# ---- block 1 ----
`config.mk`:
```
export PLATFORM = sky130hd
export DESIGN_NAME = regfile_mp_sb
export DESIGN_NICKNAME = d
export VERILOG_FILES = /design/src/rtl/regfile_mp_sb.sv
export SDC_FILE = /design/constraint.sdc
export NUM_CORES = 2
export LEC_CHECK = 0
export CAP_MARGIN = 20
export CORE_MARGIN = 2
export CORE_UTILIZATION = 28
export DETAILED_ROUTE_END_ITERATION = 12
export PLACE_DENSITY = 0.51
export SYNTH_ARGS = -nofsm -noshare
export SYNTH_HDL_FRONTEND = slang
export SYNTH_SLANG_ARGS = --single-unit
```
`constraint.sdc`:
```
create_clock -name clk -period 8.05 [get_ports clk]
set_clock_uncertainty 0.15 [all_clocks]
set_input_delay 1.61 -clock clk [delete_from_list [all_inputs] [get_ports clk]]
set_output_delay 1.61 -clock clk [all_outputs]
set_load 0.02 [all_outputs]
```
`src/rtl/regfile_mp_sb.sv`:
```
// regfile_mp_sb: multi-port RV32 register file with a busy scoreboard; x0 hardwired to zero.
// Define REGFILE_BYPASS_EN to forward same-cycle write data to the read ports.
module regfile_mp_sb #(
  parameter int BITSIZE = 32,
  parameter int REGSIZE = 32,
  parameter int NUM_RD = 2,
  parameter int NUM_WR = 2,
  localparam int AW = $clog2(REGSIZE),
  localparam int CW = $clog2(REGSIZE + 1)
) (
  input  logic                      clk,
  input  logic                      rst,
  input  logic [NUM_RD*AW-1:0]      rd_addr,
  output logic [NUM_RD*BITSIZE-1:0] rd_data,
  output logic [NUM_RD-1:0]         rd_busy,
  input  logic [NUM_WR-1:0]         wr_en,
  input  logic [NUM_WR*AW-1:0]      wr_addr,
  input  logic [NUM_WR*BITSIZE-1:0] wr_data,
  input  logic                      alloc_en,
  input  logic [AW-1:0]             alloc_addr,
  output logic                      alloc_ok,
  output logic [REGSIZE-1:0]        busy_vec,
  output logic [CW-1:0]             pending_cnt
);
  logic [BITSIZE-1:0] regs_q [REGSIZE];
  logic [BITSIZE-1:0] regs_d [REGSIZE];
  logic [REGSIZE-1:0] busy_q, busy_d;
  logic [CW-1:0]      cnt_q, cnt_d;
  logic               alloc_wr_hit;

  always_comb begin
    regs_d = regs_q;
    busy_d = busy_q;
    alloc_wr_hit = 1'b0;
    for (int j = 0; j < NUM_WR; j++) begin
      if (wr_en[j] && wr_addr[j*AW +: AW] != '0) begin
        regs_d[wr_addr[j*AW +: AW]] = wr_data[j*BITSIZE +: BITSIZE];
        busy_d[wr_addr[j*AW +: AW]] = 1'b0;
      end
      if (wr_en[j] && wr_addr[j*AW +: AW] == alloc_addr) alloc_wr_hit = 1'b1;
    end
    alloc_ok = alloc_en && (alloc_addr == '0 || !busy_q[alloc_addr] || alloc_wr_hit);
    // set after clear so a new producer overrides the retiring one
    if (alloc_ok && alloc_addr != '0) busy_d[alloc_addr] = 1'b1;
    busy_d[0] = 1'b0;
    regs_d[0] = '0;
    cnt_d = '0;
    for (int r = 0; r < REGSIZE; r++) cnt_d = cnt_d + CW'(busy_d[r]);
  end

  always_ff @(posedge clk or negedge rst) begin
    if (!rst) begin
      for (int r = 0; r < REGSIZE; r++) regs_q[r] <= '0;
      busy_q <= '0;
      cnt_q  <= '0;
    end else begin
      regs_q <= regs_d;
      busy_q <= busy_d;
      cnt_q  <= cnt_d;
    end
  end

  always_comb begin
    rd_data = '0;
    rd_busy = '0;
    for (int i = 0; i < NUM_RD; i++) begin
      rd_data[i*BITSIZE +: BITSIZE] = regs_q[rd_addr[i*AW +: AW]];
      rd_busy[i] = busy_q[rd_addr[i*AW +: AW]];
`ifdef REGFILE_BYPASS_EN
      for (int j = 0; j < NUM_WR; j++) begin
        if (wr_en[j] && wr_addr[j*AW +: AW] == rd_addr[i*AW +: AW]) begin
          rd_data[i*BITSIZE +: BITSIZE] = wr_data[j*BITSIZE +: BITSIZE];
          rd_busy[i] = alloc_ok && alloc_addr == rd_addr[i*AW +: AW];
        end
      end
`endif
      if (rd_addr[i*AW +: AW] == '0) begin
        rd_data[i*BITSIZE +: BITSIZE] = '0;
        rd_busy[i] = 1'b0;
      end
    end
  end

  assign busy_vec    = busy_q;
  assign pending_cnt = cnt_q;
endmodule

```
Figure 1. Signal wires by layer (block 1).
Drawn at 1 px/µm. Only two layers are drawn.
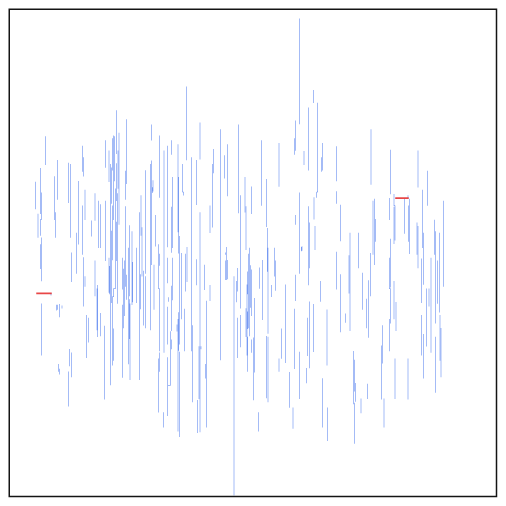
[met5] red | wire length: 25.8 µm
[met4] blue | wire length: 13300 µm

==> flow_summary.json <==
{
  "run_status": "complete, no violations",
  "ys_cells": 5974,
  "route.met3.wl_um": 27450,
  "worst_ep_arrival_time_ps": 8400,
  "final.hold.worst_slack_ps": 411.9,
  "postSynthSeqShare": 0.3964,
  "synth.largest_area_cell": "sky130_fd_sc_hd__dfrtp_1",
  "peak_fanout_along_the_critical_path": 5,
  "synthTopCellsByArea": "sky130_fd_sc_hd__dfrtp_1 (40%), sky130_fd_sc_hd__mux4_2 (21%), sky130_fd_sc_hd__mux2i_1 (13%), sky130_fd_sc_hd__a21oi_1 (4.0%), sky130_fd_sc_hd__nand2_1 (3.8%)",
  "crit_chain": "clkdlybuf4s50_1, buf_4, buf_4, or3_1, o22ai_2, a211oi_2, a211oi_2, nor4b_2, buf_4, buf_2, a32o_2, fa_1, inv_1, fa_1, fa_1, inv_1, fa_2, fa_1, fa_1, fa_2, fa_2, a21o_1, a21oi_2, xnor2_1",
  "route.final.wire_length_um": 286800,
  "number_of_diodes_added_for_antenna_fixing": 8,
  "final-instance-count-excl-fill": 9068,
  "worstSetupStartpoint": "alloc_addr[1]",
  "grt_use_met2": 0.3649,
  "power.clock.fraction": 0.280,
  "uppermost_layer_routed": "met5",
  "layout_min_cycle_time_ps": 7874,
  "slew_viol_final": 0,
  "sequential_cell_area_share": 0.3383,
  "die-width_um": 485.7,
  "die-height_um": 485.7
}
Figure 2. Register map, names as in the netlist (block 1).
Drawn at 1 px/µm. Other cells in gray.
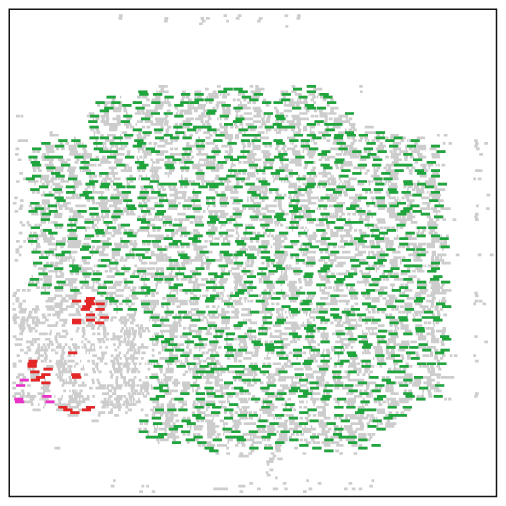
[regs_q] green | flops: 992
[pending_cnt] magenta | flops: 6 | where: lower left
[busy_vec] red | flops: 31 | where: lower left

cells by family after synthesis:
group / after synthesis / synth area share
multiplexers: 1592 / 0.3625
AND/OR/NAND/NOR: 1395 / 0.08480
AND-OR/OR-AND: 1179 / 0.1012
flip-flops: 1029 / 0.3964
buffers and inverters: 735 / 0.04492
adder cells (fa/ha/maj): 30 / 0.008436
XOR/XNOR: 13 / 0.001753
other: 1 / 0.00005773
worst min-delay path: stages (launching register included):
cell	delay [ps]
sky130_fd_sc_hd__dfrtp_1	390
sky130_fd_sc_hd__nand2_1	70
sky130_fd_sc_hd__a31oi_1	70

# ---- block 2 ----
Figure 3. Signal wires by layer (block 2).
Drawn at 4 px/µm. Only two layers are drawn.
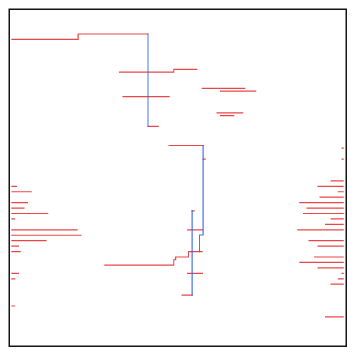
Figure 4. Placed standard cells (block 2).
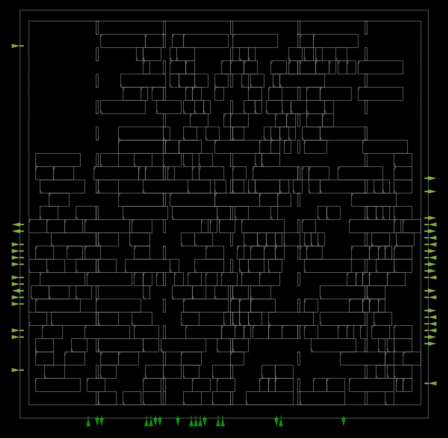
===== src/rtl/bp_initiator_pkg.sv =====
`default_nettype none
// ============================================================================
//  Module   : bpPkg (package)
//  Purpose  : Shared definitions for the bytepipe initiator: FSM state
//             encoding, wire-protocol constants and the address-byte builder.
//  Revision : 1.0  initial release
// ============================================================================
package bpPkg;

    // Initiator transaction states
    typedef enum logic [2:0] {
        ST_IDLE = 3'd0,
        ST_ADDR = 3'd1,
        ST_DATA = 3'd2,
        ST_WAIT = 3'd3,
        ST_RSP  = 3'd4
    } bpState_t;

    // Bit of the address byte that carries the write flag
    localparam int WR_BIT    = 7;
    // Response bytes expected per transaction
    localparam int RSP_BYTES = 1;

    // Address byte on the wire: {wr, addr[6:0]}
    function automatic logic [7:0] addrByte(input logic wr, input logic [6:0] addr);
        logic [7:0] b;
        b         = {1'b0, addr};
        b[WR_BIT] = wr;
        return b;
    endfunction

endpackage
`default_nettype wire


===== src/rtl/bp_initiator_timeout.sv =====
`default_nettype none
// ============================================================================
//  Module   : bpTimeout
//  Purpose  : Response-timeout counter for bytepipe blocks. Clears on
//             i_clr, counts on i_en. o_expired flags the enabled cycle whose
//             increment brings the count to all-ones, so the owner can act on
//             the same edge the counter reaches its limit.
//  Ports    : i_clk, i_rst_n (async, active-low), i_clr, i_en, o_expired
//  Revision : 1.0  initial release
// ============================================================================
module bpTimeout #(
    parameter int TIMEOUT_W = 16
) (
    input  logic i_clk,
    input  logic i_rst_n,
    input  logic i_clr,
    input  logic i_en,
    output logic o_expired
);

    localparam logic [TIMEOUT_W-1:0] c_allOnes = '1;
    localparam logic [TIMEOUT_W-1:0] c_preLast = c_allOnes - TIMEOUT_W'(1);

    logic [TIMEOUT_W-1:0] r_count;

    always_ff @(posedge i_clk or negedge i_rst_n) begin
        if (!i_rst_n) begin
            r_count <= '0;
        end else if (i_clr) begin
            r_count <= '0;
        end else if (i_en && (r_count != c_allOnes)) begin
            r_count <= r_count + TIMEOUT_W'(1);
        end
    end

    assign o_expired = i_en && (r_count == c_preLast);

endmodule
`default_nettype wire


===== src/rtl/bp_initiator.sv =====
`default_nettype none
// ============================================================================
//  Module   : bp_initiator
//  Purpose  : Bytepipe register-access initiator. Accepts one read/write
//             command, serialises it as an address byte (plus a data byte
//             for writes) towards the responder, waits for exactly one
//             response byte (or a timeout) and returns it as a response.
//  Ports    : i_clk, i_rst_n     clock, async active-low reset
//             i_cg               clock-gate enable
//             i_cmd_*/o_cmd_ready  command in   (valid/ready)
//             o_rsp_*/i_rsp_ready  response out (valid/ready)
//             o_bp_*/i_bp_ready    bytes to responder
//             i_bp_*/o_bp_ready    bytes from responder
//             o_stray            pulse when an unsolicited byte is dropped
//  Revision : 1.0  initial release
// ============================================================================
module bp_initiator
    import bpPkg::*;
#(
    parameter int TIMEOUT_W = 16,
    parameter int ADDR_W    = 7
) (
    input  logic              i_clk,
    input  logic              i_rst_n,
    input  logic              i_cg,
    input  logic              i_cmd_valid,
    output logic              o_cmd_ready,
    input  logic              i_cmd_wr,
    input  logic [ADDR_W-1:0] i_cmd_addr,
    input  logic [7:0]        i_cmd_wdata,
    output logic              o_rsp_valid,
    input  logic              i_rsp_ready,
    output logic [7:0]        o_rsp_data,
    output logic              o_rsp_timeout,
    output logic [7:0]        o_bp_data,
    output logic              o_bp_valid,
    input  logic              i_bp_ready,
    input  logic [7:0]        i_bp_data,
    input  logic              i_bp_valid,
    output logic              o_bp_ready,
    output logic              o_stray
);

    bpState_t   r_state;
    logic       r_wr;
    logic [7:0] r_wdata;

    logic w_byteIn;
    logic w_tmoClr;
    logic w_tmoEn;
    logic w_expired;

    assign w_byteIn = i_bp_valid && o_bp_ready;
    // Counter sits at zero outside WAIT so it always starts fresh on entry
    assign w_tmoClr = i_cg && (r_state != ST_WAIT);
    assign w_tmoEn  = i_cg && (r_state == ST_WAIT);

    bpTimeout #(
        .TIMEOUT_W (TIMEOUT_W)
    ) u_timeout (
        .i_clk     (i_clk),
        .i_rst_n   (i_rst_n),
        .i_clr     (w_tmoClr),
        .i_en      (w_tmoEn),
        .o_expired (w_expired)
    );

    // Outputs are registered and set on the transition into each state.
    // The address byte lives in o_bp_data itself, so only wr/wdata are kept.
    always_ff @(posedge i_clk or negedge i_rst_n) begin
        if (!i_rst_n) begin
            r_state       <= ST_IDLE;
            r_wr          <= 1'b0;
            r_wdata       <= 8'h00;
            o_cmd_ready   <= 1'b1;
            o_bp_valid    <= 1'b0;
            o_bp_data     <= 8'h00;
            o_bp_ready    <= 1'b1;
            o_rsp_valid   <= 1'b0;
            o_rsp_data    <= 8'h00;
            o_rsp_timeout <= 1'b0;
            o_stray       <= 1'b0;
        end else begin
            o_stray <= 1'b0;
            if (i_cg) begin
                // Any byte taken outside WAIT is unsolicited and dropped
                o_stray <= w_byteIn && (r_state != ST_WAIT);
                case (r_state)
                    ST_IDLE: begin
                        if (i_cmd_valid) begin
                            r_wr        <= i_cmd_wr;
                            r_wdata     <= i_cmd_wdata;
                            o_cmd_ready <= 1'b0;
                            o_bp_valid  <= 1'b1;
                            o_bp_data   <= addrByte(i_cmd_wr, i_cmd_addr);
                            r_state     <= ST_ADDR;
                        end
                    end
                    ST_ADDR: begin
                        if (i_bp_ready) begin
                            if (r_wr) begin
                                o_bp_data <= r_wdata;
                                r_state   <= ST_DATA;
                            end else begin
                                o_bp_valid <= 1'b0;
                                o_bp_data  <= 8'h00;
                                r_state    <= ST_WAIT;
                            end
                        end
                    end
                    ST_DATA: begin
                        if (i_bp_ready) begin
                            o_bp_valid <= 1'b0;
                            o_bp_data  <= 8'h00;
                            r_state    <= ST_WAIT;
                        end
                    end
                    ST_WAIT: begin
                        // A real byte wins over a timeout in the same cycle
                        if (w_byteIn) begin
                            o_rsp_valid   <= 1'b1;
                            o_rsp_data    <= i_bp_data;
                            o_rsp_timeout <= 1'b0;
                            o_bp_ready    <= 1'b0;
                            r_state       <= ST_RSP;
                        end else if (w_expired) begin
                            o_rsp_valid   <= 1'b1;
                            o_rsp_data    <= 8'h00;
                            o_rsp_timeout <= 1'b1;
                            o_bp_ready    <= 1'b0;
                            r_state       <= ST_RSP;
                        end
                    end
                    ST_RSP: begin
                        // Command ready only returns in IDLE: no overlap
                        if (i_rsp_ready) begin
                            o_rsp_valid <= 1'b0;
                            o_cmd_ready <= 1'b1;
                            o_bp_ready  <= 1'b1;
                            r_state     <= ST_IDLE;
                        end
                    end
                    default: begin
                        o_cmd_ready <= 1'b1;
                        o_bp_valid  <= 1'b0;
                        o_bp_data   <= 8'h00;
                        o_bp_ready  <= 1'b1;
                        o_rsp_valid <= 1'b0;
                        r_state     <= ST_IDLE;
                    end
                endcase
            end
        end
    end

endmodule
`default_nettype wire


===== config.mk =====
export PLATFORM = sky130hd
export DESIGN_NAME = bp_initiator
export DESIGN_NICKNAME = d
export VERILOG_FILES = /design/src/rtl/bp_initiator_pkg.sv /design/src/rtl/bp_initiator_timeout.sv /design/src/rtl/bp_initiator.sv
export SDC_FILE = /design/constraint.sdc
export NUM_CORES = 1
export LEC_CHECK = 0
export CAP_MARGIN = 10
export CORE_MARGIN = 1.5
export CORE_UTILIZATION = 40
export CTS_CLUSTER_SIZE = 20
export DETAILED_ROUTE_END_ITERATION = 16
export RECOVER_POWER = 100
export SLEW_MARGIN = 20
export SYNTH_ARGS = -nofsm -noshare
export SYNTH_HDL_FRONTEND = slang
export SYNTH_SLANG_ARGS = --single-unit

===== constraint.sdc =====
create_clock -name i_clk -period 2.01 [get_ports i_clk]
set_input_delay 0.5025 -clock i_clk [delete_from_list [all_inputs] [get_ports i_clk]]
set_output_delay 0.5025 -clock i_clk [all_outputs]
set_load 0.01 [all_outputs]

==> flow_summary.json <==
{
  "largest-register": "u_timeout.r_count",
  "area.growth.synth_to_final_pct": 31.44,
  "multiInputCombCellCount": 180,
  "gp_routability_congestion": 0.8238,
  "synthesis.area_mm2": 0.002615,
  "grt_setup_unrepaired": "false",
  "largest_cell_class": "registers",
  "path_depth": 1,
  "cts.repair.resized": 0,
  "worst_ep_arrival_time_ps": 1430,
  "synth_adder_area_share": 0.009569,
  "proportion_of_netlist_area_held_by_the_largest_area_contributor": 0.4593,
  "num_vias": 2142,
  "layout_setup_ws_ps": 73.99,
  "grt_first_pass_wirelength_um": 10190,
  "power_frac_seq": 0.422,
  "final_hold_violations": 0,
  "drt.antenna.violating_nets": 0,
  "pwr-share-comb": 0.415,
  "inverter_tally_of_the_final_layout_excluding_the_clock_network": 5,
  "fin_area_mm2": 0.003437,
  "synth-compound-area-share": 0.1603,
  "worst_setup_path_endpoint": "o_bp_ready",
  "uppermost_layer_routed": "met4",
  "run_status": "complete, no violations"
}
## Picture notes: Figure 3
[met3] red | wire length: 328 µm
[met4] blue | wire length: 71.6 µm

## Picture notes: Figure 4
sequential cell area share: 0.3648
Layout Utilization: 0.5413
number of filler instances in the final layout: 572
Placeable Area: 0.006350 mm²

-- power by group through the flow --
stage / logic [mW] / clock network [mW] / registers (mW)
floorplan: 0.829 / 0 / 1.59
global placement: 1.57 / 0 / 1.57
detailed placement: 1.60 / 0 / 1.58
CTS: 1.61 / 0.626 / 1.56
global route: 1.68 / 0.670 / 1.60
finish: 1.52 / 0.597 / 1.55
-- worst reg2reg max path: stages (launching register included) --
cell and delay, ps:
sky130_fd_sc_hd__dfrtp_1 440, sky130_fd_sc_hd__and4_1 390, sky130_fd_sc_hd__nand3_4 180, sky130_fd_sc_hd__o311a_1 390, sky130_fd_sc_hd__o31a_1 300

# ---- block 3 ----
===== src/rtl/addsub_pkg.sv =====
// Shared constants for the serial add/subtract sequencer.
//   ST_*  : sequencer state encoding (IDLE -> RUN -> DONE -> IDLE)
//   OP_*  : operation select, same sense as the ALU 's' input
package addsub_pkg;

  localparam logic [1:0] ST_IDLE = 2'd0;
  localparam logic [1:0] ST_RUN  = 2'd1;
  localparam logic [1:0] ST_DONE = 2'd2;

  localparam logic OP_ADD = 1'b0;
  localparam logic OP_SUB = 1'b1;

endpackage


===== src/rtl/addsub2_slice.sv =====
// Combinational 2-bit add/subtract slice built from two full adders.
// Ports:
//   a, b  : 2-bit operand slices
//   sub   : 1 inverts b (two's-complement subtract when ci = 1 on the LSB slice)
//   ci    : carry in
//   s     : 2-bit sum
//   co    : carry out of bit 1
//   c_msb : carry into bit 1 (used for signed overflow on the top slice)
module addsub2_slice (
  input  logic [1:0] a,
  input  logic [1:0] b,
  input  logic       sub,
  input  logic       ci,
  output logic [1:0] s,
  output logic       co,
  output logic       c_msb
);

  logic [1:0] bx;

  always_comb begin
    bx    = b ^ {2{sub}};
    s[0]  = a[0] ^ bx[0] ^ ci;
    c_msb = (a[0] & bx[0]) | (a[0] & ci) | (bx[0] & ci);
    s[1]  = a[1] ^ bx[1] ^ c_msb;
    co    = (a[1] & bx[1]) | (a[1] & c_msb) | (bx[1] & c_msb);
  end

endmodule


===== src/rtl/addsub_serial_seq.sv =====
// Multi-cycle WIDTH-bit add/subtract sequencer: one 2-bit slice per cycle, LSB slice first,
// with the carry/borrow registered between slices. Valid/ready on both sides.
// Ports:
//   clk, rst              : clock, synchronous active-high reset
//   in_valid/in_ready     : operand handshake (ready only in IDLE)
//   a, b, sub             : operands and op select (0 = a+b, 1 = a-b)
//   out_valid/out_ready   : result handshake (valid only in DONE)
//   result, co, ovf       : sum/difference, carry (add) or borrow (sub), signed overflow
module addsub_serial_seq
  import addsub_pkg::*;
#(
  parameter int unsigned WIDTH = 8
) (
  input  logic             clk,
  input  logic             rst,
  input  logic             in_valid,
  output logic             in_ready,
  input  logic [WIDTH-1:0] a,
  input  logic [WIDTH-1:0] b,
  input  logic             sub,
  output logic             out_valid,
  input  logic             out_ready,
  output logic [WIDTH-1:0] result,
  output logic             co,
  output logic             ovf
);

  localparam int unsigned SLICES = WIDTH / 2;
  localparam int unsigned CW     = (SLICES > 1) ? $clog2(SLICES) : 1;
  localparam logic [CW-1:0] LAST = CW'(SLICES - 1);

  logic [1:0]       state_q;
  logic [CW-1:0]    cnt_q;
  logic [WIDTH-1:0] a_sh_q, b_sh_q, acc_q, result_q;
  logic             carry_q, sub_q, co_q, ovf_q;

  logic [1:0]       sl_s;
  logic             sl_co, sl_c_msb;
  logic [WIDTH-1:0] acc_next;

  addsub2_slice u_slice (
    .a     (a_sh_q[1:0]),
    .b     (b_sh_q[1:0]),
    .sub   (sub_q),
    .ci    (carry_q),
    .s     (sl_s),
    .co    (sl_co),
    .c_msb (sl_c_msb)
  );

  // New slice enters from the MSB side; after SLICES steps the LSB slice sits at bit 0.
  always_comb begin
    acc_next = WIDTH'({sl_s, acc_q} >> 2);
  end

  // The partial sum lives in acc_q; result_q only changes on the last slice, so a
  // partial result never appears on the output.
  always_ff @(posedge clk) begin
    if (rst) begin
      state_q  <= ST_IDLE;
      cnt_q    <= '0;
      a_sh_q   <= '0;
      b_sh_q   <= '0;
      acc_q    <= '0;
      result_q <= '0;
      carry_q  <= 1'b0;
      sub_q    <= OP_ADD;
      co_q     <= 1'b0;
      ovf_q    <= 1'b0;
    end else begin
      case (state_q)
        ST_IDLE: begin
          if (in_valid) begin
            a_sh_q  <= a;
            b_sh_q  <= b;
            sub_q   <= sub;
            carry_q <= sub;  // +1 of the two's-complement negate
            cnt_q   <= '0;
            state_q <= ST_RUN;
          end
        end
        ST_RUN: begin
          a_sh_q  <= a_sh_q >> 2;
          b_sh_q  <= b_sh_q >> 2;
          acc_q   <= acc_next;
          carry_q <= sl_co;
          cnt_q   <= cnt_q + CW'(1);
          if (cnt_q == LAST) begin
            result_q <= acc_next;
            co_q     <= sl_co ^ sub_q;  // invert carry into borrow for subtract
            ovf_q    <= sl_co ^ sl_c_msb;
            state_q  <= ST_DONE;
          end
        end
        ST_DONE: begin
          if (out_ready) state_q <= ST_IDLE;
        end
        default: state_q <= ST_IDLE;
      endcase
    end
  end

  assign in_ready  = (state_q == ST_IDLE);
  assign out_valid = (state_q == ST_DONE);
  assign result    = result_q;
  assign co        = co_q;
  assign ovf       = ovf_q;

endmodule


===== config.mk =====
export PLATFORM = sky130hd
export DESIGN_NAME = addsub_serial_seq
export DESIGN_NICKNAME = d
export VERILOG_FILES = /design/src/rtl/addsub_pkg.sv /design/src/rtl/addsub2_slice.sv /design/src/rtl/addsub_serial_seq.sv
export SDC_FILE = /design/constraint.sdc
export NUM_CORES = 1
export LEC_CHECK = 0
export CAP_MARGIN = 20
export CORE_AREA = 2 2 54 77
export DETAILED_ROUTE_END_ITERATION = 10
export DIE_AREA = 0 0 56 79
export PLACE_DENSITY = 0.82
export REMOVE_ABC_BUFFERS = 1
export SLEW_MARGIN = 10
export SYNTH_ARGS = -nofsm -noshare
export SYNTH_HDL_FRONTEND = slang
export SYNTH_SLANG_ARGS = --single-unit

===== constraint.sdc =====
create_clock -name clk -period 1.64 [get_ports clk]
set_input_delay 0.328 -clock clk [delete_from_list [all_inputs] [get_ports clk]]
set_output_delay 0.328 -clock clk [all_outputs]
set_load 0.05 [all_outputs]

==> flow_summary.json <==
{
  "ctsRootBufferMaster": "sky130_fd_sc_hd__clkbuf_8",
  "dr_wl_met2_um": 1552,
  "run_status": "complete, but fails checks",
  "switching_share": 0.2178,
  "largest_cell_class": "combinational gates",
  "layout_setup_ws_ps": -33.64,
  "num-clock-buffers": 6,
  "setup_viol": 4,
  "worst_path_largest_cell_delay_ps": 380,
  "cts_hold_buf": 0,
  "place_area_mm2": 0.001961,
  "final_cell_mix": "sky130_fd_sc_hd__dfxtp_1 (34), sky130_fd_sc_hd__nand2_1 (27), sky130_fd_sc_hd__nor2_1 (24)",
  "maxCapViolCount": 0,
  "grt_setup_unrepaired": "true",
  "terminating_pin_of_the_worst_hold_path": "result[1]$_SDFFE_PP0P_",
  "maxSlewHeadroom": 0.6505,
  "drt_first_iter_violations": 15,
  "drt.antenna.violating_nets": 0,
  "worst-endpoint-required_ps": 1840,
  "portBuffers": 32,
  "uppermost_layer_routed": "met4",
  "slew_viol_final": 0,
  "grt_start_max_net_pins": 39,
  "failed_checks": "setup timing",
  "boundaryPins": 33
}
## kinds of logic after synthesis
logic type | count (synthesis) | synth area share
and+or+nand+nor | 61 | 0.1657
muxes | 15 | 0.09202
xor gates and xnor gates | 4 | 0.02148
AOI/OAI and AO/OA | 38 | 0.1595
adders and majority gates | 3 | 0.03221
buffers and inverters | 14 | 0.06288
DFF | 38 | 0.4663
## stage by stage
stage	hold WS [ps]	cells
after floorplan	390.4	161
after global placement	441.1	245
after detailed placement	448.5	245
after CTS	459.2	254
after global routing	469.0	255
final	454.2	255
Figure 5. Signal metal coverage by tile (block 3).
Drawn at 4 px/µm. The die is cut into 11 by 16 equal tiles; dark blue is low, red is high, scaled to the fullest tile. Values are wire area over tile area, all layers added.
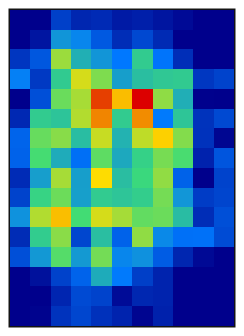
nearly empty tiles: 18%
densest ninth of the die: center
mean over tiles: 0.11
emptiest ninth of the die: lower right


# ---- block 4 ----
==> src/rtl/fetch_align_buffer.sv <==
// fetch_align_buffer: two-entry line buffer feeding a fetch-width extractor.
// Missing lines are filled through a line-request handshake; fetches that
// cross a line boundary are stitched together from both entries.
module fetch_align_buffer #(
    parameter int unsigned LINE_WIDTH  = 256,
    parameter int unsigned FETCH_WIDTH = 64,
    parameter int unsigned PC_WIDTH    = 64
) (
    input  logic                   i_clk,
    input  logic                   i_rst,
    input  logic                   i_flush,
    input  logic                   i_req_valid,
    input  logic [PC_WIDTH-1:0]    i_req_pc,
    output logic                   o_req_ready,
    output logic                   o_line_req_valid,
    output logic [PC_WIDTH-1:0]    o_line_req_addr,
    input  logic                   i_line_req_ready,
    input  logic                   i_line_resp_valid,
    input  logic [LINE_WIDTH-1:0]  i_line_resp_data,
    output logic                   o_fetch_valid,
    output logic [PC_WIDTH-1:0]    o_fetch_pc,
    output logic [FETCH_WIDTH-1:0] o_fetch_data,
    input  logic                   i_fetch_ready
);
    localparam int unsigned LB   = LINE_WIDTH / 8;
    localparam int unsigned FB   = FETCH_WIDTH / 8;
    localparam int unsigned OFFW = $clog2(LB);
    localparam int unsigned OW1  = OFFW + 1;

    if ((LINE_WIDTH < 64) || ((LINE_WIDTH & (LINE_WIDTH - 1)) != 0) ||
        (FETCH_WIDTH < 32) || ((FETCH_WIDTH & (FETCH_WIDTH - 1)) != 0) ||
        (FETCH_WIDTH > LINE_WIDTH) || (PC_WIDTH <= OFFW)) begin : g_param_check
        $error("fetch_align_buffer: illegal LINE_WIDTH/FETCH_WIDTH/PC_WIDTH");
    end

    typedef enum logic [2:0] {StIdle, StCheck, StMissReq, StMissWait, StOutput} state_e;

    state_e                 state_q, state_d;
    logic [PC_WIDTH-1:0]    pc_q, pc_d;
    logic [PC_WIDTH-1:0]    tgt_q, tgt_d;
    logic [1:0]             ent_valid_q, ent_valid_d;
    logic [PC_WIDTH-1:0]    ent_tag_q [2];
    logic [PC_WIDTH-1:0]    ent_tag_d [2];
    logic [LINE_WIDTH-1:0]  ent_data_q [2];
    logic [LINE_WIDTH-1:0]  ent_data_d [2];
    logic                   drop_q, drop_d;
    logic                   fetch_valid_q, fetch_valid_d;
    logic [PC_WIDTH-1:0]    fetch_pc_q, fetch_pc_d;
    logic [FETCH_WIDTH-1:0] fetch_data_q, fetch_data_d;

    logic [PC_WIDTH-1:0]     line_a, line_b;
    logic [OFFW-1:0]         off;
    logic                    span, hit_a, hit_b;
    logic [LINE_WIDTH-1:0]   hi_data;
    logic [2*LINE_WIDTH-1:0] cat;
    logic                    req_fire, line_req_fire;

    // Decode the latched PC into line addresses, offset and hit status.
    always_comb begin
        line_a  = {pc_q[PC_WIDTH-1:OFFW], {OFFW{1'b0}}};
        line_b  = line_a + PC_WIDTH'(LB);
        off     = {pc_q[OFFW-1:1], 1'b0};
        span    = ({1'b0, off} + OW1'(FB)) > OW1'(LB);
        hit_a   = ent_valid_q[line_a[OFFW]] && (ent_tag_q[line_a[OFFW]] == line_a);
        hit_b   = ent_valid_q[line_b[OFFW]] && (ent_tag_q[line_b[OFFW]] == line_b);
        hi_data = span ? ent_data_q[line_b[OFFW]] : '0;
        cat     = {hi_data, ent_data_q[line_a[OFFW]]};
    end

    // Handshake outputs; the line request is held off while a stale response is owed.
    always_comb begin
        o_req_ready      = !i_rst && !i_flush &&
                           ((state_q == StIdle) || ((state_q == StOutput) && i_fetch_ready));
        o_line_req_valid = (state_q == StMissReq) && !drop_q;
        o_line_req_addr  = (state_q == StMissReq) ? tgt_q : '0;
        o_fetch_valid    = fetch_valid_q;
        o_fetch_pc       = fetch_pc_q;
        o_fetch_data     = fetch_data_q;
        req_fire         = i_req_valid && o_req_ready;
        line_req_fire    = o_line_req_valid && i_line_req_ready;
    end

    // Next-state logic: flush first, then the fetch FSM.
    always_comb begin
        state_d       = state_q;
        pc_d          = pc_q;
        tgt_d         = tgt_q;
        ent_valid_d   = ent_valid_q;
        ent_tag_d     = ent_tag_q;
        ent_data_d    = ent_data_q;
        drop_d        = drop_q;
        fetch_valid_d = fetch_valid_q;
        fetch_pc_d    = fetch_pc_q;
        fetch_data_d  = fetch_data_q;

        if (i_flush) begin
            state_d       = StIdle;
            pc_d          = '0;
            ent_valid_d   = '0;
            fetch_valid_d = 1'b0;
            // A response arriving with the flush settles whatever was owed.
            drop_d = line_req_fire ||
                     ((drop_q || (state_q == StMissWait)) && !i_line_resp_valid);
        end else begin
            if (drop_q && i_line_resp_valid) begin
                drop_d = 1'b0;
            end
            unique case (state_q)
                StIdle: begin
                    if (req_fire) begin
                        pc_d    = i_req_pc;
                        pc_d[0] = 1'b0;
                        state_d = StCheck;
                    end
                end
                StCheck: begin
                    if (!hit_a) begin
                        tgt_d   = line_a;
                        state_d = StMissReq;
                    end else if (span && !hit_b) begin
                        tgt_d   = line_b;
                        state_d = StMissReq;
                    end else begin
                        fetch_valid_d = 1'b1;
                        fetch_pc_d    = pc_q;
                        fetch_data_d  = FETCH_WIDTH'(cat >> {off, 3'b000});
                        state_d       = StOutput;
                    end
                end
                StMissReq: begin
                    if (line_req_fire) begin
                        state_d = StMissWait;
                    end
                end
                StMissWait: begin
                    if (i_line_resp_valid) begin
                        ent_valid_d[tgt_q[OFFW]] = 1'b1;
                        ent_tag_d[tgt_q[OFFW]]   = tgt_q;
                        ent_data_d[tgt_q[OFFW]]  = i_line_resp_data;
                        state_d                  = StCheck;
                    end
                end
                StOutput: begin
                    if (i_fetch_ready) begin
                        fetch_valid_d = 1'b0;
                        if (req_fire) begin
                            pc_d    = i_req_pc;
                            pc_d[0] = 1'b0;
                            state_d = StCheck;
                        end else begin
                            state_d = StIdle;
                        end
                    end
                end
                default: state_d = StIdle;
            endcase
        end
    end

    // Control and output registers with synchronous reset.
    always_ff @(posedge i_clk) begin
        if (i_rst) begin
            state_q       <= StIdle;
            pc_q          <= '0;
            tgt_q         <= '0;
            ent_valid_q   <= '0;
            ent_tag_q[0]  <= '0;
            ent_tag_q[1]  <= '0;
            drop_q        <= 1'b0;
            fetch_valid_q <= 1'b0;
            fetch_pc_q    <= '0;
            fetch_data_q  <= '0;
        end else begin
            state_q       <= state_d;
            pc_q          <= pc_d;
            tgt_q         <= tgt_d;
            ent_valid_q   <= ent_valid_d;
            ent_tag_q     <= ent_tag_d;
            drop_q        <= drop_d;
            fetch_valid_q <= fetch_valid_d;
            fetch_pc_q    <= fetch_pc_d;
            fetch_data_q  <= fetch_data_d;
        end
    end

    // Line data storage; meaningful only while the entry valid bit is set.
    always_ff @(posedge i_clk) begin
        ent_data_q <= ent_data_d;
    end

endmodule

==> config.mk <==
export PLATFORM = sky130hd
export DESIGN_NAME = fetch_align_buffer
export DESIGN_NICKNAME = d
export VERILOG_FILES = /design/src/rtl/fetch_align_buffer.sv
export SDC_FILE = /design/constraint.sdc
export NUM_CORES = 2
export LEC_CHECK = 0
export ABC_CLOCK_PERIOD_IN_PS = 21600
export CORE_ASPECT_RATIO = 0.8
export CORE_MARGIN = 4
export CORE_UTILIZATION = 55
export DETAILED_ROUTE_END_ITERATION = 8
export GPL_ROUTABILITY_DRIVEN = 1
export PLACE_DENSITY_LB_ADDON = 0.12
export SLEW_MARGIN = 15
export SYNTH_ARGS = -nofsm -noshare
export SYNTH_HDL_FRONTEND = slang
export SYNTH_SLANG_ARGS = --single-unit
==> constraint.sdc <==
create_clock -name i_clk -period 21.6 [get_ports i_clk]
set_clock_uncertainty 0.2 [all_clocks]
set_input_delay 2.16 -clock i_clk [delete_from_list [all_inputs] [get_ports i_clk]]
set_output_delay 2.16 -clock i_clk [all_outputs]
set_load 0.1 [all_outputs]
Figure 6. Signal metal coverage by tile (block 4).
Drawn at 1 px/µm. The die is cut into 33 by 27 equal tiles; dark blue is low, red is high, scaled to the fullest tile. Values are wire area over tile area, all layers added.
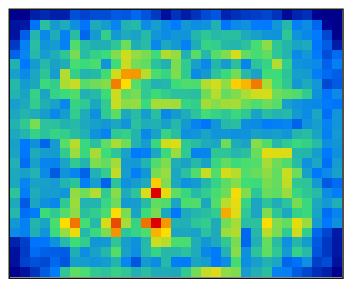
nearly empty tiles: 1.1%
tiles over half the peak: 25%
mean over tiles: 0.34
fullest tile: 0.84

==> flow_summary.json <==
{
  "maxSlewHeadroom": 0.08449,
  "critical-path-top-delay-family": "buffers and inverters",
  "final-clk-cell-share": 0.05383,
  "cts_tree": "built",
  "top_comb_family_area": "multiplexers",
  "route.final.wire_length_um": 171700,
  "final.hold.worst_slack_ps": 266.5,
  "antenna_violations_before_repair": 51,
  "place_area_mm2": 0.05161,
  "inverter_tally_of_the_final_layout_excluding_the_clock_network": 16,
  "layout_min_cycle_time_ps": 7540,
  "synth.largest_area_cell": "sky130_fd_sc_hd__edfxtp_1",
  "cts_inserted_buffers": 89,
  "boundaryPins": 522,
  "drcViolationCount": 0,
  "syn_inst": 4277,
  "synthesis.area_mm2": 0.04626,
  "synth_flop_count": 886,
  "synth.mux.area_fraction": 0.1566,
  "maxCapViolCount": 0,
  "num-clock-buffers": 123,
  "run_status": "complete, no violations",
  "layout.area.comb_mm2": 0.02164,
  "tightestPinTransition_ps": 1335,
  "multiInputCombCellCount": 2971
}
Figure 7. Port wiring (block 4).
Drawn at 1.5 px/µm.
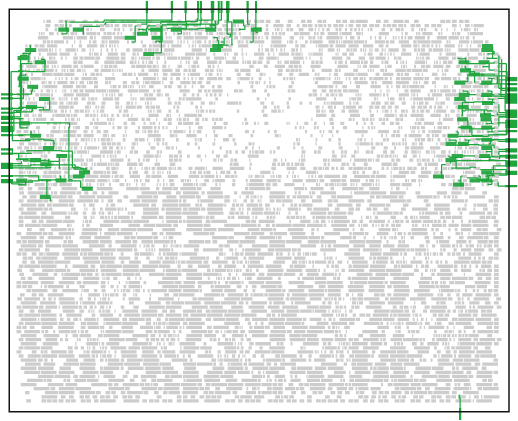
[o_fetch_pc] green | bits: 64 | direction: output | end cells: 64 | buffers: 63 | wire: 2440 µm

-- how the worst min path moves through the flow --
| stage | slack (ps) | cells past startpoint | endpoint |
|---|---|---|---|
| after detailed placement | 260 | 2 | o_fetch_data[60]$_SDFFE_PP0P_ |
| after global routing | 290 | 2 | ent_tag_q[98]$_SDFFE_PP0P_ |
| after global placement | 250 | 2 | o_fetch_pc[49]$_SDFFE_PP0P_ |
| after CTS | 270 | 2 | o_fetch_data[41]$_SDFFE_PP0P_ |
| after floorplan | 250 | 2 | ent_tag_q[111]$_SDFFE_PP0P_ |
| final | 270 | 2 | o_fetch_data[60]$_SDFFE_PP0P_ |

# ---- block 5 ----
Figure 8. Port wiring (block 5).
Drawn at 4 px/µm.
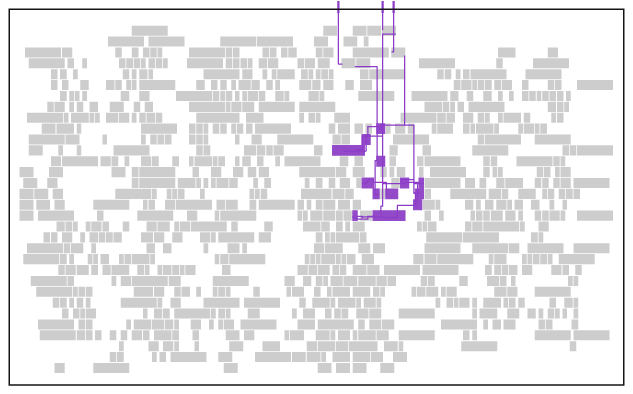
Figure 9. Signal metal coverage by tile (block 5).
Drawn at 3 px/µm. The die is cut into 31 by 19 equal tiles; dark blue is low, red is high, scaled to the fullest tile. Values are wire area over tile area, all layers added.
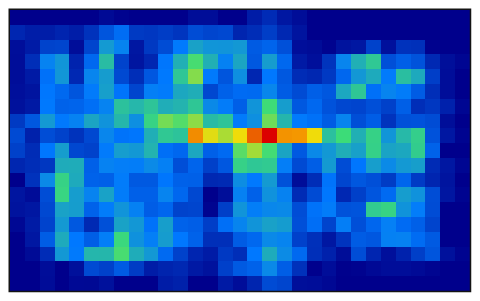
--- src/rtl/simmem_release_timer.sv ---
// Per-slot release timer: each accepted entry waits its programmed delay, then its
// slot stays releasable until the response banks release it.
//
// state      | meaning
// FREE       | slot idle, a new entry for this iid may be accepted
// COUNTING   | delay running, counter holds remaining cycles (>= 1)
// RELEASABLE | delay elapsed, release_en bit asserted until the banks release the slot
module simmem_release_timer #(
  parameter int NumSlots   = 8,
  parameter int DelayWidth = 8,
  localparam int IidWidth  = $clog2(NumSlots),
  localparam int CntWidth  = $clog2(NumSlots + 1)
) (
  input  logic                  clk_i,
  input  logic                  rst_ni,
  input  logic                  entry_valid_i,
  output logic                  entry_ready_o,
  input  logic [IidWidth-1:0]   entry_iid_i,
  input  logic [DelayWidth-1:0] entry_delay_i,
  output logic [NumSlots-1:0]   release_en_onehot_o,
  input  logic [NumSlots-1:0]   released_onehot_i,
  output logic [CntWidth-1:0]   busy_cnt_o
);

  typedef enum logic [1:0] {
    FREE       = 2'd0,
    COUNTING   = 2'd1,
    RELEASABLE = 2'd2
  } slot_state_e;

  slot_state_e           state_q [NumSlots];
  logic [DelayWidth-1:0] cnt_q   [NumSlots];
  logic [CntWidth-1:0]   busy_q;
  logic [CntWidth-1:0]   rel_cnt;
  logic                  handshake;

  assign entry_ready_o = (state_q[entry_iid_i] == FREE);
  assign handshake     = entry_valid_i & entry_ready_o;
  assign busy_cnt_o    = busy_q;

  always_comb begin
    release_en_onehot_o = '0;
    for (int i = 0; i < NumSlots; i++) begin
      release_en_onehot_o[i] = (state_q[i] == RELEASABLE);
    end
  end

  // Only releases of slots that are actually releasable count as honoured.
  always_comb begin
    rel_cnt = '0;
    for (int i = 0; i < NumSlots; i++) begin
      if (release_en_onehot_o[i] && released_onehot_i[i]) begin
        rel_cnt = rel_cnt + CntWidth'(1);
      end
    end
  end

  always_ff @(posedge clk_i or negedge rst_ni) begin
    if (!rst_ni) begin
      for (int i = 0; i < NumSlots; i++) begin
        state_q[i] <= FREE;
        cnt_q[i]   <= '0;
      end
      busy_q <= '0;
    end else begin
      for (int i = 0; i < NumSlots; i++) begin
        case (state_q[i])
          FREE: begin
            if (handshake && (entry_iid_i == IidWidth'(i))) begin
              if (entry_delay_i == '0) begin
                state_q[i] <= RELEASABLE;
              end else begin
                state_q[i] <= COUNTING;
                cnt_q[i]   <= entry_delay_i;
              end
            end
          end
          COUNTING: begin
            // The last count cycle moves straight to RELEASABLE so the counter never wraps.
            if (cnt_q[i] == DelayWidth'(1)) begin
              state_q[i] <= RELEASABLE;
              cnt_q[i]   <= '0;
            end else if (cnt_q[i] != '0) begin
              cnt_q[i] <= cnt_q[i] - DelayWidth'(1);
            end
          end
          RELEASABLE: begin
            if (released_onehot_i[i]) begin
              state_q[i] <= FREE;
            end
          end
          default: begin
            state_q[i] <= FREE;
            cnt_q[i]   <= '0;
          end
        endcase
      end
      busy_q <= busy_q + {{(CntWidth - 1){1'b0}}, handshake} - rel_cnt;
    end
  end

endmodule

--- config.mk ---
export PLATFORM = sky130hd
export DESIGN_NAME = simmem_release_timer
export DESIGN_NICKNAME = d
export VERILOG_FILES = /design/src/rtl/simmem_release_timer.sv
export SDC_FILE = /design/constraint.sdc
export NUM_CORES = 1
export LEC_CHECK = 0
export CAP_MARGIN = 5
export CORE_ASPECT_RATIO = 0.6
export CORE_MARGIN = 2
export CORE_UTILIZATION = 45
export DETAILED_ROUTE_END_ITERATION = 7
export GPL_ROUTABILITY_DRIVEN = 0
export SKIP_CTS_REPAIR_TIMING = 1
export SYNTH_ARGS = -nofsm -noshare
export SYNTH_HDL_FRONTEND = slang
export SYNTH_SLANG_ARGS = --single-unit
--- constraint.sdc ---
create_clock -name clk_i -period 9.1 [get_ports clk_i]
set_input_delay 1.365 -clock clk_i [delete_from_list [all_inputs] [get_ports clk_i]]
set_output_delay 1.365 -clock clk_i [all_outputs]
set_load 0.05 [all_outputs]
==> flow_summary.json <==
{
  "run_status": "complete, no violations",
  "drt_first_iter_violations": 394,
  "synthTopCellsByArea": "sky130_fd_sc_hd__dfrtp_1 (35%), sky130_fd_sc_hd__o21ai_0 (7.2%), sky130_fd_sc_hd__ha_1 (5.8%), sky130_fd_sc_hd__a21oi_1 (5.7%), sky130_fd_sc_hd__nor2_1 (4.7%)",
  "clock_insertion_delay_at_the_later_pin_of_the_skew_report_ps": 340,
  "worst_ep_arrival_time_ps": 6900,
  "worstSetupEndpointType": "register",
  "dominantRegCellSynth": "sky130_fd_sc_hd__dfrtp_1",
  "timing.rr.end": "busy_cnt_o[3]$_DFF_PN0_",
  "global_route.peak_usage_layer": "met2",
  "routed_vias_inst": 5.972,
  "synth_flop_count": 84,
  "cts_tree": "built",
  "worst-r2r-cell-count": 25,
  "grt_pass1_vias": 5292,
  "layout_setup_ws_ps": 2461,
  "clk_path_buf_depth": 2,
  "grtUsageTotal": 0.2407,
  "bufAreaShareNonClock": 0.05678,
  "critPathKind": "in -> reg",
  "worst_path_largest_cell_delay_ps": 490,
  "ys_cells": 747,
  "synth_chip_area_mm2": 0.006017
}
About Figure 8:
[entry_iid_i] purple | bits: 3 | direction: input | end cells: 14 | buffers: 3 | wire: 250 µm

About Figure 9:
tiles over half the peak: 3.4%
densest ninth of the die: center
nearly empty tiles: 16%

[worst min-delay path: stages (launching register included)]
cell                      delay [ps]
sky130_fd_sc_hd__dfrtp_1         340
sky130_fd_sc_hd__o21ai_1          70
sky130_fd_sc_hd__o31ai_2          50
[where the power goes]
group | internal, mW | switching (mW)
combinational | 0.544 | 0.890
clock | 0.220 | 0.151
sequential | 0.546 | 0.195
total | 1.31 | 1.24
[flip-flops by register name, summed over array words and instances, names as in the netlist]
| signal | cells |
|---|---|
| busy_cnt_o | 4 |
| state_q | 16 |
| cnt_q | 64 |

# ---- block 6 ----
Figure 10. Register map, names as in the netlist (block 6).
Drawn at 8 px/µm. Other sequential cells in the stronger gray, the rest of the logic in the fainter gray.
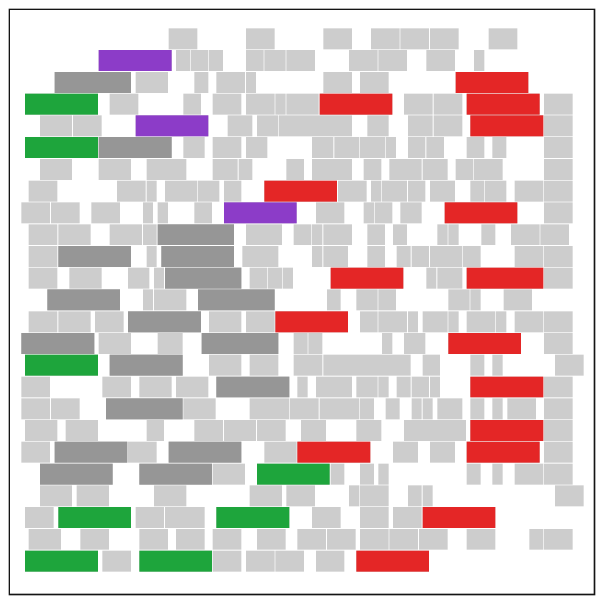
**src/rtl/instr_fetch.sv**
```systemverilog
// ---------------------------------------------------------------------------
// instr_fetch : 6502 instruction fetch stage (opcode + 0-2 operands, PC)
// Rev 1.0
// ---------------------------------------------------------------------------
`default_nettype none

module instr_fetch #(
  parameter logic [15:0] PC_RESET = 16'h0200
) (
  input  logic        clk,
  input  logic        reset,
  input  logic        rdy,
  output logic [15:0] mem_addr,
  output logic        mem_rd_req,
  input  logic [7:0]  mem_rd_data,
  input  logic        mem_rd_valid,
  input  logic        next_instr,
  input  logic        load_PC,
  input  logic [15:0] pc_in,
  output logic [7:0]  opcode,
  output logic [7:0]  operand_lo,
  output logic [7:0]  operand_hi,
  output logic [1:0]  instr_len,
  output logic        instr_valid,
  output logic [15:0] pc
);

  typedef enum logic [2:0] {
    S_IDLE     = 3'd0,
    S_FETCH_OP = 3'd1,
    S_FETCH_LO = 3'd2,
    S_FETCH_HI = 3'd3,
    S_READY    = 3'd4
  } state_t;

  state_t      r_state;
  state_t      w_state_next;
  logic [15:0] r_pc;
  logic [7:0]  r_opcode;
  logic [7:0]  r_lo;
  logic [7:0]  r_hi;
  logic [1:0]  r_len;
  logic        w_req;
  logic        w_accept;
  logic        w_load;
  logic [1:0]  w_dec_len;

  // Length decode covers all 256 codes, unofficial ones included.
  function automatic logic [1:0] f_len(input logic [7:0] op);
    logic [3:0] lo_n;
    logic [3:0] hi_n;
    lo_n = op[3:0];
    hi_n = op[7:4];
    if (op == 8'h20)
      f_len = 2'd3;
    else if (op == 8'h00 || op == 8'h40 || op == 8'h60)
      f_len = 2'd1;
    else if (lo_n == 4'h8 || lo_n == 4'hA)
      f_len = 2'd1;
    else if (lo_n >= 4'hC)
      f_len = 2'd3;
    else if ((lo_n == 4'h9 || lo_n == 4'hB) && hi_n[0])
      f_len = 2'd3;
    else
      f_len = 2'd2;
  endfunction

  assign w_dec_len = f_len(mem_rd_data);
  assign w_req     = (r_state == S_FETCH_OP) || (r_state == S_FETCH_LO) ||
                     (r_state == S_FETCH_HI);
  assign w_accept  = w_req & mem_rd_valid & rdy;
  assign w_load    = rdy & load_PC & ((r_state == S_IDLE) || (r_state == S_READY));

  always_ff @(posedge clk or posedge reset) begin
    if (reset)
      r_state <= S_IDLE;
    else if (rdy)
      r_state <= w_state_next;
  end

  always_comb begin
    w_state_next = r_state;
    case (r_state)
      S_IDLE: begin
        if (!load_PC)
          w_state_next = S_FETCH_OP;
      end
      S_FETCH_OP: begin
        if (w_accept)
          w_state_next = (w_dec_len == 2'd1) ? S_READY : S_FETCH_LO;
      end
      S_FETCH_LO: begin
        if (w_accept)
          w_state_next = (r_len == 2'd2) ? S_READY : S_FETCH_HI;
      end
      S_FETCH_HI: begin
        if (w_accept)
          w_state_next = S_READY;
      end
      S_READY: begin
        if (load_PC)
          w_state_next = S_IDLE;
        else if (next_instr)
          w_state_next = S_FETCH_OP;
      end
      default: w_state_next = S_IDLE;
    endcase
  end

  // Reset drops any in-flight byte; unfetched operands keep old values.
  always_ff @(posedge clk or posedge reset) begin
    if (reset) begin
      r_pc     <= PC_RESET;
      r_opcode <= 8'hEA;
      r_lo     <= 8'h00;
      r_hi     <= 8'h00;
      r_len    <= 2'd1;
    end else begin
      if (w_load)
        r_pc <= pc_in;
      else if (w_accept)
        r_pc <= r_pc + 16'd1;

      if (w_accept) begin
        case (r_state)
          S_FETCH_OP: begin
            r_opcode <= mem_rd_data;
            r_len    <= w_dec_len;
          end
          S_FETCH_LO: r_lo <= mem_rd_data;
          S_FETCH_HI: r_hi <= mem_rd_data;
          default: ;
        endcase
      end
    end
  end

  assign mem_addr    = r_pc;
  assign pc          = r_pc;
  assign mem_rd_req  = w_req;
  assign opcode      = r_opcode;
  assign operand_lo  = r_lo;
  assign operand_hi  = r_hi;
  assign instr_len   = r_len;
  assign instr_valid = (r_state == S_READY);

endmodule

`default_nettype wire

```
**config.mk**
```make
export PLATFORM = sky130hd
export DESIGN_NAME = instr_fetch
export DESIGN_NICKNAME = d
export VERILOG_FILES = /design/src/rtl/instr_fetch.sv
export SDC_FILE = /design/constraint.sdc
export NUM_CORES = 1
export LEC_CHECK = 0
export CORE_UTILIZATION = 48
export DETAILED_ROUTE_END_ITERATION = 16
export PLACE_DENSITY_LB_ADDON = 0.15
export SLEW_MARGIN = 30
export SYNTH_ARGS = -nofsm -noshare
export SYNTH_HDL_FRONTEND = slang
export SYNTH_SLANG_ARGS = --single-unit
```
**constraint.sdc**
```tcl
create_clock -name clk -period 4.6 [get_ports clk]
set_input_delay 1.15 -clock clk [delete_from_list [all_inputs] [get_ports clk]]
set_output_delay 1.15 -clock clk [all_outputs]
set_load 0.1 [all_outputs]
```
==> flow_summary.json <==
{
  "gp_routability_congestion": 0.8025,
  "layout_min_cycle_time_ps": 3439,
  "grtUsageTotal": 0.2293,
  "remaining_global_route_overflow": 0,
  "die-height_um": 72.97,
  "crit_slowest_cell": "sky130_fd_sc_hd__clkdlybuf4s50_1",
  "antenna_violations_before_repair": 0,
  "nNetsFinal": 327,
  "maxSlewHeadroom": 0.3273,
  "fin_area_mm2": 0.003371,
  "place_area_mm2": 0.003258,
  "distinct_cell_type_count_after_synthesis": 51,
  "maxCapViolCount": 0,
  "synth.largest_area_cell": "sky130_fd_sc_hd__dfrtp_1",
  "synth.avg_cell_area_um2": 10.74,
  "cp-start-kind": "register",
  "globalRouteMet3Util": 0.07459,
  "run_status": "complete, no violations",
  "routed_vias_inst": 5.547,
  "cts_tree": "built",
  "post_synth_most_frequent_cells": "sky130_fd_sc_hd__dfrtp_1 (38), sky130_fd_sc_hd__mux2_2 (27), sky130_fd_sc_hd__nand2_1 (19)",
  "grt_pass1_vias": 1893,
  "terminating_pin_of_the_worst_hold_path": "instr_len[0]$_DFFE_PP1P_"
}
## Picture notes: Figure 10
[mem_addr] red | flops: 16
[r_state] purple | flops: 3
[operand_hi] green | flops: 8
not colored: 18

==> final cells by class <==
class / count / area, µm² / area share
clock buffer: 6 / 72.57 / 0.02153
tap: 67 / 83.83 / 0.02487
multi-input combinational: 148 / 1121 / 0.3326
clock inverter: 2 / 38.79 / 0.01151
timing repair buffer: 90 / 895.9 / 0.2658
inverter: 6 / 23.77 / 0.007053
sequential: 45 / 1135 / 0.3367
==> cells by family after synthesis <==
kind of cell               Yosys count
and+or+nand+nor                     71
DFF                                 45
muxes                               32
xor gates and xnor gates             5
adders and majority gates            1
buffers and inverters               32
AOI/OAI and AO/OA                   39

# ---- block 7 ----
`src/rtl/pipeline_hazard_ctrl.sv`:
```
// Hazard/sequencing controller for the 5-stage core: operand forwarding, load-use bubbles,
// branch flush and a pipeline freeze on data-memory waits with a timeout watchdog.
module pipeline_hazard_ctrl #(
    parameter int REG_ADDR_W  = 5,
    parameter int MEM_TIMEOUT = 255
) (
    input  logic                  clk,
    input  logic                  rst_n,
    input  logic                  clk_en,
    input  logic                  id_valid,
    input  logic [REG_ADDR_W-1:0] rs1_addr_id,
    input  logic [REG_ADDR_W-1:0] rs2_addr_id,
    input  logic                  rs1_used,
    input  logic                  rs2_used,
    input  logic [REG_ADDR_W-1:0] rd_addr_id,
    input  logic                  rd_wr_en_id,
    input  logic                  data_rd_en_id,
    input  logic                  branch_taken,
    input  logic                  data_req,
    input  logic                  data_ready,
    output logic                  stall_if,
    output logic                  stall_id,
    output logic                  bubble_ex,
    output logic                  flush_if,
    output logic                  freeze,
    output logic [1:0]            fwd_rs1_sel,
    output logic [1:0]            fwd_rs2_sel,
    output logic                  mem_timeout
);
    localparam int CNT_W = 16;
    localparam logic [CNT_W-1:0] TIMEOUT_CNT = CNT_W'(MEM_TIMEOUT);

    typedef enum logic [1:0] {ST_RUN, ST_LU, ST_WAIT} state_e;

    state_e                  state_q, state_d;
    logic [CNT_W-1:0]        wait_cnt_q, wait_cnt_d;
    logic                    mem_timeout_q, mem_timeout_d;
    logic [REG_ADDR_W-1:0]   ex_rd_q, ex_rd_d, mem_rd_q, mem_rd_d, wb_rd_q, wb_rd_d;
    logic                    ex_wr_q, ex_wr_d, mem_wr_q, mem_wr_d, wb_wr_q, wb_wr_d;
    logic                    ex_load_q, ex_load_d;
    logic                    mw, lu, advance;

    // Youngest in-flight writer wins; x0 and unused sources always read the register file.
    function automatic logic [1:0] fwd_sel(input logic [REG_ADDR_W-1:0] rs, input logic used);
        logic [1:0] sel;
        sel = 2'd0;
        if (used && rs != '0) begin
            if (ex_wr_q && ex_rd_q == rs)       sel = 2'd1;
            else if (mem_wr_q && mem_rd_q == rs) sel = 2'd2;
            else if (wb_wr_q && wb_rd_q == rs)   sel = 2'd3;
        end
        return sel;
    endfunction

    always_comb begin
        mw = data_req && !data_ready;
        lu = id_valid && ex_load_q && (ex_rd_q != '0) &&
             ((rs1_used && rs1_addr_id == ex_rd_q) || (rs2_used && rs2_addr_id == ex_rd_q));
        advance = clk_en && !mw;

        // Outputs are forced low during reset even though mw/branch come straight from inputs.
        freeze      = rst_n && mw;
        stall_if    = rst_n && (mw || lu);
        stall_id    = rst_n && (mw || lu);
        bubble_ex   = rst_n && !mw && lu;
        flush_if    = rst_n && !mw && !lu && branch_taken;
        fwd_rs1_sel = rst_n ? fwd_sel(rs1_addr_id, rs1_used) : 2'd0;
        fwd_rs2_sel = rst_n ? fwd_sel(rs2_addr_id, rs2_used) : 2'd0;
        mem_timeout = mem_timeout_q;
    end

    always_comb begin
        // NOTE: every next-state signal gets a hold default first, so no path infers a latch.
        ex_rd_d   = ex_rd_q;
        ex_wr_d   = ex_wr_q;
        ex_load_d = ex_load_q;
        mem_rd_d  = mem_rd_q;
        mem_wr_d  = mem_wr_q;
        wb_rd_d   = wb_rd_q;
        wb_wr_d   = wb_wr_q;
        state_d   = state_q;

        if (advance) begin
            ex_rd_d   = (id_valid && !lu) ? rd_addr_id : '0;
            ex_wr_d   = id_valid && !lu && rd_wr_en_id;
            ex_load_d = id_valid && !lu && data_rd_en_id;
            mem_rd_d  = ex_rd_q;
            mem_wr_d  = ex_wr_q;
            wb_rd_d   = mem_rd_q;
            wb_wr_d   = mem_wr_q;
        end

        unique case (state_q)
            ST_RUN:  state_d = mw ? ST_WAIT : (lu ? ST_LU : ST_RUN);
            ST_LU:   state_d = mw ? ST_WAIT : ST_RUN;
            ST_WAIT: state_d = data_ready ? ST_RUN : ST_WAIT;
            default: state_d = ST_RUN;
        endcase

        if (state_d == ST_WAIT)
            wait_cnt_d = (wait_cnt_q == TIMEOUT_CNT) ? wait_cnt_q : wait_cnt_q + CNT_W'(1);
        else
            wait_cnt_d = '0;
        mem_timeout_d = mem_timeout_q || (wait_cnt_d == TIMEOUT_CNT);
    end

    always_ff @(posedge clk or negedge rst_n) begin
        if (!rst_n) begin
            state_q       <= ST_RUN;
            wait_cnt_q    <= '0;
            mem_timeout_q <= 1'b0;
            ex_rd_q       <= '0;
            ex_wr_q       <= 1'b0;
            ex_load_q     <= 1'b0;
            mem_rd_q      <= '0;
            mem_wr_q      <= 1'b0;
            wb_rd_q       <= '0;
            wb_wr_q       <= 1'b0;
        end else if (clk_en) begin
            // NOTE: non-blocking so every register samples the pre-edge values of the others.
            state_q       <= state_d;
            wait_cnt_q    <= wait_cnt_d;
            mem_timeout_q <= mem_timeout_d;
            ex_rd_q       <= ex_rd_d;
            ex_wr_q       <= ex_wr_d;
            ex_load_q     <= ex_load_d;
            mem_rd_q      <= mem_rd_d;
            mem_wr_q      <= mem_wr_d;
            wb_rd_q       <= wb_rd_d;
            wb_wr_q       <= wb_wr_d;
        end
    end
endmodule

```
`config.mk`:
```
export PLATFORM = sky130hd
export DESIGN_NAME = pipeline_hazard_ctrl
export DESIGN_NICKNAME = d
export VERILOG_FILES = /design/src/rtl/pipeline_hazard_ctrl.sv
export SDC_FILE = /design/constraint.sdc
export NUM_CORES = 1
export LEC_CHECK = 0
export CAP_MARGIN = 20
export CORE_UTILIZATION = 50
export DETAILED_ROUTE_END_ITERATION = 8
export GPL_ROUTABILITY_DRIVEN = 0
export HOLD_SLACK_MARGIN = 0.08
export PLACE_DENSITY_LB_ADDON = 0.2
export SYNTH_ARGS = -nofsm -noshare
export SYNTH_HDL_FRONTEND = slang
export SYNTH_SLANG_ARGS = --single-unit
```
`constraint.sdc`:
```
create_clock -name clk -period 2.87 [get_ports clk]
set_input_delay 0.7175 -clock clk [delete_from_list [all_inputs] [get_ports clk]]
set_output_delay 0.7175 -clock clk [all_outputs]
set_load 0.01 [all_outputs]
```
Figure 11. Port wiring (block 7).
Drawn at 6 px/µm.
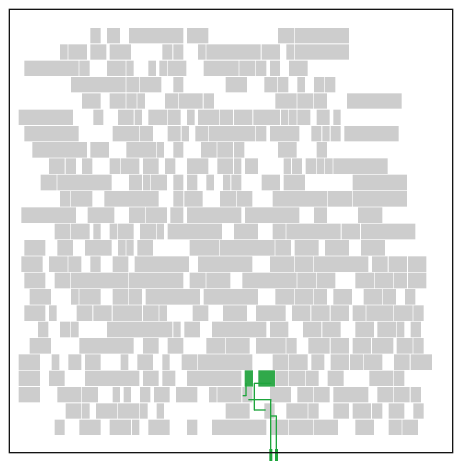
[fwd_rs1_sel] green | bits: 2 | direction: output | end cells: 2 | buffers: 2 | wire: 30.1 µm

Figure 12. Signal metal coverage by tile (block 7).
Drawn at 4 px/µm. The die is cut into 15 by 15 equal tiles; dark blue is low, red is high, scaled to the fullest tile. Values are wire area over tile area, all layers added.
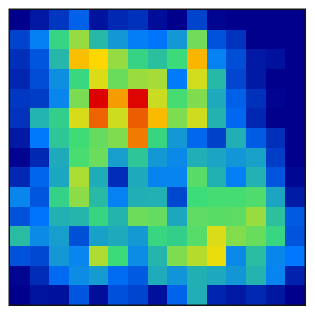
tiles over half the peak: 23%
emptiest ninth of the die: upper right
fullest tile: 0.57
nearly empty tiles: 11%
mean over tiles: 0.18

==> flow_summary.json <==
{
  "sequential_cell_area_share": 0.2994,
  "worst_path_largest_cell_delay_ps": 320,
  "inverter_tally_of_the_final_layout_excluding_the_clock_network": 12,
  "distinct_cell_type_count_after_synthesis": 58,
  "synth_chip_area_mm2": 0.002566,
  "run_status": "complete, no violations",
  "min-delay-start": "mem_timeout$_DFFE_PN0P_",
  "grtUsageTotal": 0.2618,
  "cellInternalPower_mw": 1.003,
  "die-height_um": 73.64,
  "layout_setup_ws_ps": 78.62,
  "synth.avg_cell_area_um2": 9.264,
  "flop-count": 38,
  "num-clock-buffers": 6,
  "grt_setup_unrepaired": "false",
  "worst_hold_path_cell_count": 2,
  "final.hold.worst_slack_ps": 471.0,
  "syn_inst": 277,
  "grt_first_pass_wirelength_um": 10670,
  "final_cell_mix": "sky130_fd_sc_hd__dfrtp_1 (37), sky130_fd_sc_hd__nand2_1 (23), sky130_fd_sc_hd__xor2_1 (22)",
  "warnings": 26,
  "largest_cell_class": "combinational gates",
  "portBuffers": 35,
  "most_frequent_logic_cell_in_the_layout": "sky130_fd_sc_hd__dfrtp_1",
  "worst_setup_path_endpoint": "fwd_rs1_sel[1]",
  "terminating_pin_of_the_worst_hold_path": "mem_timeout$_DFFE_PN0P_",
  "route.final.wire_length_um": 6363,
  "clock_slew_at_the_register_clock_pins_of_the_worst_setup_and_hold_paths_ps": 70,
  "fp_util": 0.5327,
  "number_of_placement_rows": 25
}
-- sequential cells by signal, indices dropped and copies added (netlist names) --
name / count
ex_load_q: 1
ex_rd_q: 5
ex_wr_q: 1
mem_rd_q: 5
mem_timeout: 1
mem_wr_q: 1
state_q: 2
wait_cnt_q: 16
wb_rd_q: 5
wb_wr_q: 1
-- timing repair --
action / in CTS / in global routing
gates resized: 47 / 18
endpoints found under the setup margin: 8 / 9
gates cloned: 0 / 0
pin swaps: 12 / 9
setup buffers: 2 / 0
endpoints found under the hold margin: 0 / 0

# ---- block 8 ----
Figure 13. Signal wires by layer (block 8).
Drawn at 4 px/µm. Only two layers are drawn.
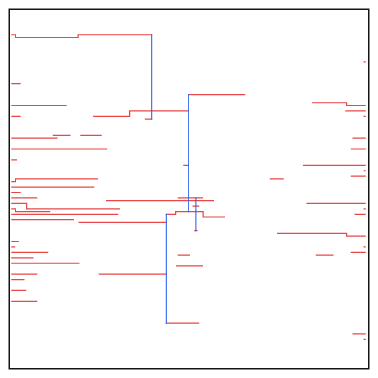
Figure 14. Register map, names as in the netlist (block 8).
Drawn at 6 px/µm. Other sequential cells in the stronger gray, the rest of the logic in the fainter gray.
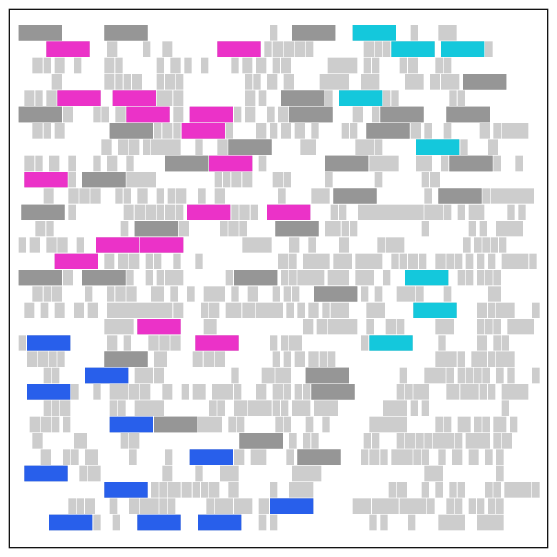
Figure 15. Port wiring (block 8).
Drawn at 6 px/µm.
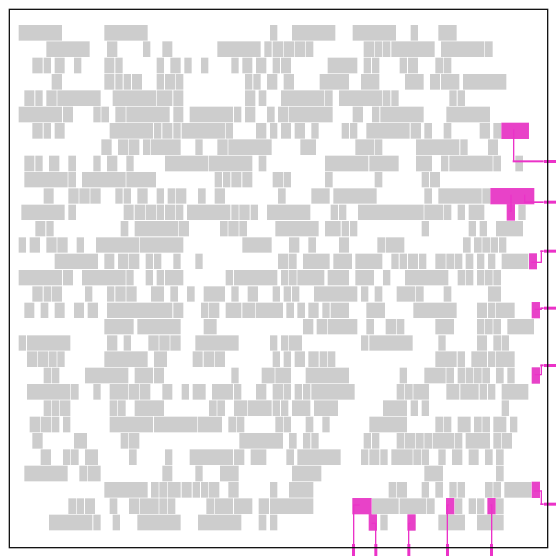
## src/rtl/xosera_pkg.sv

```systemverilog
// Shared sprite constants, FSM state type and word-order helper for the sprite fetch path.
package xosera_pkg;

  localparam int SPRITE_W      = 32;
  localparam int SPRITE_H      = 32;
  localparam int SPRITE_BPP    = 4;
  localparam int SPRITE_ADDR_W = 8;
  localparam int WORD_W        = 16;

  typedef enum logic [2:0] {
    IDLE,
    PRELOAD,
    ARMED,
    ACTIVE,
    DONE
  } spr_state_t;

  // A mirrored line walks the eight words of a row backwards (7 - k == ~k).
  function automatic logic [2:0] word_sel(input logic [2:0] k, input logic flip);
    return flip ? ~k : k;
  endfunction

endpackage

```

## src/rtl/sprite_shift.sv

```systemverilog
// Sprite hold/shift register and nibble selection.
// Mirror logic only exists when SPRITE_HFLIP_EN is defined.
module sprite_shift
  import xosera_pkg::*;
(
  input  logic                  clk,
  input  logic                  reset_i,
  input  logic                  hold_ld,
  input  logic                  arm_ld,
  input  logic                  word_ld,
  input  logic                  shift_en,
  input  logic                  flip,
  input  logic [WORD_W-1:0]     data,
  output logic [SPRITE_BPP-1:0] pixel
);

  logic [WORD_W-1:0] hold_q;
  logic [WORD_W-1:0] shift_q;

  always_ff @(posedge clk) begin
    if (reset_i) begin
      hold_q  <= '0;
      shift_q <= '0;
    end else begin
      if (hold_ld) hold_q <= data;
      if (arm_ld)
        shift_q <= hold_q;
      else if (word_ld)
        shift_q <= data;
      else if (shift_en)
`ifdef SPRITE_HFLIP_EN
        shift_q <= flip ? (shift_q >> SPRITE_BPP) : (shift_q << SPRITE_BPP);
`else
        shift_q <= shift_q << SPRITE_BPP;
`endif
    end
  end

`ifdef SPRITE_HFLIP_EN
  assign pixel = flip ? shift_q[SPRITE_BPP-1:0] : shift_q[WORD_W-1 -: SPRITE_BPP];
`else
  logic unused_flip;
  assign unused_flip = flip;
  assign pixel = shift_q[WORD_W-1 -: SPRITE_BPP];
`endif

endmodule

```

## src/rtl/sprite_fetch.sv

```systemverilog
// Per-scanline sprite fetch: preloads word 0, then streams 7 more words from BRAM
// just in time for the shifter. Horizontal mirror is built only with SPRITE_HFLIP_EN.
module sprite_fetch
  import xosera_pkg::*;
#(
  parameter int SPR_W = 32
) (
  input  logic                     clk,
  input  logic                     reset_i,
  input  logic                     line_start_i,
  input  logic [10:0]              h_count_i,
  input  logic [10:0]              v_count_i,
  input  logic                     sprite_en_i,
  input  logic [10:0]              sprite_x_i,
  input  logic [10:0]              sprite_y_i,
  input  logic                     hflip_i,
  output logic                     spr_rd_en_o,
  output logic [SPRITE_ADDR_W-1:0] spr_rd_addr_o,
  input  logic [WORD_W-1:0]        spr_rd_data_i,
  output logic [SPRITE_BPP-1:0]    pixel_o,
  output logic                     pixel_vis_o
);

  localparam logic [4:0] LAST_PIX = 5'(SPR_W - 1);

  spr_state_t state, state_nx;
  logic                     pre_wait, pre_wait_nx;
  logic [4:0]               pix_cnt, pix_cnt_nx;
  logic [4:0]               row_q, row_nx;
  logic [10:0]              x_q, x_nx;
  logic                     rd_en_nx;
  logic [SPRITE_ADDR_W-1:0] rd_addr_nx;
  logic [10:0]              row_calc;
  logic                     flip_q, flip_ls;
  logic                     hold_ld, arm_ld, word_ld, shift_en;
  logic [SPRITE_BPP-1:0]    nib;

  assign row_calc = v_count_i - sprite_y_i;

`ifdef SPRITE_HFLIP_EN
  logic flip_r;
  always_ff @(posedge clk) begin
    if (reset_i)           flip_r <= 1'b0;
    else if (line_start_i) flip_r <= hflip_i;
  end
  assign flip_q  = flip_r;
  assign flip_ls = hflip_i;
`else
  logic unused_hflip;
  assign unused_hflip = hflip_i;
  assign flip_q  = 1'b0;
  assign flip_ls = 1'b0;
`endif

  always_ff @(posedge clk) begin
    if (reset_i) begin
      state         <= IDLE;
      pre_wait      <= 1'b0;
      pix_cnt       <= '0;
      row_q         <= '0;
      x_q           <= '0;
      spr_rd_en_o   <= 1'b0;
      spr_rd_addr_o <= '0;
    end else begin
      state         <= state_nx;
      pre_wait      <= pre_wait_nx;
      pix_cnt       <= pix_cnt_nx;
      row_q         <= row_nx;
      x_q           <= x_nx;
      spr_rd_en_o   <= rd_en_nx;
      spr_rd_addr_o <= rd_addr_nx;
    end
  end

  always_comb begin
    state_nx    = state;
    pre_wait_nx = 1'b0;
    pix_cnt_nx  = pix_cnt;
    row_nx      = row_q;
    x_nx        = x_q;
    rd_en_nx    = 1'b0;
    rd_addr_nx  = spr_rd_addr_o;
    hold_ld     = 1'b0;
    arm_ld      = 1'b0;
    word_ld     = 1'b0;
    shift_en    = 1'b0;
    if (line_start_i) begin
      x_nx   = sprite_x_i;
      row_nx = row_calc[4:0];
      if (sprite_en_i && (row_calc < 11'(SPRITE_H))) begin
        state_nx    = PRELOAD;
        pre_wait_nx = 1'b1;
        rd_en_nx    = 1'b1;
        rd_addr_nx  = {row_calc[4:0], word_sel(3'd0, flip_ls)};
      end else begin
        state_nx = IDLE;
      end
    end else begin
      case (state)
        // First PRELOAD cycle carries the read; data arrives in the second.
        PRELOAD: if (!pre_wait) begin
          hold_ld  = 1'b1;
          state_nx = ARMED;
        end
        ARMED: if (h_count_i == x_q) begin
          arm_ld     = 1'b1;
          pix_cnt_nx = '0;
          state_nx   = ACTIVE;
        end
        ACTIVE: begin
          shift_en   = 1'b1;
          pix_cnt_nx = pix_cnt + 5'd1;
          // Request word k two pixels ahead so it lands exactly at the reload.
          if (pix_cnt[1:0] == 2'd1 && pix_cnt < LAST_PIX - 5'd2) begin
            rd_en_nx   = 1'b1;
            rd_addr_nx = {row_q, word_sel(pix_cnt[4:2] + 3'd1, flip_q)};
          end
          if (pix_cnt[1:0] == 2'd3) begin
            shift_en = 1'b0;
            if (pix_cnt == LAST_PIX) state_nx = DONE;
            else                     word_ld  = 1'b1;
          end
        end
        default: ;
      endcase
    end
  end

  sprite_shift u_shift (
    .clk      (clk),
    .reset_i  (reset_i),
    .hold_ld  (hold_ld),
    .arm_ld   (arm_ld),
    .word_ld  (word_ld),
    .shift_en (shift_en),
    .flip     (flip_q),
    .data     (spr_rd_data_i),
    .pixel    (nib)
  );

  assign pixel_o     = (state == ACTIVE) ? nib : '0;
  assign pixel_vis_o = (state == ACTIVE) && (nib != '0);

endmodule

```

## config.mk

```make
export PLATFORM = sky130hd
export DESIGN_NAME = sprite_fetch
export DESIGN_NICKNAME = d
export VERILOG_FILES = /design/src/rtl/xosera_pkg.sv /design/src/rtl/sprite_shift.sv /design/src/rtl/sprite_fetch.sv
export SDC_FILE = /design/constraint.sdc
export NUM_CORES = 1
export LEC_CHECK = 0
export ABC_AREA = 1
export CORE_UTILIZATION = 50
export DETAILED_ROUTE_END_ITERATION = 8
export DONT_BUFFER_PORTS = 1
export PLACE_DENSITY_LB_ADDON = 0.05
export SYNTH_ARGS = -nofsm -noshare
export SYNTH_HDL_FRONTEND = slang
export SYNTH_SLANG_ARGS = --single-unit
```

## constraint.sdc

```tcl
create_clock -name clk -period 2.66 [get_ports clk]
set_input_delay 0.399 -clock clk [delete_from_list [all_inputs] [get_ports clk]]
set_output_delay 0.399 -clock clk [all_outputs]
set_load 0.01 [all_outputs]
```

==> flow_summary.json <==
{
  "synth_chip_area_mm2": 0.003827,
  "post-cts-setup-buffers": 0,
  "boundaryPins": 79,
  "worst_setup_path_endpoint": "u_shift.shift_q[5]$_SDFFE_PP0P_",
  "worst_clock_skew_ps": 10.93,
  "drcViolationCount": 0,
  "run_status": "complete, no violations",
  "fillCellCount": 748,
  "flop_to_flop_setup_slack_ps": 490,
  "synth.largest_area_cell": "sky130_fd_sc_hd__dfxtp_1",
  "clock_insertion_delay_at_the_later_pin_of_the_skew_report_ps": 350,
  "die-width_um": 89.49,
  "ys_cells": 571,
  "worst_hold_path_cell_count": 1,
  "final_cell_mix": "sky130_fd_sc_hd__nand2_1 (116), sky130_fd_sc_hd__inv_1 (89), sky130_fd_sc_hd__nor2_1 (66), sky130_fd_sc_hd__dfxtp_1 (66), sky130_fd_sc_hd__o21ai_0 (45)",
  "synthesis.area_mm2": 0.003827,
  "cp_buf_inv_count": 2,
  "multiInputCombCellCount": 387,
  "pwr.group.clock_mw": 0.959,
  "switching_share": 0.2612,
  "place_area_mm2": 0.003887,
  "comb_share": 0.4962,
  "die_area_mm2": 0.008008,
  "h-tree-depth": 3,
  "grt_setup_unrepaired": "false",
  "clk_path_buf_depth": 2,
  "switching_power_of_the_nets_mw": 0.5966,
  "drt-wirelength-per-cell_um": 12.10,
  "post-place-cells": 654
}
## Picture notes: Figure 13
[met3] red | wire length: 530 µm
[met4] blue | wire length: 85.7 µm

## Picture notes: Figure 14
[x_q] blue | flops: 11 | where: lower left
[u_shift.shift_q] magenta | flops: 16
[spr_rd_addr_o] cyan | flops: 8

## Picture notes: Figure 15
[sprite_y_i] magenta | bits: 11 | direction: input | end cells: 12 | buffers: 0 | wire: 57.6 µm

## routing by layer
metal / track usage / part of all wire / routed length, µm
met1: 0.2592 / 0.45 / 3655
met2: 0.3720 / 0.47 / 3834
met3: 0.08126 / 0.065 / 529
met4: 0.07359 / 0.010 / 85
met5: 0 / 0 / 0
## synthesized netlist by cell type (all sizes together)
cell     count
o21a         2
xnor2        6
nor3         1
or2          4
xor2         5
o21ai       64
o41ai        1
o2111ai      1
inv         95
o21bai       1
nand4        7
nand3       30
clkbuf      12
and2         1
ha          14
clkinv       2
nand2      119
fa           1
buf          9
nand3b       2
a21oi       54
nor2        74
dfxtp       66

# ---- block 9 ----
Figure 16. Register map, names as in the netlist (block 9).
Drawn at 10 px/µm. Other sequential cells in the stronger gray, the rest of the logic in the fainter gray.
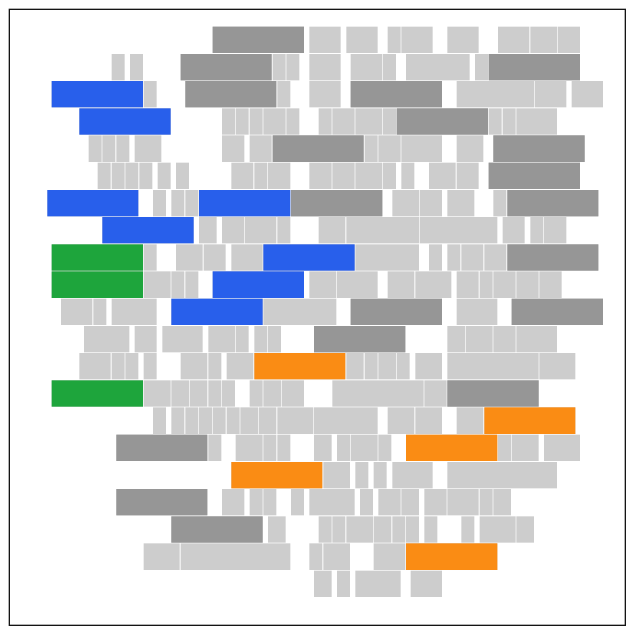
Figure 17. Placed standard cells (block 9).
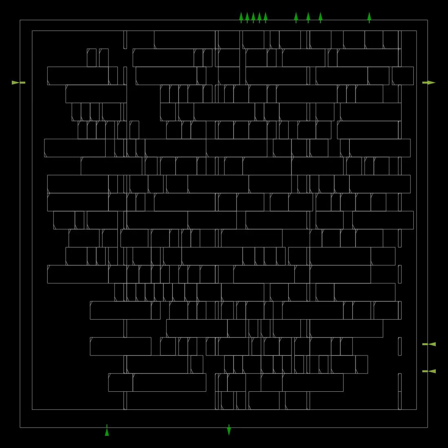
`config.mk`:
```
export PLATFORM = sky130hd
export DESIGN_NAME = rx_frame_decoder
export DESIGN_NICKNAME = d
export VERILOG_FILES = /design/src/rtl/rx_frame_decoder.sv
export SDC_FILE = /design/constraint.sdc
export NUM_CORES = 1
export LEC_CHECK = 0
export ABC_AREA = 1
export CORE_MARGIN = 1.5
export CORE_UTILIZATION = 50
export CTS_CLUSTER_DIAMETER = 30
export DETAILED_ROUTE_END_ITERATION = 16
export HOLD_SLACK_MARGIN = 0.02
export PLACE_DENSITY_LB_ADDON = 0.3
export RECOVER_POWER = 50
export REMOVE_ABC_BUFFERS = 1
export SYNTH_ARGS = -nofsm -noshare
export SYNTH_HDL_FRONTEND = slang
export SYNTH_SLANG_ARGS = --single-unit
export TNS_END_PERCENT = 50
```
`constraint.sdc`:
```
create_clock -name clk -period 1.5 [get_ports clk]
set_input_delay 0.3 -clock clk [delete_from_list [all_inputs] [get_ports clk]]
set_output_delay 0.3 -clock clk [all_outputs]
set_load 0.02 [all_outputs]
```
`src/rtl/rx_frame_decoder.sv`:
```
// rx_frame_decoder: oversampling serial frame decoder with start-glitch rejection and majority-voted bits
// Ports: clk, rst_n (async, active-low), sample_en (sample strobe), rx_in (raw line, idle low,
//   start high, stop low) -> code (last good frame), code_valid / frame_err (one-clk pulses), busy.
// Optional: define RX_PARITY_EN to insert an even-parity bit between the data bits and the stop bit.
module rx_frame_decoder #(
  parameter int SPB       = 10,
  parameter int DATA_BITS = 8
) (
  input  logic       clk,
  input  logic       rst_n,
  input  logic       sample_en,
  input  logic       rx_in,
  output logic [7:0] code,
  output logic       code_valid,
  output logic       frame_err,
  output logic       busy
);
  localparam logic [4:0] LAST_S = 5'(SPB - 1);
  localparam logic [4:0] HALF   = 5'((SPB + 1) / 2);
  localparam logic [6:0] SPB7   = 7'(SPB);
  localparam logic [2:0] LAST_B = 3'(DATA_BITS - 1);
  typedef enum logic [2:0] {
    IDLE, START, DATA, STOP
`ifdef RX_PARITY_EN
    , PARITY
`endif
  } state_t;
  state_t                 state_q;
  logic                   rx_meta_q, rx_s_q;
  logic [4:0]             scnt_q, ones_q;
  logic [2:0]             bidx_q;
  logic [DATA_BITS-1:0]   shreg_q;
  logic [7:0]             code_q;
  logic                   code_valid_q, frame_err_q;
  logic [4:0]             ones_d;
  logic [6:0]             dbl;
  logic                   last_s, maj, stop_ok;
  logic [DATA_BITS:0]     shift_w;
`ifdef RX_PARITY_EN
  logic                   par_err_q;
`endif
  assign ones_d  = ones_q + 5'(rx_s_q);
  assign dbl     = {1'b0, ones_d, 1'b0};
  assign last_s  = scnt_q == LAST_S;
  assign maj     = dbl > SPB7;
  assign shift_w = {maj, shreg_q};
`ifdef RX_PARITY_EN
  assign stop_ok = (dbl < SPB7) && !par_err_q;
`else
  assign stop_ok = dbl < SPB7;
`endif
  always_ff @(posedge clk or negedge rst_n) begin
    if (!rst_n) begin
      rx_meta_q    <= 1'b0;
      rx_s_q       <= 1'b0;
      state_q      <= IDLE;
      scnt_q       <= '0;
      ones_q       <= '0;
      bidx_q       <= '0;
      shreg_q      <= '0;
      code_q       <= '0;
      code_valid_q <= 1'b0;
      frame_err_q  <= 1'b0;
`ifdef RX_PARITY_EN
      par_err_q    <= 1'b0;
`endif
    end else begin
      rx_meta_q    <= rx_in;
      rx_s_q       <= rx_meta_q;
      code_valid_q <= 1'b0;
      frame_err_q  <= 1'b0;
      if (sample_en) begin
        // counters wrap at the last sample of each bit; states override as needed
        scnt_q <= last_s ? 5'd0 : scnt_q + 5'd1;
        ones_q <= last_s ? 5'd0 : ones_d;
        case (state_q)
          IDLE: begin
            scnt_q  <= 5'(rx_s_q);
            ones_q  <= '0;
            state_q <= rx_s_q ? START : IDLE;
          end
          START: begin
            if (!rx_s_q && scnt_q < HALF) begin
              state_q <= IDLE;
              scnt_q  <= '0;
            end else if (last_s) begin
              state_q <= DATA;
              bidx_q  <= '0;
            end
          end
          DATA: begin
            if (last_s) begin
              shreg_q <= shift_w[DATA_BITS:1];
              bidx_q  <= bidx_q + 3'd1;
`ifdef RX_PARITY_EN
              if (bidx_q == LAST_B) state_q <= PARITY;
`else
              if (bidx_q == LAST_B) state_q <= STOP;
`endif
            end
          end
`ifdef RX_PARITY_EN
          PARITY: begin
            if (last_s) begin
              par_err_q <= (^shreg_q) ^ maj;
              state_q   <= STOP;
            end
          end
`endif
          STOP: begin
            if (last_s) begin
              state_q      <= IDLE;
              bidx_q       <= '0;
              code_q       <= stop_ok ? 8'(shreg_q) : code_q;
              code_valid_q <= stop_ok;
              frame_err_q  <= !stop_ok;
            end
          end
          default: state_q <= IDLE;
        endcase
      end
    end
  end
  assign code       = code_q;
  assign code_valid = code_valid_q;
  assign frame_err  = frame_err_q;
  assign busy       = state_q != IDLE;
endmodule
```
==> flow_summary.json <==
{
  "worst-endpoint-required_ps": 1730,
  "post_synth_most_frequent_cells": "sky130_fd_sc_hd__nand2_1 (66), sky130_fd_sc_hd__dfrtp_1 (35), sky130_fd_sc_hd__inv_1 (16)",
  "antenna_violations_before_repair": 0,
  "wl_met1_um": 1635,
  "power.group.top": "registers",
  "finalPower_mw": 2.850,
  "critPathKind": "reg -> reg",
  "pwr.group.combinational_mw": 0.890,
  "run_status": "complete, but fails checks",
  "setup_viol": 9,
  "timing.hold.worst.class": "reg -> reg",
  "worst_path_largest_cell_delay_ps": 420,
  "cp-start-kind": "register",
  "route.met3.wl_um": 148,
  "synth-compound-area-share": 0.05637,
  "layout_setup_ws_ps": -95.31,
  "grtUsageTotal": 0.2376,
  "area.growth.synth_to_final_pct": 34.33,
  "place_area_mm2": 0.002072,
  "synth_flop_count": 35,
  "failed_checks": "setup timing",
  "xor_area_frac": 0.01537,
  "postSynthSeqShare": 0.5124,
  "power.sequential.total_mw": 1.12
}
## Picture notes: Figure 16
[shreg_q] blue | flops: 8
[scnt_q] orange | flops: 5
[bidx_q] green | flops: 3

## Picture notes: Figure 17
total number of sequential cells: 35
sequential cell area share: 0.3815
number of placement rows: 21
count of placed standard cells in the final layout, fillers left out: 281

-- layout make-up --
class,instances,area (µm²),share of cell area
Inverter,19,73.82,0.03215
Timing Repair Buffer,38,312.8,0.1362
Tap cell,46,57.56,0.02507
Clock inverter,2,60.06,0.02616
Multi-Input combinational cell,135,874.6,0.3809
Sequential cell,35,875.8,0.3815
Clock buffer,6,41.29,0.01798
-- layer usage --
metal	up-vias	global-route usage
li1	718	-
met1	721	0.2981
met2	36	0.4027
met3	5	0.05672
met4	0	0.08207
met5	-	0

# ---- block 10 ----
<file path="src/rtl/life_update_sched_if.sv">
// Handshake bundle between the Life board sequencer and its datapath.
// next_alive exists only when LIFE_SCHED_EXTINCT_EN is defined.
interface life_update_sched_if #(
  parameter int CELL_BITS = 6,
  parameter int GEN_W     = 16
);
  logic                 frame_tick;
  logic                 run_en;
  logic                 step_req;
  logic                 seed_req;
`ifdef LIFE_SCHED_EXTINCT_EN
  logic                 next_alive;
`endif
  logic [CELL_BITS-1:0] cell_addr;
  logic                 seed_we;
  logic                 snap_we;
  logic                 calc_we;
  logic                 busy;
  logic                 gen_done;
  logic [GEN_W-1:0]     gen_count;

`ifdef LIFE_SCHED_EXTINCT_EN
  modport master (
    output frame_tick, run_en, step_req, seed_req, next_alive,
    input  cell_addr, seed_we, snap_we, calc_we, busy, gen_done, gen_count
  );
  modport slave (
    input  frame_tick, run_en, step_req, seed_req, next_alive,
    output cell_addr, seed_we, snap_we, calc_we, busy, gen_done, gen_count
  );
`else
  modport master (
    output frame_tick, run_en, step_req, seed_req,
    input  cell_addr, seed_we, snap_we, calc_we, busy, gen_done, gen_count
  );
  modport slave (
    input  frame_tick, run_en, step_req, seed_req,
    output cell_addr, seed_we, snap_we, calc_we, busy, gen_done, gen_count
  );
`endif
endinterface

</file>
<file path="src/rtl/life_update_sched.sv">
// Generation sequencer for the 8x8 Life board (seed / snap / calc sweeps).
// Define LIFE_SCHED_EXTINCT_EN to auto-reseed after an all-dead generation.
module life_update_sched #(
  parameter int CELL_BITS      = 6,
  parameter int FRAMES_PER_GEN = 8,
  parameter int GEN_W          = 16
) (
  input logic               clk,
  input logic               rst_n,
  life_update_sched_if.slave bus
);
  localparam int DIV_W = (FRAMES_PER_GEN > 1) ? $clog2(FRAMES_PER_GEN) : 1;
  localparam logic [DIV_W-1:0] DIV_TOP = DIV_W'(FRAMES_PER_GEN - 1);
  localparam logic [CELL_BITS-1:0] LAST = {CELL_BITS{1'b1}};

  typedef enum logic [2:0] {
    IDLE, SEED, SNAP, CALC, DONE
  } state_t;

  state_t               r_state;
  state_t               w_next;
  logic [CELL_BITS-1:0] r_addr;
  logic [DIV_W-1:0]     r_div;
  logic [GEN_W-1:0]     r_gen;
  logic                 r_step_pend;
  logic                 r_seed_pend;
  logic                 w_tick;
  logic                 w_run_trig;
  logic                 w_start_seed;
  logic                 w_start_gen;
  logic                 w_sweep;
  logic                 w_last;
  logic                 w_extinct;

  assign w_tick       = (r_state == IDLE) && bus.frame_tick;
  assign w_run_trig   = w_tick && bus.run_en && (r_div == DIV_TOP);
  assign w_start_seed = w_tick && r_seed_pend;
  assign w_start_gen  = w_tick && !r_seed_pend &&
                        (w_run_trig || r_step_pend);
  assign w_sweep      = (r_state == SEED) || (r_state == SNAP) ||
                        (r_state == CALC);
  assign w_last       = (r_addr == LAST);

  always_comb begin
    w_next = r_state;
    unique case (r_state)
      IDLE: begin
        if (w_start_seed)     w_next = SEED;
        else if (w_start_gen) w_next = SNAP;
      end
      SEED:    if (w_last) w_next = IDLE;
      SNAP:    if (w_last) w_next = CALC;
      CALC:    if (w_last) w_next = DONE;
      DONE:    w_next = IDLE;
      default: w_next = IDLE;
    endcase
  end

`ifdef LIFE_SCHED_EXTINCT_EN
  logic r_alive;

  // prev is frozen during CALC, so OR-ing the written bits sees the whole board
  always_ff @(posedge clk) begin
    if (!rst_n)                                r_alive <= 1'b0;
    else if (r_state == SNAP)                  r_alive <= 1'b0;
    else if (r_state == CALC && bus.next_alive) r_alive <= 1'b1;
  end

  assign w_extinct = (r_state == DONE) && !r_alive;
`else
  assign w_extinct = 1'b0;
`endif

  always_ff @(posedge clk) begin
    if (!rst_n) begin
      r_state     <= IDLE;
      r_addr      <= '0;
      r_div       <= '0;
      r_gen       <= '0;
      r_step_pend <= 1'b0;
      r_seed_pend <= 1'b1;
    end else begin
      r_state <= w_next;
      // the address wraps to 0 on the last cell, ready for the next phase
      r_addr  <= w_sweep ? r_addr + 1'b1 : '0;
      if (w_start_seed)
        r_div <= '0;
      else if (w_tick && bus.run_en)
        r_div <= w_run_trig ? '0 : r_div + 1'b1;
      r_step_pend <= (r_step_pend && !w_start_gen) || bus.step_req;
      r_seed_pend <= (r_seed_pend && !w_start_seed) || bus.seed_req ||
                     w_extinct;
      if (r_state == SEED && w_last)
        r_gen <= '0;
      else if (r_state == DONE)
        r_gen <= r_gen + 1'b1;
    end
  end

  assign bus.cell_addr = r_addr;
  assign bus.seed_we   = (r_state == SEED);
  assign bus.snap_we   = (r_state == SNAP);
  assign bus.calc_we   = (r_state == CALC);
  assign bus.busy      = (r_state != IDLE);
  assign bus.gen_done  = (r_state == DONE);
  assign bus.gen_count = r_gen;
endmodule

</file>
<file path="src/flat_wrapper.sv">
// flat-port wrapper written by rule: the top's interface ports become plain ports
module life_update_sched_flat 
#(
  parameter int CELL_BITS      = 6,
  parameter int FRAMES_PER_GEN = 8,
  parameter int GEN_W          = 16
)
  (clk, rst_n, bus_frame_tick, bus_run_en, bus_step_req, bus_seed_req, bus_cell_addr, bus_seed_we, bus_snap_we, bus_calc_we, bus_busy, bus_gen_done, bus_gen_count);
  life_update_sched_if #(.CELL_BITS(CELL_BITS), .GEN_W(GEN_W)) bus_i ();
  input logic clk;
  input logic rst_n;
  input wire logic [$bits(bus_i.frame_tick)-1:0] bus_frame_tick;
  input wire logic [$bits(bus_i.run_en)-1:0] bus_run_en;
  input wire logic [$bits(bus_i.step_req)-1:0] bus_step_req;
  input wire logic [$bits(bus_i.seed_req)-1:0] bus_seed_req;
  output wire logic [$bits(bus_i.cell_addr)-1:0] bus_cell_addr;
  output wire logic [$bits(bus_i.seed_we)-1:0] bus_seed_we;
  output wire logic [$bits(bus_i.snap_we)-1:0] bus_snap_we;
  output wire logic [$bits(bus_i.calc_we)-1:0] bus_calc_we;
  output wire logic [$bits(bus_i.busy)-1:0] bus_busy;
  output wire logic [$bits(bus_i.gen_done)-1:0] bus_gen_done;
  output wire logic [$bits(bus_i.gen_count)-1:0] bus_gen_count;
  assign bus_i.frame_tick = bus_frame_tick;
  assign bus_i.run_en = bus_run_en;
  assign bus_i.step_req = bus_step_req;
  assign bus_i.seed_req = bus_seed_req;
  assign bus_cell_addr = bus_i.cell_addr;
  assign bus_seed_we = bus_i.seed_we;
  assign bus_snap_we = bus_i.snap_we;
  assign bus_calc_we = bus_i.calc_we;
  assign bus_busy = bus_i.busy;
  assign bus_gen_done = bus_i.gen_done;
  assign bus_gen_count = bus_i.gen_count;
  life_update_sched #(.CELL_BITS(CELL_BITS), .FRAMES_PER_GEN(FRAMES_PER_GEN), .GEN_W(GEN_W)) u_core (.clk(clk), .rst_n(rst_n), .bus(bus_i));
endmodule
</file>
<file path="config.mk">
export PLATFORM = sky130hd
export DESIGN_NAME = life_update_sched_flat
export DESIGN_NICKNAME = d
export VERILOG_FILES = /design/src/rtl/life_update_sched_if.sv /design/src/rtl/life_update_sched.sv /design/src/flat_wrapper.sv
export SDC_FILE = /design/constraint.sdc
export NUM_CORES = 1
export LEC_CHECK = 0
export CORE_MARGIN = 2
export CORE_UTILIZATION = 52
export DETAILED_ROUTE_END_ITERATION = 6
export GPL_TIMING_DRIVEN = 0
export PLACE_DENSITY = 0.93
export SLEW_MARGIN = 15
export SYNTH_ARGS = -nofsm -noshare
export SYNTH_HDL_FRONTEND = slang
export SYNTH_SLANG_ARGS = --single-unit
export TNS_END_PERCENT = 100
</file>
<file path="constraint.sdc">
create_clock -name clk -period 3 [get_ports clk]
set_input_delay 0.3 -clock clk [delete_from_list [all_inputs] [get_ports clk]]
set_output_delay 0.3 -clock clk [all_outputs]
set_load 0.005 [all_outputs]
</file>
Figure 18. Port wiring (block 10).
Drawn at 8 px/µm.
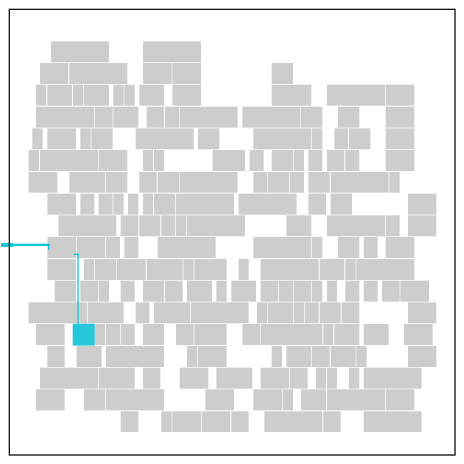
[bus_seed_req] cyan | bits: 1 | direction: input | end cells: 1 | buffers: 1 | wire: 15.5 µm

Figure 19. Register map, names as in the netlist (block 10).
Drawn at 10 px/µm. Other sequential cells in the stronger gray, the rest of the logic in the fainter gray.
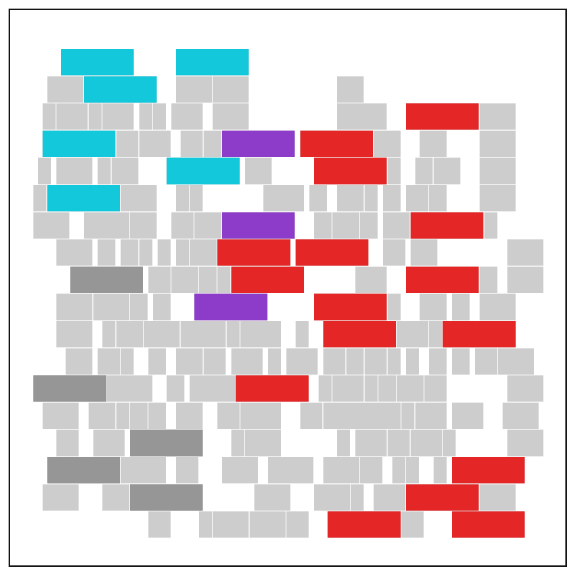
[u_core.bus.cell_addr] cyan | flops: 6 | where: upper left
[u_core.r_state] purple | flops: 3
[u_core.bus.gen_count] red | flops: 16

[where the power goes]
group	switching (mW)	internal [mW]	total [mW]
sequential	0.00469	0.404	0.409
combinational	0.0296	0.0305	0.0600
clock	0.138	0.113	0.251
[path summary, 6_finish.rpt]
check | end | slack, ps
worst max-delay path | bus_calc_we | 850
worst min-delay path | u_core.r_seed_pend$_SDFF_PN1_ | 360
worst max register to register | u_core.bus.gen_count[1]$_SDFFE_PP0P_ | 920
worst min register to register | u_core.bus.cell_addr[0]$_SDFF_PN0_ | 470
==> flow_summary.json <==
{
  "maxSlewHeadroom": 0.6289,
  "number_of_placement_rows": 18,
  "clock_insertion_delay_at_the_later_pin_of_the_skew_report_ps": 330,
  "run_status": "complete, no violations",
  "cts_tree": "built",
  "uppermost_layer_routed": "met4",
  "xor_area_frac": 0.08243,
  "wl_met1_um": 1263,
  "crit_slowest_cell": "sky130_fd_sc_hd__clkdlybuf4s50_1",
  "grt_use_met2": 0.3759,
  "fin_area_mm2": 0.001789,
  "fp_util": 0.5526,
  "flop-count": 30,
  "nNetsFinal": 200,
  "synthesis.area_mm2": 0.001381
}

# ---- block 11 ----
### src/rtl/cpu_pkg.sv
// Shared fetch-unit definitions.
//   fetch_state_t : fetch sequencer states
//   PC_INC        : default byte increment of the PC per sequential fetch
package cpu_pkg;

  typedef enum logic [1:0] {
    BOOT  = 2'd0,
    REQ   = 2'd1,
    FULL  = 2'd2,
    DRAIN = 2'd3
  } fetch_state_t;

  localparam int unsigned PC_INC = 32'd4;

endpackage

### src/rtl/fetch_skid.sv
// One-entry skid buffer holding an instruction word and its fetch address.
// Ports:
//   clk, rst          : clock, synchronous active-high reset
//   load_i            : capture instr_i/pc_i (entry becomes valid)
//   pop_i             : entry has been moved out (entry becomes empty)
//   flush_i           : discard the entry (dominates load and pop)
//   instr_i, pc_i     : data to capture
//   valid_o           : entry holds data
//   instr_o, pc_o     : buffered instruction and its address
module fetch_skid #(
  parameter int unsigned DATA_WIDTH = 32
) (
  input  logic                  clk,
  input  logic                  rst,
  input  logic                  load_i,
  input  logic                  pop_i,
  input  logic                  flush_i,
  input  logic [DATA_WIDTH-1:0] instr_i,
  input  logic [DATA_WIDTH-1:0] pc_i,
  output logic                  valid_o,
  output logic [DATA_WIDTH-1:0] instr_o,
  output logic [DATA_WIDTH-1:0] pc_o
);

  logic                  valid_q;
  logic [DATA_WIDTH-1:0] instr_q;
  logic [DATA_WIDTH-1:0] pc_q;

  // Skid entry register: flush beats load, load beats pop.
  always_ff @(posedge clk) begin
    if (rst) begin
      valid_q <= 1'b0;
      instr_q <= '0;
      pc_q    <= '0;
    end else if (flush_i) begin
      valid_q <= 1'b0;
    end else if (load_i) begin
      valid_q <= 1'b1;
      instr_q <= instr_i;
      pc_q    <= pc_i;
    end else if (pop_i) begin
      valid_q <= 1'b0;
    end else begin
      valid_q <= valid_q;
    end
  end

  assign valid_o = valid_q;
  assign instr_o = instr_q;
  assign pc_o    = pc_q;

endmodule

### src/rtl/fetch_ctrl.sv
// Handshake-aware instruction fetch unit. Owns the PC, issues req/ack
// fetches, buffers returned words in an output slot plus one skid entry,
// and applies redirects (dominant) and decode stalls.
// Ports:
//   clk, rst                         : clock, synchronous active-high reset
//   imem_req/imem_addr               : fetch request (held until imem_ack)
//   imem_ack/imem_rdata              : acknowledge with same-cycle data
//   redirect_valid/redirect_target   : branch/jump redirect pulse and target
//   stall                            : decode cannot accept the slot
//   instr_valid/instr/instr_pc       : output slot to decode
//   pc_out                           : next address to request
module fetch_ctrl
  import cpu_pkg::*;
#(
  parameter int unsigned           DATA_WIDTH  = 32,
  parameter logic [DATA_WIDTH-1:0] RESET_PC    = 32'h0000_0000,
  parameter int unsigned           INSTR_BYTES = PC_INC
) (
  input  logic                  clk,
  input  logic                  rst,
  output logic                  imem_req,
  output logic [DATA_WIDTH-1:0] imem_addr,
  input  logic                  imem_ack,
  input  logic [DATA_WIDTH-1:0] imem_rdata,
  input  logic                  redirect_valid,
  input  logic [DATA_WIDTH-1:0] redirect_target,
  input  logic                  stall,
  output logic                  instr_valid,
  output logic [DATA_WIDTH-1:0] instr,
  output logic [DATA_WIDTH-1:0] instr_pc,
  output logic [DATA_WIDTH-1:0] pc_out
);

  fetch_state_t          state_q, state_d;
  logic [DATA_WIDTH-1:0] pc_q, pc_d;
  logic [DATA_WIDTH-1:0] drain_addr_q, drain_addr_d;
  logic [DATA_WIDTH-1:0] instr_q, instr_d;
  logic [DATA_WIDTH-1:0] instr_pc_q, instr_pc_d;
  logic                  instr_valid_q, instr_valid_d;

  logic                  consume_s;
  logic                  pc_advance_s;
  logic                  skid_load_s, skid_pop_s, skid_flush_s;
  logic                  skid_valid_s;
  logic [DATA_WIDTH-1:0] skid_instr_s, skid_pc_s;
  logic [DATA_WIDTH-1:0] pc_inc_s, redirect_pc_s;

  assign consume_s     = instr_valid_q & ~stall;
  assign pc_inc_s      = pc_q + DATA_WIDTH'(INSTR_BYTES);  // wraps silently
  assign redirect_pc_s = {redirect_target[DATA_WIDTH-1:2], 2'b00};

  fetch_skid #(.DATA_WIDTH(DATA_WIDTH)) u_skid (
    .clk     (clk),
    .rst     (rst),
    .load_i  (skid_load_s),
    .pop_i   (skid_pop_s),
    .flush_i (skid_flush_s),
    .instr_i (imem_rdata),
    .pc_i    (pc_q),
    .valid_o (skid_valid_s),
    .instr_o (skid_instr_s),
    .pc_o    (skid_pc_s)
  );

  // PC next-value: redirect target vs. sequential increment, else hold.
  always_comb begin
    pc_d = pc_q;
    if (redirect_valid) begin
      pc_d = redirect_pc_s;
    end else if (pc_advance_s) begin
      pc_d = pc_inc_s;
    end else begin
      pc_d = pc_q;
    end
  end

  // Next-state, slot and skid control.
  always_comb begin
    state_d       = state_q;
    drain_addr_d  = drain_addr_q;
    instr_d       = instr_q;
    instr_pc_d    = instr_pc_q;
    instr_valid_d = instr_valid_q & ~consume_s;
    pc_advance_s  = 1'b0;
    skid_load_s   = 1'b0;
    skid_pop_s    = 1'b0;
    skid_flush_s  = 1'b0;

    if (redirect_valid) begin
      instr_valid_d = 1'b0;
      skid_flush_s  = 1'b1;
      case (state_q)
        REQ: begin
          if (imem_ack) begin
            state_d = REQ;               // returned word is simply dropped
          end else begin
            drain_addr_d = pc_q;         // in-flight request must complete
            state_d      = DRAIN;
          end
        end
        DRAIN: begin
          // An ack arriving with the redirect already retires the old request.
          if (imem_ack) begin
            state_d = REQ;
          end else begin
            state_d = DRAIN;
          end
        end
        default: state_d = REQ;          // BOOT, FULL
      endcase
    end else begin
      case (state_q)
        BOOT: state_d = REQ;
        REQ: begin
          if (imem_ack) begin
            pc_advance_s = 1'b1;
            if (!instr_valid_q || consume_s) begin
              instr_d       = imem_rdata;
              instr_pc_d    = pc_q;
              instr_valid_d = 1'b1;
            end else begin
              skid_load_s = 1'b1;
              state_d     = FULL;
            end
          end else begin
            state_d = REQ;
          end
        end
        FULL: begin
          if (consume_s) begin
            instr_d       = skid_instr_s;
            instr_pc_d    = skid_pc_s;
            instr_valid_d = skid_valid_s;
            skid_pop_s    = 1'b1;
            state_d       = REQ;
          end else begin
            state_d = FULL;
          end
        end
        DRAIN: begin
          if (imem_ack) begin
            state_d = REQ;               // discarded data never reaches the slot
          end else begin
            state_d = DRAIN;
          end
        end
        default: state_d = BOOT;
      endcase
    end
  end

  // State, PC and output slot registers.
  always_ff @(posedge clk) begin
    if (rst) begin
      state_q       <= BOOT;
      pc_q          <= RESET_PC;
      drain_addr_q  <= '0;
      instr_q       <= '0;
      instr_pc_q    <= '0;
      instr_valid_q <= 1'b0;
    end else begin
      state_q       <= state_d;
      pc_q          <= pc_d;
      drain_addr_q  <= drain_addr_d;
      instr_q       <= instr_d;
      instr_pc_q    <= instr_pc_d;
      instr_valid_q <= instr_valid_d;
    end
  end

  assign imem_req    = (state_q == REQ) || (state_q == DRAIN);
  assign imem_addr   = (state_q == DRAIN) ? drain_addr_q : pc_q;
  assign instr_valid = instr_valid_q;
  assign instr       = instr_q;
  assign instr_pc    = instr_pc_q;
  assign pc_out      = pc_q;

endmodule
### config.mk
export PLATFORM = sky130hd
export DESIGN_NAME = fetch_ctrl
export DESIGN_NICKNAME = d
export VERILOG_FILES = /design/src/rtl/cpu_pkg.sv /design/src/rtl/fetch_skid.sv /design/src/rtl/fetch_ctrl.sv
export SDC_FILE = /design/constraint.sdc
export NUM_CORES = 1
export LEC_CHECK = 0
export CAP_MARGIN = 20
export CELL_PAD_IN_SITES_DETAIL_PLACEMENT = 1
export CELL_PAD_IN_SITES_GLOBAL_PLACEMENT = 1
export CORE_MARGIN = 2
export CORE_UTILIZATION = 37
export DETAILED_ROUTE_END_ITERATION = 7
export GPL_TIMING_DRIVEN = 0
export PLACE_DENSITY = 0.92
export SLEW_MARGIN = 20
export SYNTH_ARGS = -nofsm -noshare
export SYNTH_HDL_FRONTEND = slang
export SYNTH_SLANG_ARGS = --single-unit
### constraint.sdc
create_clock -name clk -period 3 [get_ports clk]
set_clock_uncertainty 0.1 [all_clocks]
set_input_delay 0.3 -clock clk [delete_from_list [all_inputs] [get_ports clk]]
set_output_delay 0.3 -clock clk [all_outputs]
set_load 0.01 [all_outputs]
==> flow_summary.json <==
{
  "post-place-cells": 1489,
  "run_status": "complete, no violations",
  "place_area_mm2": 0.01071,
  "terminating_pin_of_the_worst_hold_path": "pc_out[2]$_SDFFE_PP0P_",
  "proportion_of_netlist_area_held_by_the_largest_area_contributor": 0.4463,
  "grt_start_max_net_pins": 17,
  "path_depth": 4,
  "globalRouteMet3Util": 0.04513,
  "die_area_mm2": 0.02402,
  "cts.sink_count": 188,
  "nNetsFinal": 1295,
  "switching_share": 0.2763,
  "drt_first_iter_violations": 586,
  "r2r-start": "state_q[1]$_SDFFE_PP0P_",
  "dominantRegCellSynth": "sky130_fd_sc_hd__dfxtp_1",
  "pwr.group.clock_mw": 2.41,
  "layout_min_cycle_time_ps": 2867,
  "number_of_placement_rows": 55,
  "post_synth_most_frequent_cells": "sky130_fd_sc_hd__nand2_1 (212), sky130_fd_sc_hd__dfxtp_1 (188), sky130_fd_sc_hd__a21oi_1 (102)",
  "wl_met1_um": 13080,
  "portBuffers": 188
}
flip-flops by register name, indices dropped and copies added, names as in the netlist:
register	flops
instr	32
instr_pc	30
pc_out	30
drain_addr_q	30
state_q	2
instr_valid	1
u_skid.instr_o	32
u_skid.pc_o	30
u_skid.valid_o	1
area by class of cell:
cell class	count	area, µm²
well taps	285	356.6
fillers	2649	11180
multi-input cells	711	4209
inverters	14	52.55
diodes	1	2.502
clock inverters	9	136.4
flip-flops and latches	188	3764
plain buffers	100	445.4
repair buffers	189	1889
clock buffers	21	470.5
Figure 20. Signal wires by layer (block 11).
Drawn at 2 px/µm. Only two layers are drawn.
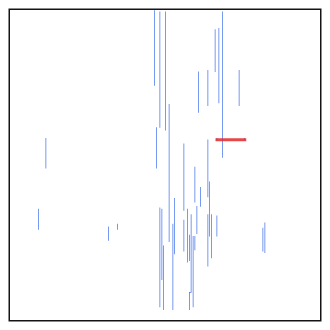
[met5] red | wire length: 13.8 µm
[met4] blue | wire length: 1010 µm

Figure 21. Placed standard cells (block 11).
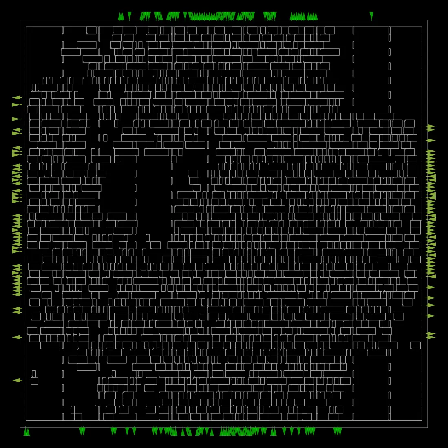
Layout Utilization: 0.5033
number of filler instances in the final layout: 2649
total number of sequential cells: 188


# ---- block 12 ----
Figure 22. Signal wires by layer (block 12).
Drawn at 1 px/µm. Only two layers are drawn.
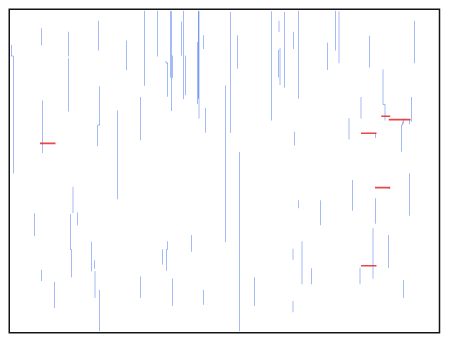
Figure 23. Placed standard cells (block 12).
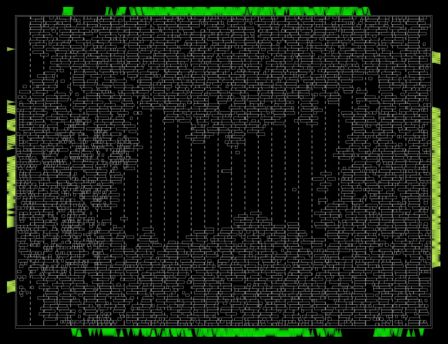
**config.mk**
```make
export PLATFORM = sky130hd
export DESIGN_NAME = tri_fetcher_flat
export DESIGN_NICKNAME = d
export VERILOG_FILES = /design/src/rtl/tri_fetcher_if.sv /design/src/rtl/tri_fetcher.sv /design/src/flat_wrapper.sv
export SDC_FILE = /design/constraint.sdc
export NUM_CORES = 1
export LEC_CHECK = 0
export CAP_MARGIN = 20
export CORE_ASPECT_RATIO = 0.75
export CORE_UTILIZATION = 40
export CTS_CLUSTER_SIZE = 14
export DETAILED_ROUTE_END_ITERATION = 6
export SKIP_LAST_GASP = 1
export SLEW_MARGIN = 20
export SYNTH_ARGS = -nofsm -noshare
export SYNTH_HDL_FRONTEND = slang
export SYNTH_SLANG_ARGS = --single-unit
```
**constraint.sdc**
```tcl
create_clock -name clk -period 9.4 [get_ports clk]
set_input_delay 1.88 -clock clk [delete_from_list [all_inputs] [get_ports clk]]
set_output_delay 1.88 -clock clk [all_outputs]
set_load 0.005 [all_outputs]
```
**src/rtl/tri_fetcher_if.sv**
```systemverilog
// Signal bundle shared by tri_fetcher, the pass controller, the cached element
// reader and the downstream consumer.
interface tri_fetcher_if #(
    parameter int ELEMSZ = 288
);
    logic              start;
    logic [31:0]       nelems;
    logic              busy;
    logic              done;
    logic              err;
    logic              rd_read;
    logic [31:0]       rd_index;
    logic              rd_iready;
    logic [ELEMSZ-1:0] rd_data;
    logic              rd_ovalid;
    logic [ELEMSZ-1:0] o_elem;
    logic [31:0]       o_index;
    logic              o_last;
    logic              o_valid;
    logic              o_ready;

    modport master (
        output start, nelems, rd_iready, rd_data, rd_ovalid, o_ready,
        input  busy, done, err, rd_read, rd_index, o_elem, o_index, o_last, o_valid
    );

    modport slave (
        input  start, nelems, rd_iready, rd_data, rd_ovalid, o_ready,
        output busy, done, err, rd_read, rd_index, o_elem, o_index, o_last, o_valid
    );
endinterface

```
**src/rtl/tri_fetcher.sv**
```systemverilog
// Fetches elements 0..nelems-1 from a cached reader, one request in flight at a time,
// and hands them to a consumer through a small first-word fall-through buffer.
module tri_fetcher #(
    parameter int NDWORDS    = 9,
    parameter int ELEMSZ     = 32 * NDWORDS,
    parameter int FIFO_DEPTH = 4,
    parameter int TIMEOUT    = 4096
) (
    input  logic         clk,
    input  logic         reset,
    tri_fetcher_if.slave bus
);
    localparam int          AW        = $clog2(FIFO_DEPTH);
    localparam logic [AW:0] DEPTH_C   = (AW + 1)'(FIFO_DEPTH);
    localparam logic [31:0] WAIT_LAST = 32'(TIMEOUT - 1);

    typedef enum logic [1:0] {IDLE, ISSUE, WAIT, DRAIN} state_t;
    state_t state_q, state_d;

    logic              busy_q, done_q, err_q;
    logic [31:0]       nelems_q, cnt_q, wcnt_q;
    logic [AW-1:0]     wr_ptr_q, rd_ptr_q;
    logic [AW:0]       count_q;
    logic [ELEMSZ-1:0] mem_elem  [FIFO_DEPTH];
    logic [31:0]       mem_index [FIFO_DEPTH];
    logic              mem_last  [FIFO_DEPTH];

    logic launch, zero_start, issue, accept, timeout_hit, finish;
    logic is_last, fifo_empty, fifo_pop;

    assign is_last    = (cnt_q == nelems_q - 32'd1);
    assign fifo_empty = (count_q == '0);
    assign fifo_pop   = !fifo_empty && bus.o_ready;

    always_ff @(posedge clk or posedge reset) begin
        if (reset) state_q <= IDLE;
        else       state_q <= state_d;
    end

    // A request is only issued when the buffer has room, so a push never meets a full FIFO.
    always_comb begin
        state_d     = state_q;
        launch      = 1'b0;
        zero_start  = 1'b0;
        issue       = 1'b0;
        accept      = 1'b0;
        timeout_hit = 1'b0;
        finish      = 1'b0;
        case (state_q)
            IDLE: begin
                if (bus.start) begin
                    if (bus.nelems != 32'd0) begin
                        launch  = 1'b1;
                        state_d = ISSUE;
                    end else begin
                        zero_start = 1'b1;
                    end
                end
            end
            ISSUE: begin
                if (bus.rd_iready && (count_q < DEPTH_C)) begin
                    issue   = 1'b1;
                    state_d = WAIT;
                end
            end
            WAIT: begin
                if (bus.rd_ovalid) begin
                    accept  = 1'b1;
                    state_d = is_last ? DRAIN : ISSUE;
                end else if (wcnt_q == WAIT_LAST) begin
                    timeout_hit = 1'b1;
                    state_d     = IDLE;
                end
            end
            DRAIN: begin
                if (fifo_empty) begin
                    finish  = 1'b1;
                    state_d = IDLE;
                end
            end
            default: state_d = IDLE;
        endcase
    end

    always_ff @(posedge clk or posedge reset) begin
        if (reset) begin
            busy_q   <= 1'b0;
            done_q   <= 1'b0;
            err_q    <= 1'b0;
            nelems_q <= '0;
            cnt_q    <= '0;
            wcnt_q   <= '0;
            wr_ptr_q <= '0;
            rd_ptr_q <= '0;
            count_q  <= '0;
        end else begin
            done_q <= zero_start | finish | timeout_hit;
            if (launch) begin
                busy_q   <= 1'b1;
                err_q    <= 1'b0;
                nelems_q <= bus.nelems;
                cnt_q    <= '0;
            end
            if (zero_start) err_q <= 1'b0;
            if (finish || timeout_hit) busy_q <= 1'b0;
            if (accept) cnt_q <= cnt_q + 32'd1;

            if (issue)                                wcnt_q <= '0;
            else if (state_q == WAIT && !bus.rd_ovalid) wcnt_q <= wcnt_q + 32'd1;

            // A timeout discards whatever was buffered for the abandoned pass.
            if (timeout_hit) begin
                err_q    <= 1'b1;
                wr_ptr_q <= '0;
                rd_ptr_q <= '0;
                count_q  <= '0;
            end else begin
                if (accept)   wr_ptr_q <= wr_ptr_q + 1'b1;
                if (fifo_pop) rd_ptr_q <= rd_ptr_q + 1'b1;
                case ({accept, fifo_pop})
                    2'b10:   count_q <= count_q + (AW + 1)'(1);
                    2'b01:   count_q <= count_q - (AW + 1)'(1);
                    default: count_q <= count_q;
                endcase
            end
        end
    end

    always_ff @(posedge clk) begin
        if (accept) begin
            mem_elem[wr_ptr_q]  <= bus.rd_data;
            mem_index[wr_ptr_q] <= cnt_q;
            mem_last[wr_ptr_q]  <= is_last;
        end
    end

    assign bus.busy     = busy_q;
    assign bus.done     = done_q;
    assign bus.err      = err_q;
    assign bus.rd_read  = issue;
    assign bus.rd_index = (issue || state_q == WAIT) ? cnt_q : 32'd0;
    assign bus.o_valid  = !fifo_empty;
    assign bus.o_elem   = fifo_empty ? '0    : mem_elem[rd_ptr_q];
    assign bus.o_index  = fifo_empty ? 32'd0 : mem_index[rd_ptr_q];
    assign bus.o_last   = fifo_empty ? 1'b0  : mem_last[rd_ptr_q];
endmodule
```
**src/flat_wrapper.sv**
```systemverilog
// flat-port wrapper written by rule: the top's interface ports become plain ports
module tri_fetcher_flat 
#(
    parameter int NDWORDS    = 9,
    parameter int ELEMSZ     = 32 * NDWORDS,
    parameter int FIFO_DEPTH = 4,
    parameter int TIMEOUT    = 4096
)
  (clk, reset, bus_start, bus_nelems, bus_rd_iready, bus_rd_data, bus_rd_ovalid, bus_o_ready, bus_busy, bus_done, bus_err, bus_rd_read, bus_rd_index, bus_o_elem, bus_o_index, bus_o_last, bus_o_valid);
  tri_fetcher_if #(.ELEMSZ(ELEMSZ)) bus_i ();
  input  logic clk;
  input  logic reset;
  input wire logic [$bits(bus_i.start)-1:0] bus_start;
  input wire logic [$bits(bus_i.nelems)-1:0] bus_nelems;
  input wire logic [$bits(bus_i.rd_iready)-1:0] bus_rd_iready;
  input wire logic [$bits(bus_i.rd_data)-1:0] bus_rd_data;
  input wire logic [$bits(bus_i.rd_ovalid)-1:0] bus_rd_ovalid;
  input wire logic [$bits(bus_i.o_ready)-1:0] bus_o_ready;
  output wire logic [$bits(bus_i.busy)-1:0] bus_busy;
  output wire logic [$bits(bus_i.done)-1:0] bus_done;
  output wire logic [$bits(bus_i.err)-1:0] bus_err;
  output wire logic [$bits(bus_i.rd_read)-1:0] bus_rd_read;
  output wire logic [$bits(bus_i.rd_index)-1:0] bus_rd_index;
  output wire logic [$bits(bus_i.o_elem)-1:0] bus_o_elem;
  output wire logic [$bits(bus_i.o_index)-1:0] bus_o_index;
  output wire logic [$bits(bus_i.o_last)-1:0] bus_o_last;
  output wire logic [$bits(bus_i.o_valid)-1:0] bus_o_valid;
  assign bus_i.start = bus_start;
  assign bus_i.nelems = bus_nelems;
  assign bus_i.rd_iready = bus_rd_iready;
  assign bus_i.rd_data = bus_rd_data;
  assign bus_i.rd_ovalid = bus_rd_ovalid;
  assign bus_i.o_ready = bus_o_ready;
  assign bus_busy = bus_i.busy;
  assign bus_done = bus_i.done;
  assign bus_err = bus_i.err;
  assign bus_rd_read = bus_i.rd_read;
  assign bus_rd_index = bus_i.rd_index;
  assign bus_o_elem = bus_i.o_elem;
  assign bus_o_index = bus_i.o_index;
  assign bus_o_last = bus_i.o_last;
  assign bus_o_valid = bus_i.o_valid;
  tri_fetcher #(.NDWORDS(NDWORDS), .ELEMSZ(ELEMSZ), .FIFO_DEPTH(FIFO_DEPTH), .TIMEOUT(TIMEOUT)) u_core (.clk(clk), .reset(reset), .bus(bus_i));
endmodule
```
==> flow_summary.json <==
{
  "cellInternalPower_mw": 13.67,
  "place_area_mm2": 0.06360,
  "final-clk-cell-share": 0.06178,
  "synth.largest_area_cell": "sky130_fd_sc_hd__edfxtp_1",
  "terminating_pin_of_the_worst_hold_path": "u_core.nelems_q[1]$_DFFE_PP0P_",
  "h-tree-depth": 4,
  "layout.area.comb_mm2": 0.01278,
  "maxCapViolCount": 0,
  "pwr.group.clock_mw": 5.19,
  "r2r-start": "u_core.nelems_q[5]$_DFFE_PP0P_",
  "register_area_mm2": 0.04127,
  "proportion_of_netlist_area_held_by_the_largest_area_contributor": 0.7056,
  "fillCellCount": 11049,
  "ctsRootBufferMaster": "sky130_fd_sc_hd__clkbuf_16",
  "synth-compound-area-share": 0.009616,
  "global_route.peak_usage_layer": "met2",
  "final.period_utilization": 0.6384,
  "peak_fanout_along_the_critical_path": 58,
  "tightestPinTransition_ps": 1340,
  "run_status": "complete, no violations",
  "largest_cell_class": "registers",
  "final_cell_mix": "sky130_fd_sc_hd__edfxtp_1 (1284), sky130_fd_sc_hd__clkdlybuf4s50_1 (683), sky130_fd_sc_hd__and2_1 (327)",
  "uppermost_layer_routed": "met5",
  "drt_first_pass_iters": 5,
  "nNetsFinal": 3775
}
## Picture notes: Figure 22
[met4] blue | wire length: 3300 µm
[met5] red | wire length: 82.8 µm

## Picture notes: Figure 23
Placeable Area: 0.1356 mm²
count of placed standard cells in the final layout, fillers left out: 5331
tap cells: 1785

## critical path, cell delays in order (launching register included)
cell and delay [ps]:
sky130_fd_sc_hd__dfrtp_4 970, sky130_fd_sc_hd__buf_12 490, sky130_fd_sc_hd__buf_12 440, sky130_fd_sc_hd__mux4_2 560
sky130_fd_sc_hd__and2_1 180, sky130_fd_sc_hd__clkdlybuf4s50_1 520

# ---- block 13 ----
Figure 24. The metal 3 layer (block 13).
Drawn at 3 px/µm. Cells faint in the background.
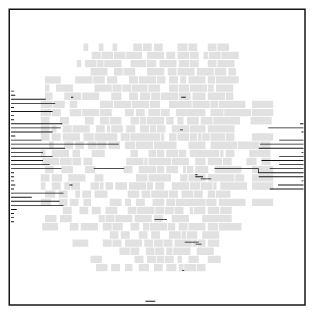
Figure 25. Signal metal coverage by tile (block 13).
Drawn at 4 px/µm. The die is cut into 20 by 20 equal tiles; dark blue is low, red is high, scaled to the fullest tile. Values are wire area over tile area, all layers added.
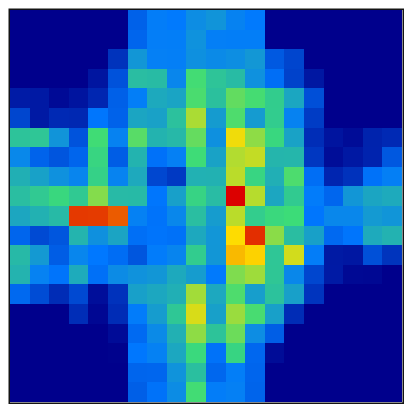
`src/rtl/alarm_comparators.sv`:
```
// ---------------------------------------------------------------------------
// alarm_comparators
//   Alarm-match stage between the per-day alarm registers and the alarm
//   driver.  It holds no alarm state of its own.  Each cycle it compares the
//   current time against all seven stored alarm times.  It then picks the
//   comparison for the current day and registers three outputs: a level
//   output, a rising-edge pulse and the raw match vector.
//
// Ports
//   clk        system clock, outputs update on rising edge
//   rst_n      asynchronous active-low reset
//   CT         current time word
//   CD         current day code (0..6 valid, 7 = invalid / never alarms)
//   Q_r0..6    stored alarm time for each day
//   AA         registered activate-alarm level
//   AA_rise    one-cycle pulse on AA 0->1
//   match      registered per-register equality vector, independent of CD
// ---------------------------------------------------------------------------
module alarm_comparators #(
    parameter int TIME_W   = 13,
    parameter int NUM_DAYS = 7
) (
    input  logic                clk,
    input  logic                rst_n,
    input  logic [TIME_W-1:0]   CT,
    input  logic [2:0]          CD,
    input  logic [TIME_W-1:0]   Q_r0,
    input  logic [TIME_W-1:0]   Q_r1,
    input  logic [TIME_W-1:0]   Q_r2,
    input  logic [TIME_W-1:0]   Q_r3,
    input  logic [TIME_W-1:0]   Q_r4,
    input  logic [TIME_W-1:0]   Q_r5,
    input  logic [TIME_W-1:0]   Q_r6,
    output logic                AA,
    output logic                AA_rise,
    output logic [NUM_DAYS-1:0] match
);

    logic [NUM_DAYS-1:0][TIME_W-1:0] q_arr;
    logic [NUM_DAYS-1:0]             eq;
    // Padded to 8 entries so that CD = 7 selects a constant zero.
    logic [7:0]                      eq_ext;
    logic                            sel;

    logic                aa_d, aa_q;
    logic                aa_rise_d, aa_rise_q;
    logic [NUM_DAYS-1:0] match_d, match_q;

    assign q_arr = {Q_r6, Q_r5, Q_r4, Q_r3, Q_r2, Q_r1, Q_r0};

    // Exact full-width compare per register; no masking of any bit.
    for (genvar i = 0; i < NUM_DAYS; i++) begin : g_cmp
        assign eq[i] = (CT == q_arr[i]);
    end

    assign eq_ext = {{(8-NUM_DAYS){1'b0}}, eq};

    always_comb begin
        sel       = eq_ext[CD];
        match_d   = eq;
        aa_d      = sel;
        // Compares against the previous registered AA, so the pulse fires
        // once per contiguous match interval.
        aa_rise_d = sel & ~aa_q;
    end

    always_ff @(posedge clk or negedge rst_n) begin
        if (!rst_n) begin
            aa_q      <= 1'b0;
            aa_rise_q <= 1'b0;
            match_q   <= '0;
        end else begin
            aa_q      <= aa_d;
            aa_rise_q <= aa_rise_d;
            match_q   <= match_d;
        end
    end

    assign AA      = aa_q;
    assign AA_rise = aa_rise_q;
    assign match   = match_q;

endmodule

```
`config.mk`:
```
export PLATFORM = sky130hd
export DESIGN_NAME = alarm_comparators
export DESIGN_NICKNAME = d
export VERILOG_FILES = /design/src/rtl/alarm_comparators.sv
export SDC_FILE = /design/constraint.sdc
export NUM_CORES = 1
export LEC_CHECK = 0
export CAP_MARGIN = 0
export CORE_MARGIN = 10
export CORE_UTILIZATION = 25
export DETAILED_ROUTE_END_ITERATION = 10
export PLACE_DENSITY = 0.64
export REMOVE_ABC_BUFFERS = 1
export SLEW_MARGIN = 20
export SYNTH_ARGS = -nofsm -noshare
export SYNTH_HDL_FRONTEND = slang
export SYNTH_SLANG_ARGS = --single-unit
```
`constraint.sdc`:
```
create_clock -name clk -period 0.8 [get_ports clk]
set_clock_uncertainty 0.2 [all_clocks]
set_input_delay 0.16 -clock clk [delete_from_list [all_inputs] [get_ports clk]]
set_output_delay 0.16 -clock clk [all_outputs]
set_load 0.05 [all_outputs]
```
==> flow_summary.json <==
{
  "fp_util": 0.2576,
  "power.group.top": "combinational cells",
  "cp_buf_inv_count": 2,
  "synth.largest_area_cell": "sky130_fd_sc_hd__xnor2_1",
  "boundaryPins": 118,
  "setup_viol": 18,
  "placement.setup.worst_slack_ps": -1595,
  "gp_routability_congestion": 0.8381,
  "layout_setup_ws_ps": -862.7,
  "run_status": "complete, but fails checks",
  "cts_tree": "built",
  "critPathKind": "in -> reg",
  "timing.hold.worst.class": "in -> async",
  "peak_fanout_along_the_critical_path": 4,
  "cts_hold_buf": 0,
  "post-cts-setup-buffers": 18,
  "largest_cell_class": "combinational gates",
  "num_vias": 1830,
  "totalNegativeSetupSlack_ps": -7989,
  "final_hold_violations": 0,
  "worst_setup_path_endpoint": "AA_rise$_DFF_PN0_",
  "failed_checks": "setup timing",
  "die-height_um": 98.11,
  "route.final.wire_length_um": 7518,
  "wl_met1_um": 2679,
  "uppermost_layer_routed": "met5",
  "cts.sink_count": 9,
  "worst-r2r-cell-count": 1,
  "grt_start_max_net_pins": 10
}
Notes on Figure 24 above:
longest straight run: 35.6 µm
main direction: horizontal
nets with wire on the layer: 56

Notes on Figure 25 above:
mean over tiles: 0.13
tiles over half the peak: 9.8%
densest ninth of the die: center

[logic make-up (layout without fill, tap and decap cells)]
kind of cell,after synthesis,count (layout),share of synthesized area
AND-OR/OR-AND,6,6,0.04184
buffers and inverters,15,180,0.09024
XOR/XNOR,91,91,0.5373
other,0,1,0
flip-flops,9,9,0.1477
AND/OR/NAND/NOR,43,43,0.1829
[flip-flops by register name (all words and copies together) (netlist names)]
name and flops:
AA_rise 1, match 7, AA 1


==> layout pictures side by side <==
Placed standard cells.
(a)
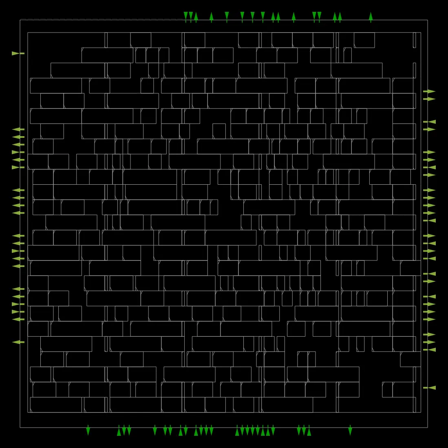
(b)
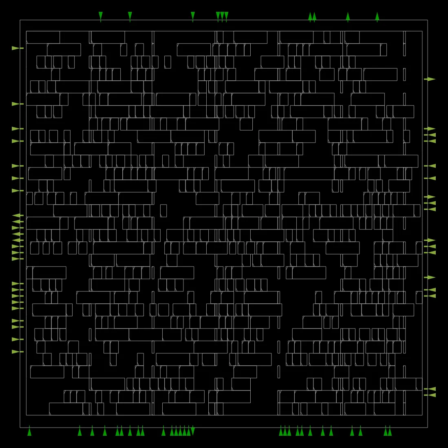
(c)
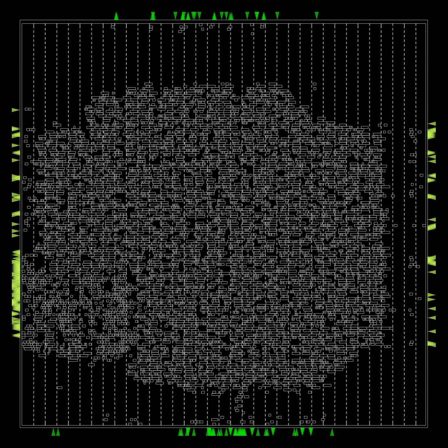
(d)
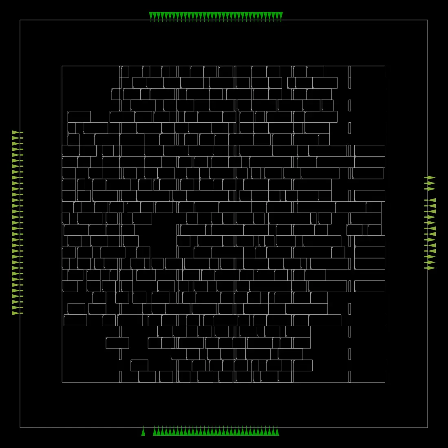
(e)
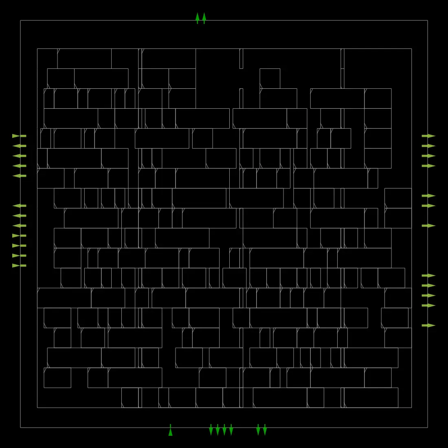
(f)
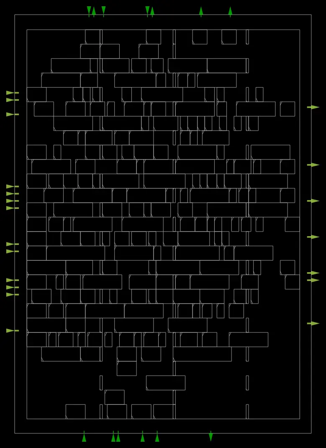
- (c) = block 1
- (f) = block 3
- (e) = block 10
- (b) = block 8
- (a) = block 6
- (d) = block 13


## Gallery

Port wiring.
picture 1
Drawn at 1 px/µm.
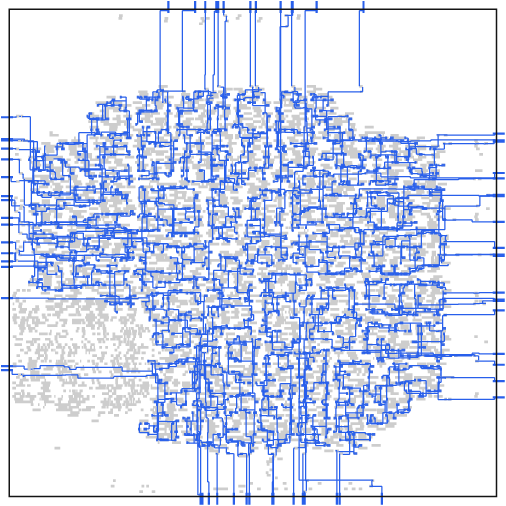
picture 2
Drawn at 6 px/µm.
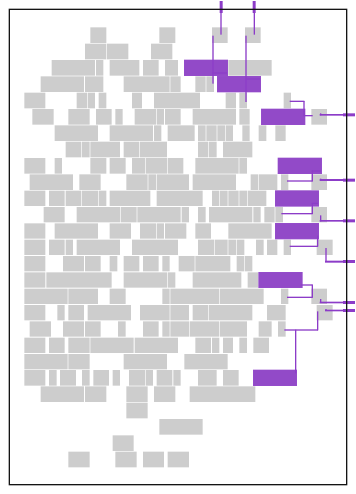
picture 3
Drawn at 6 px/µm.
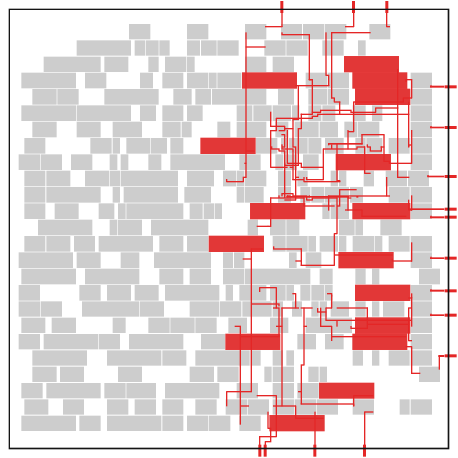
picture 4
Drawn at 4 px/µm.
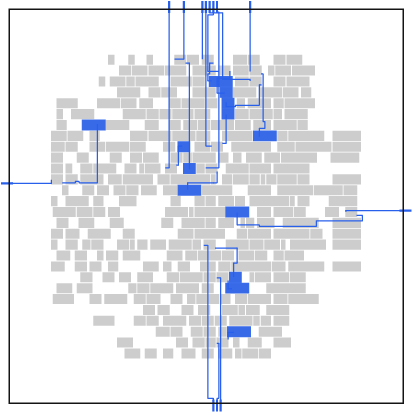
picture 5
Drawn at 3 px/µm.
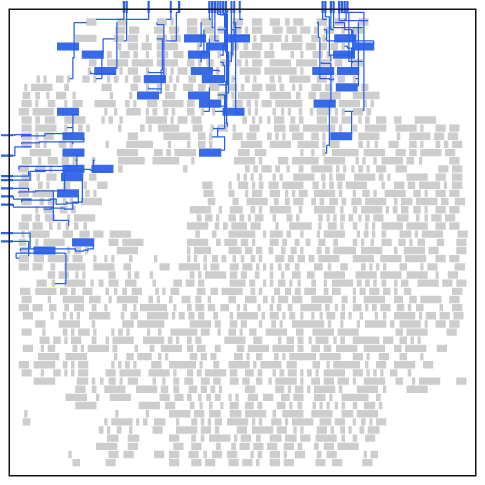
picture 6
Drawn at 8 px/µm.
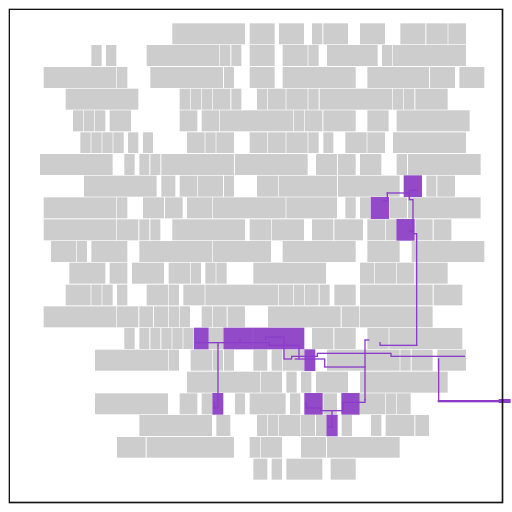
Picture 4 comes from block 13.
Picture 6 comes from block 9.
Picture 5 comes from block 11.
Picture 2 comes from block 3.
Picture 3 comes from block 6.
Picture 1 comes from block 1.

Power is estimated from default activity; no workload was simulated.
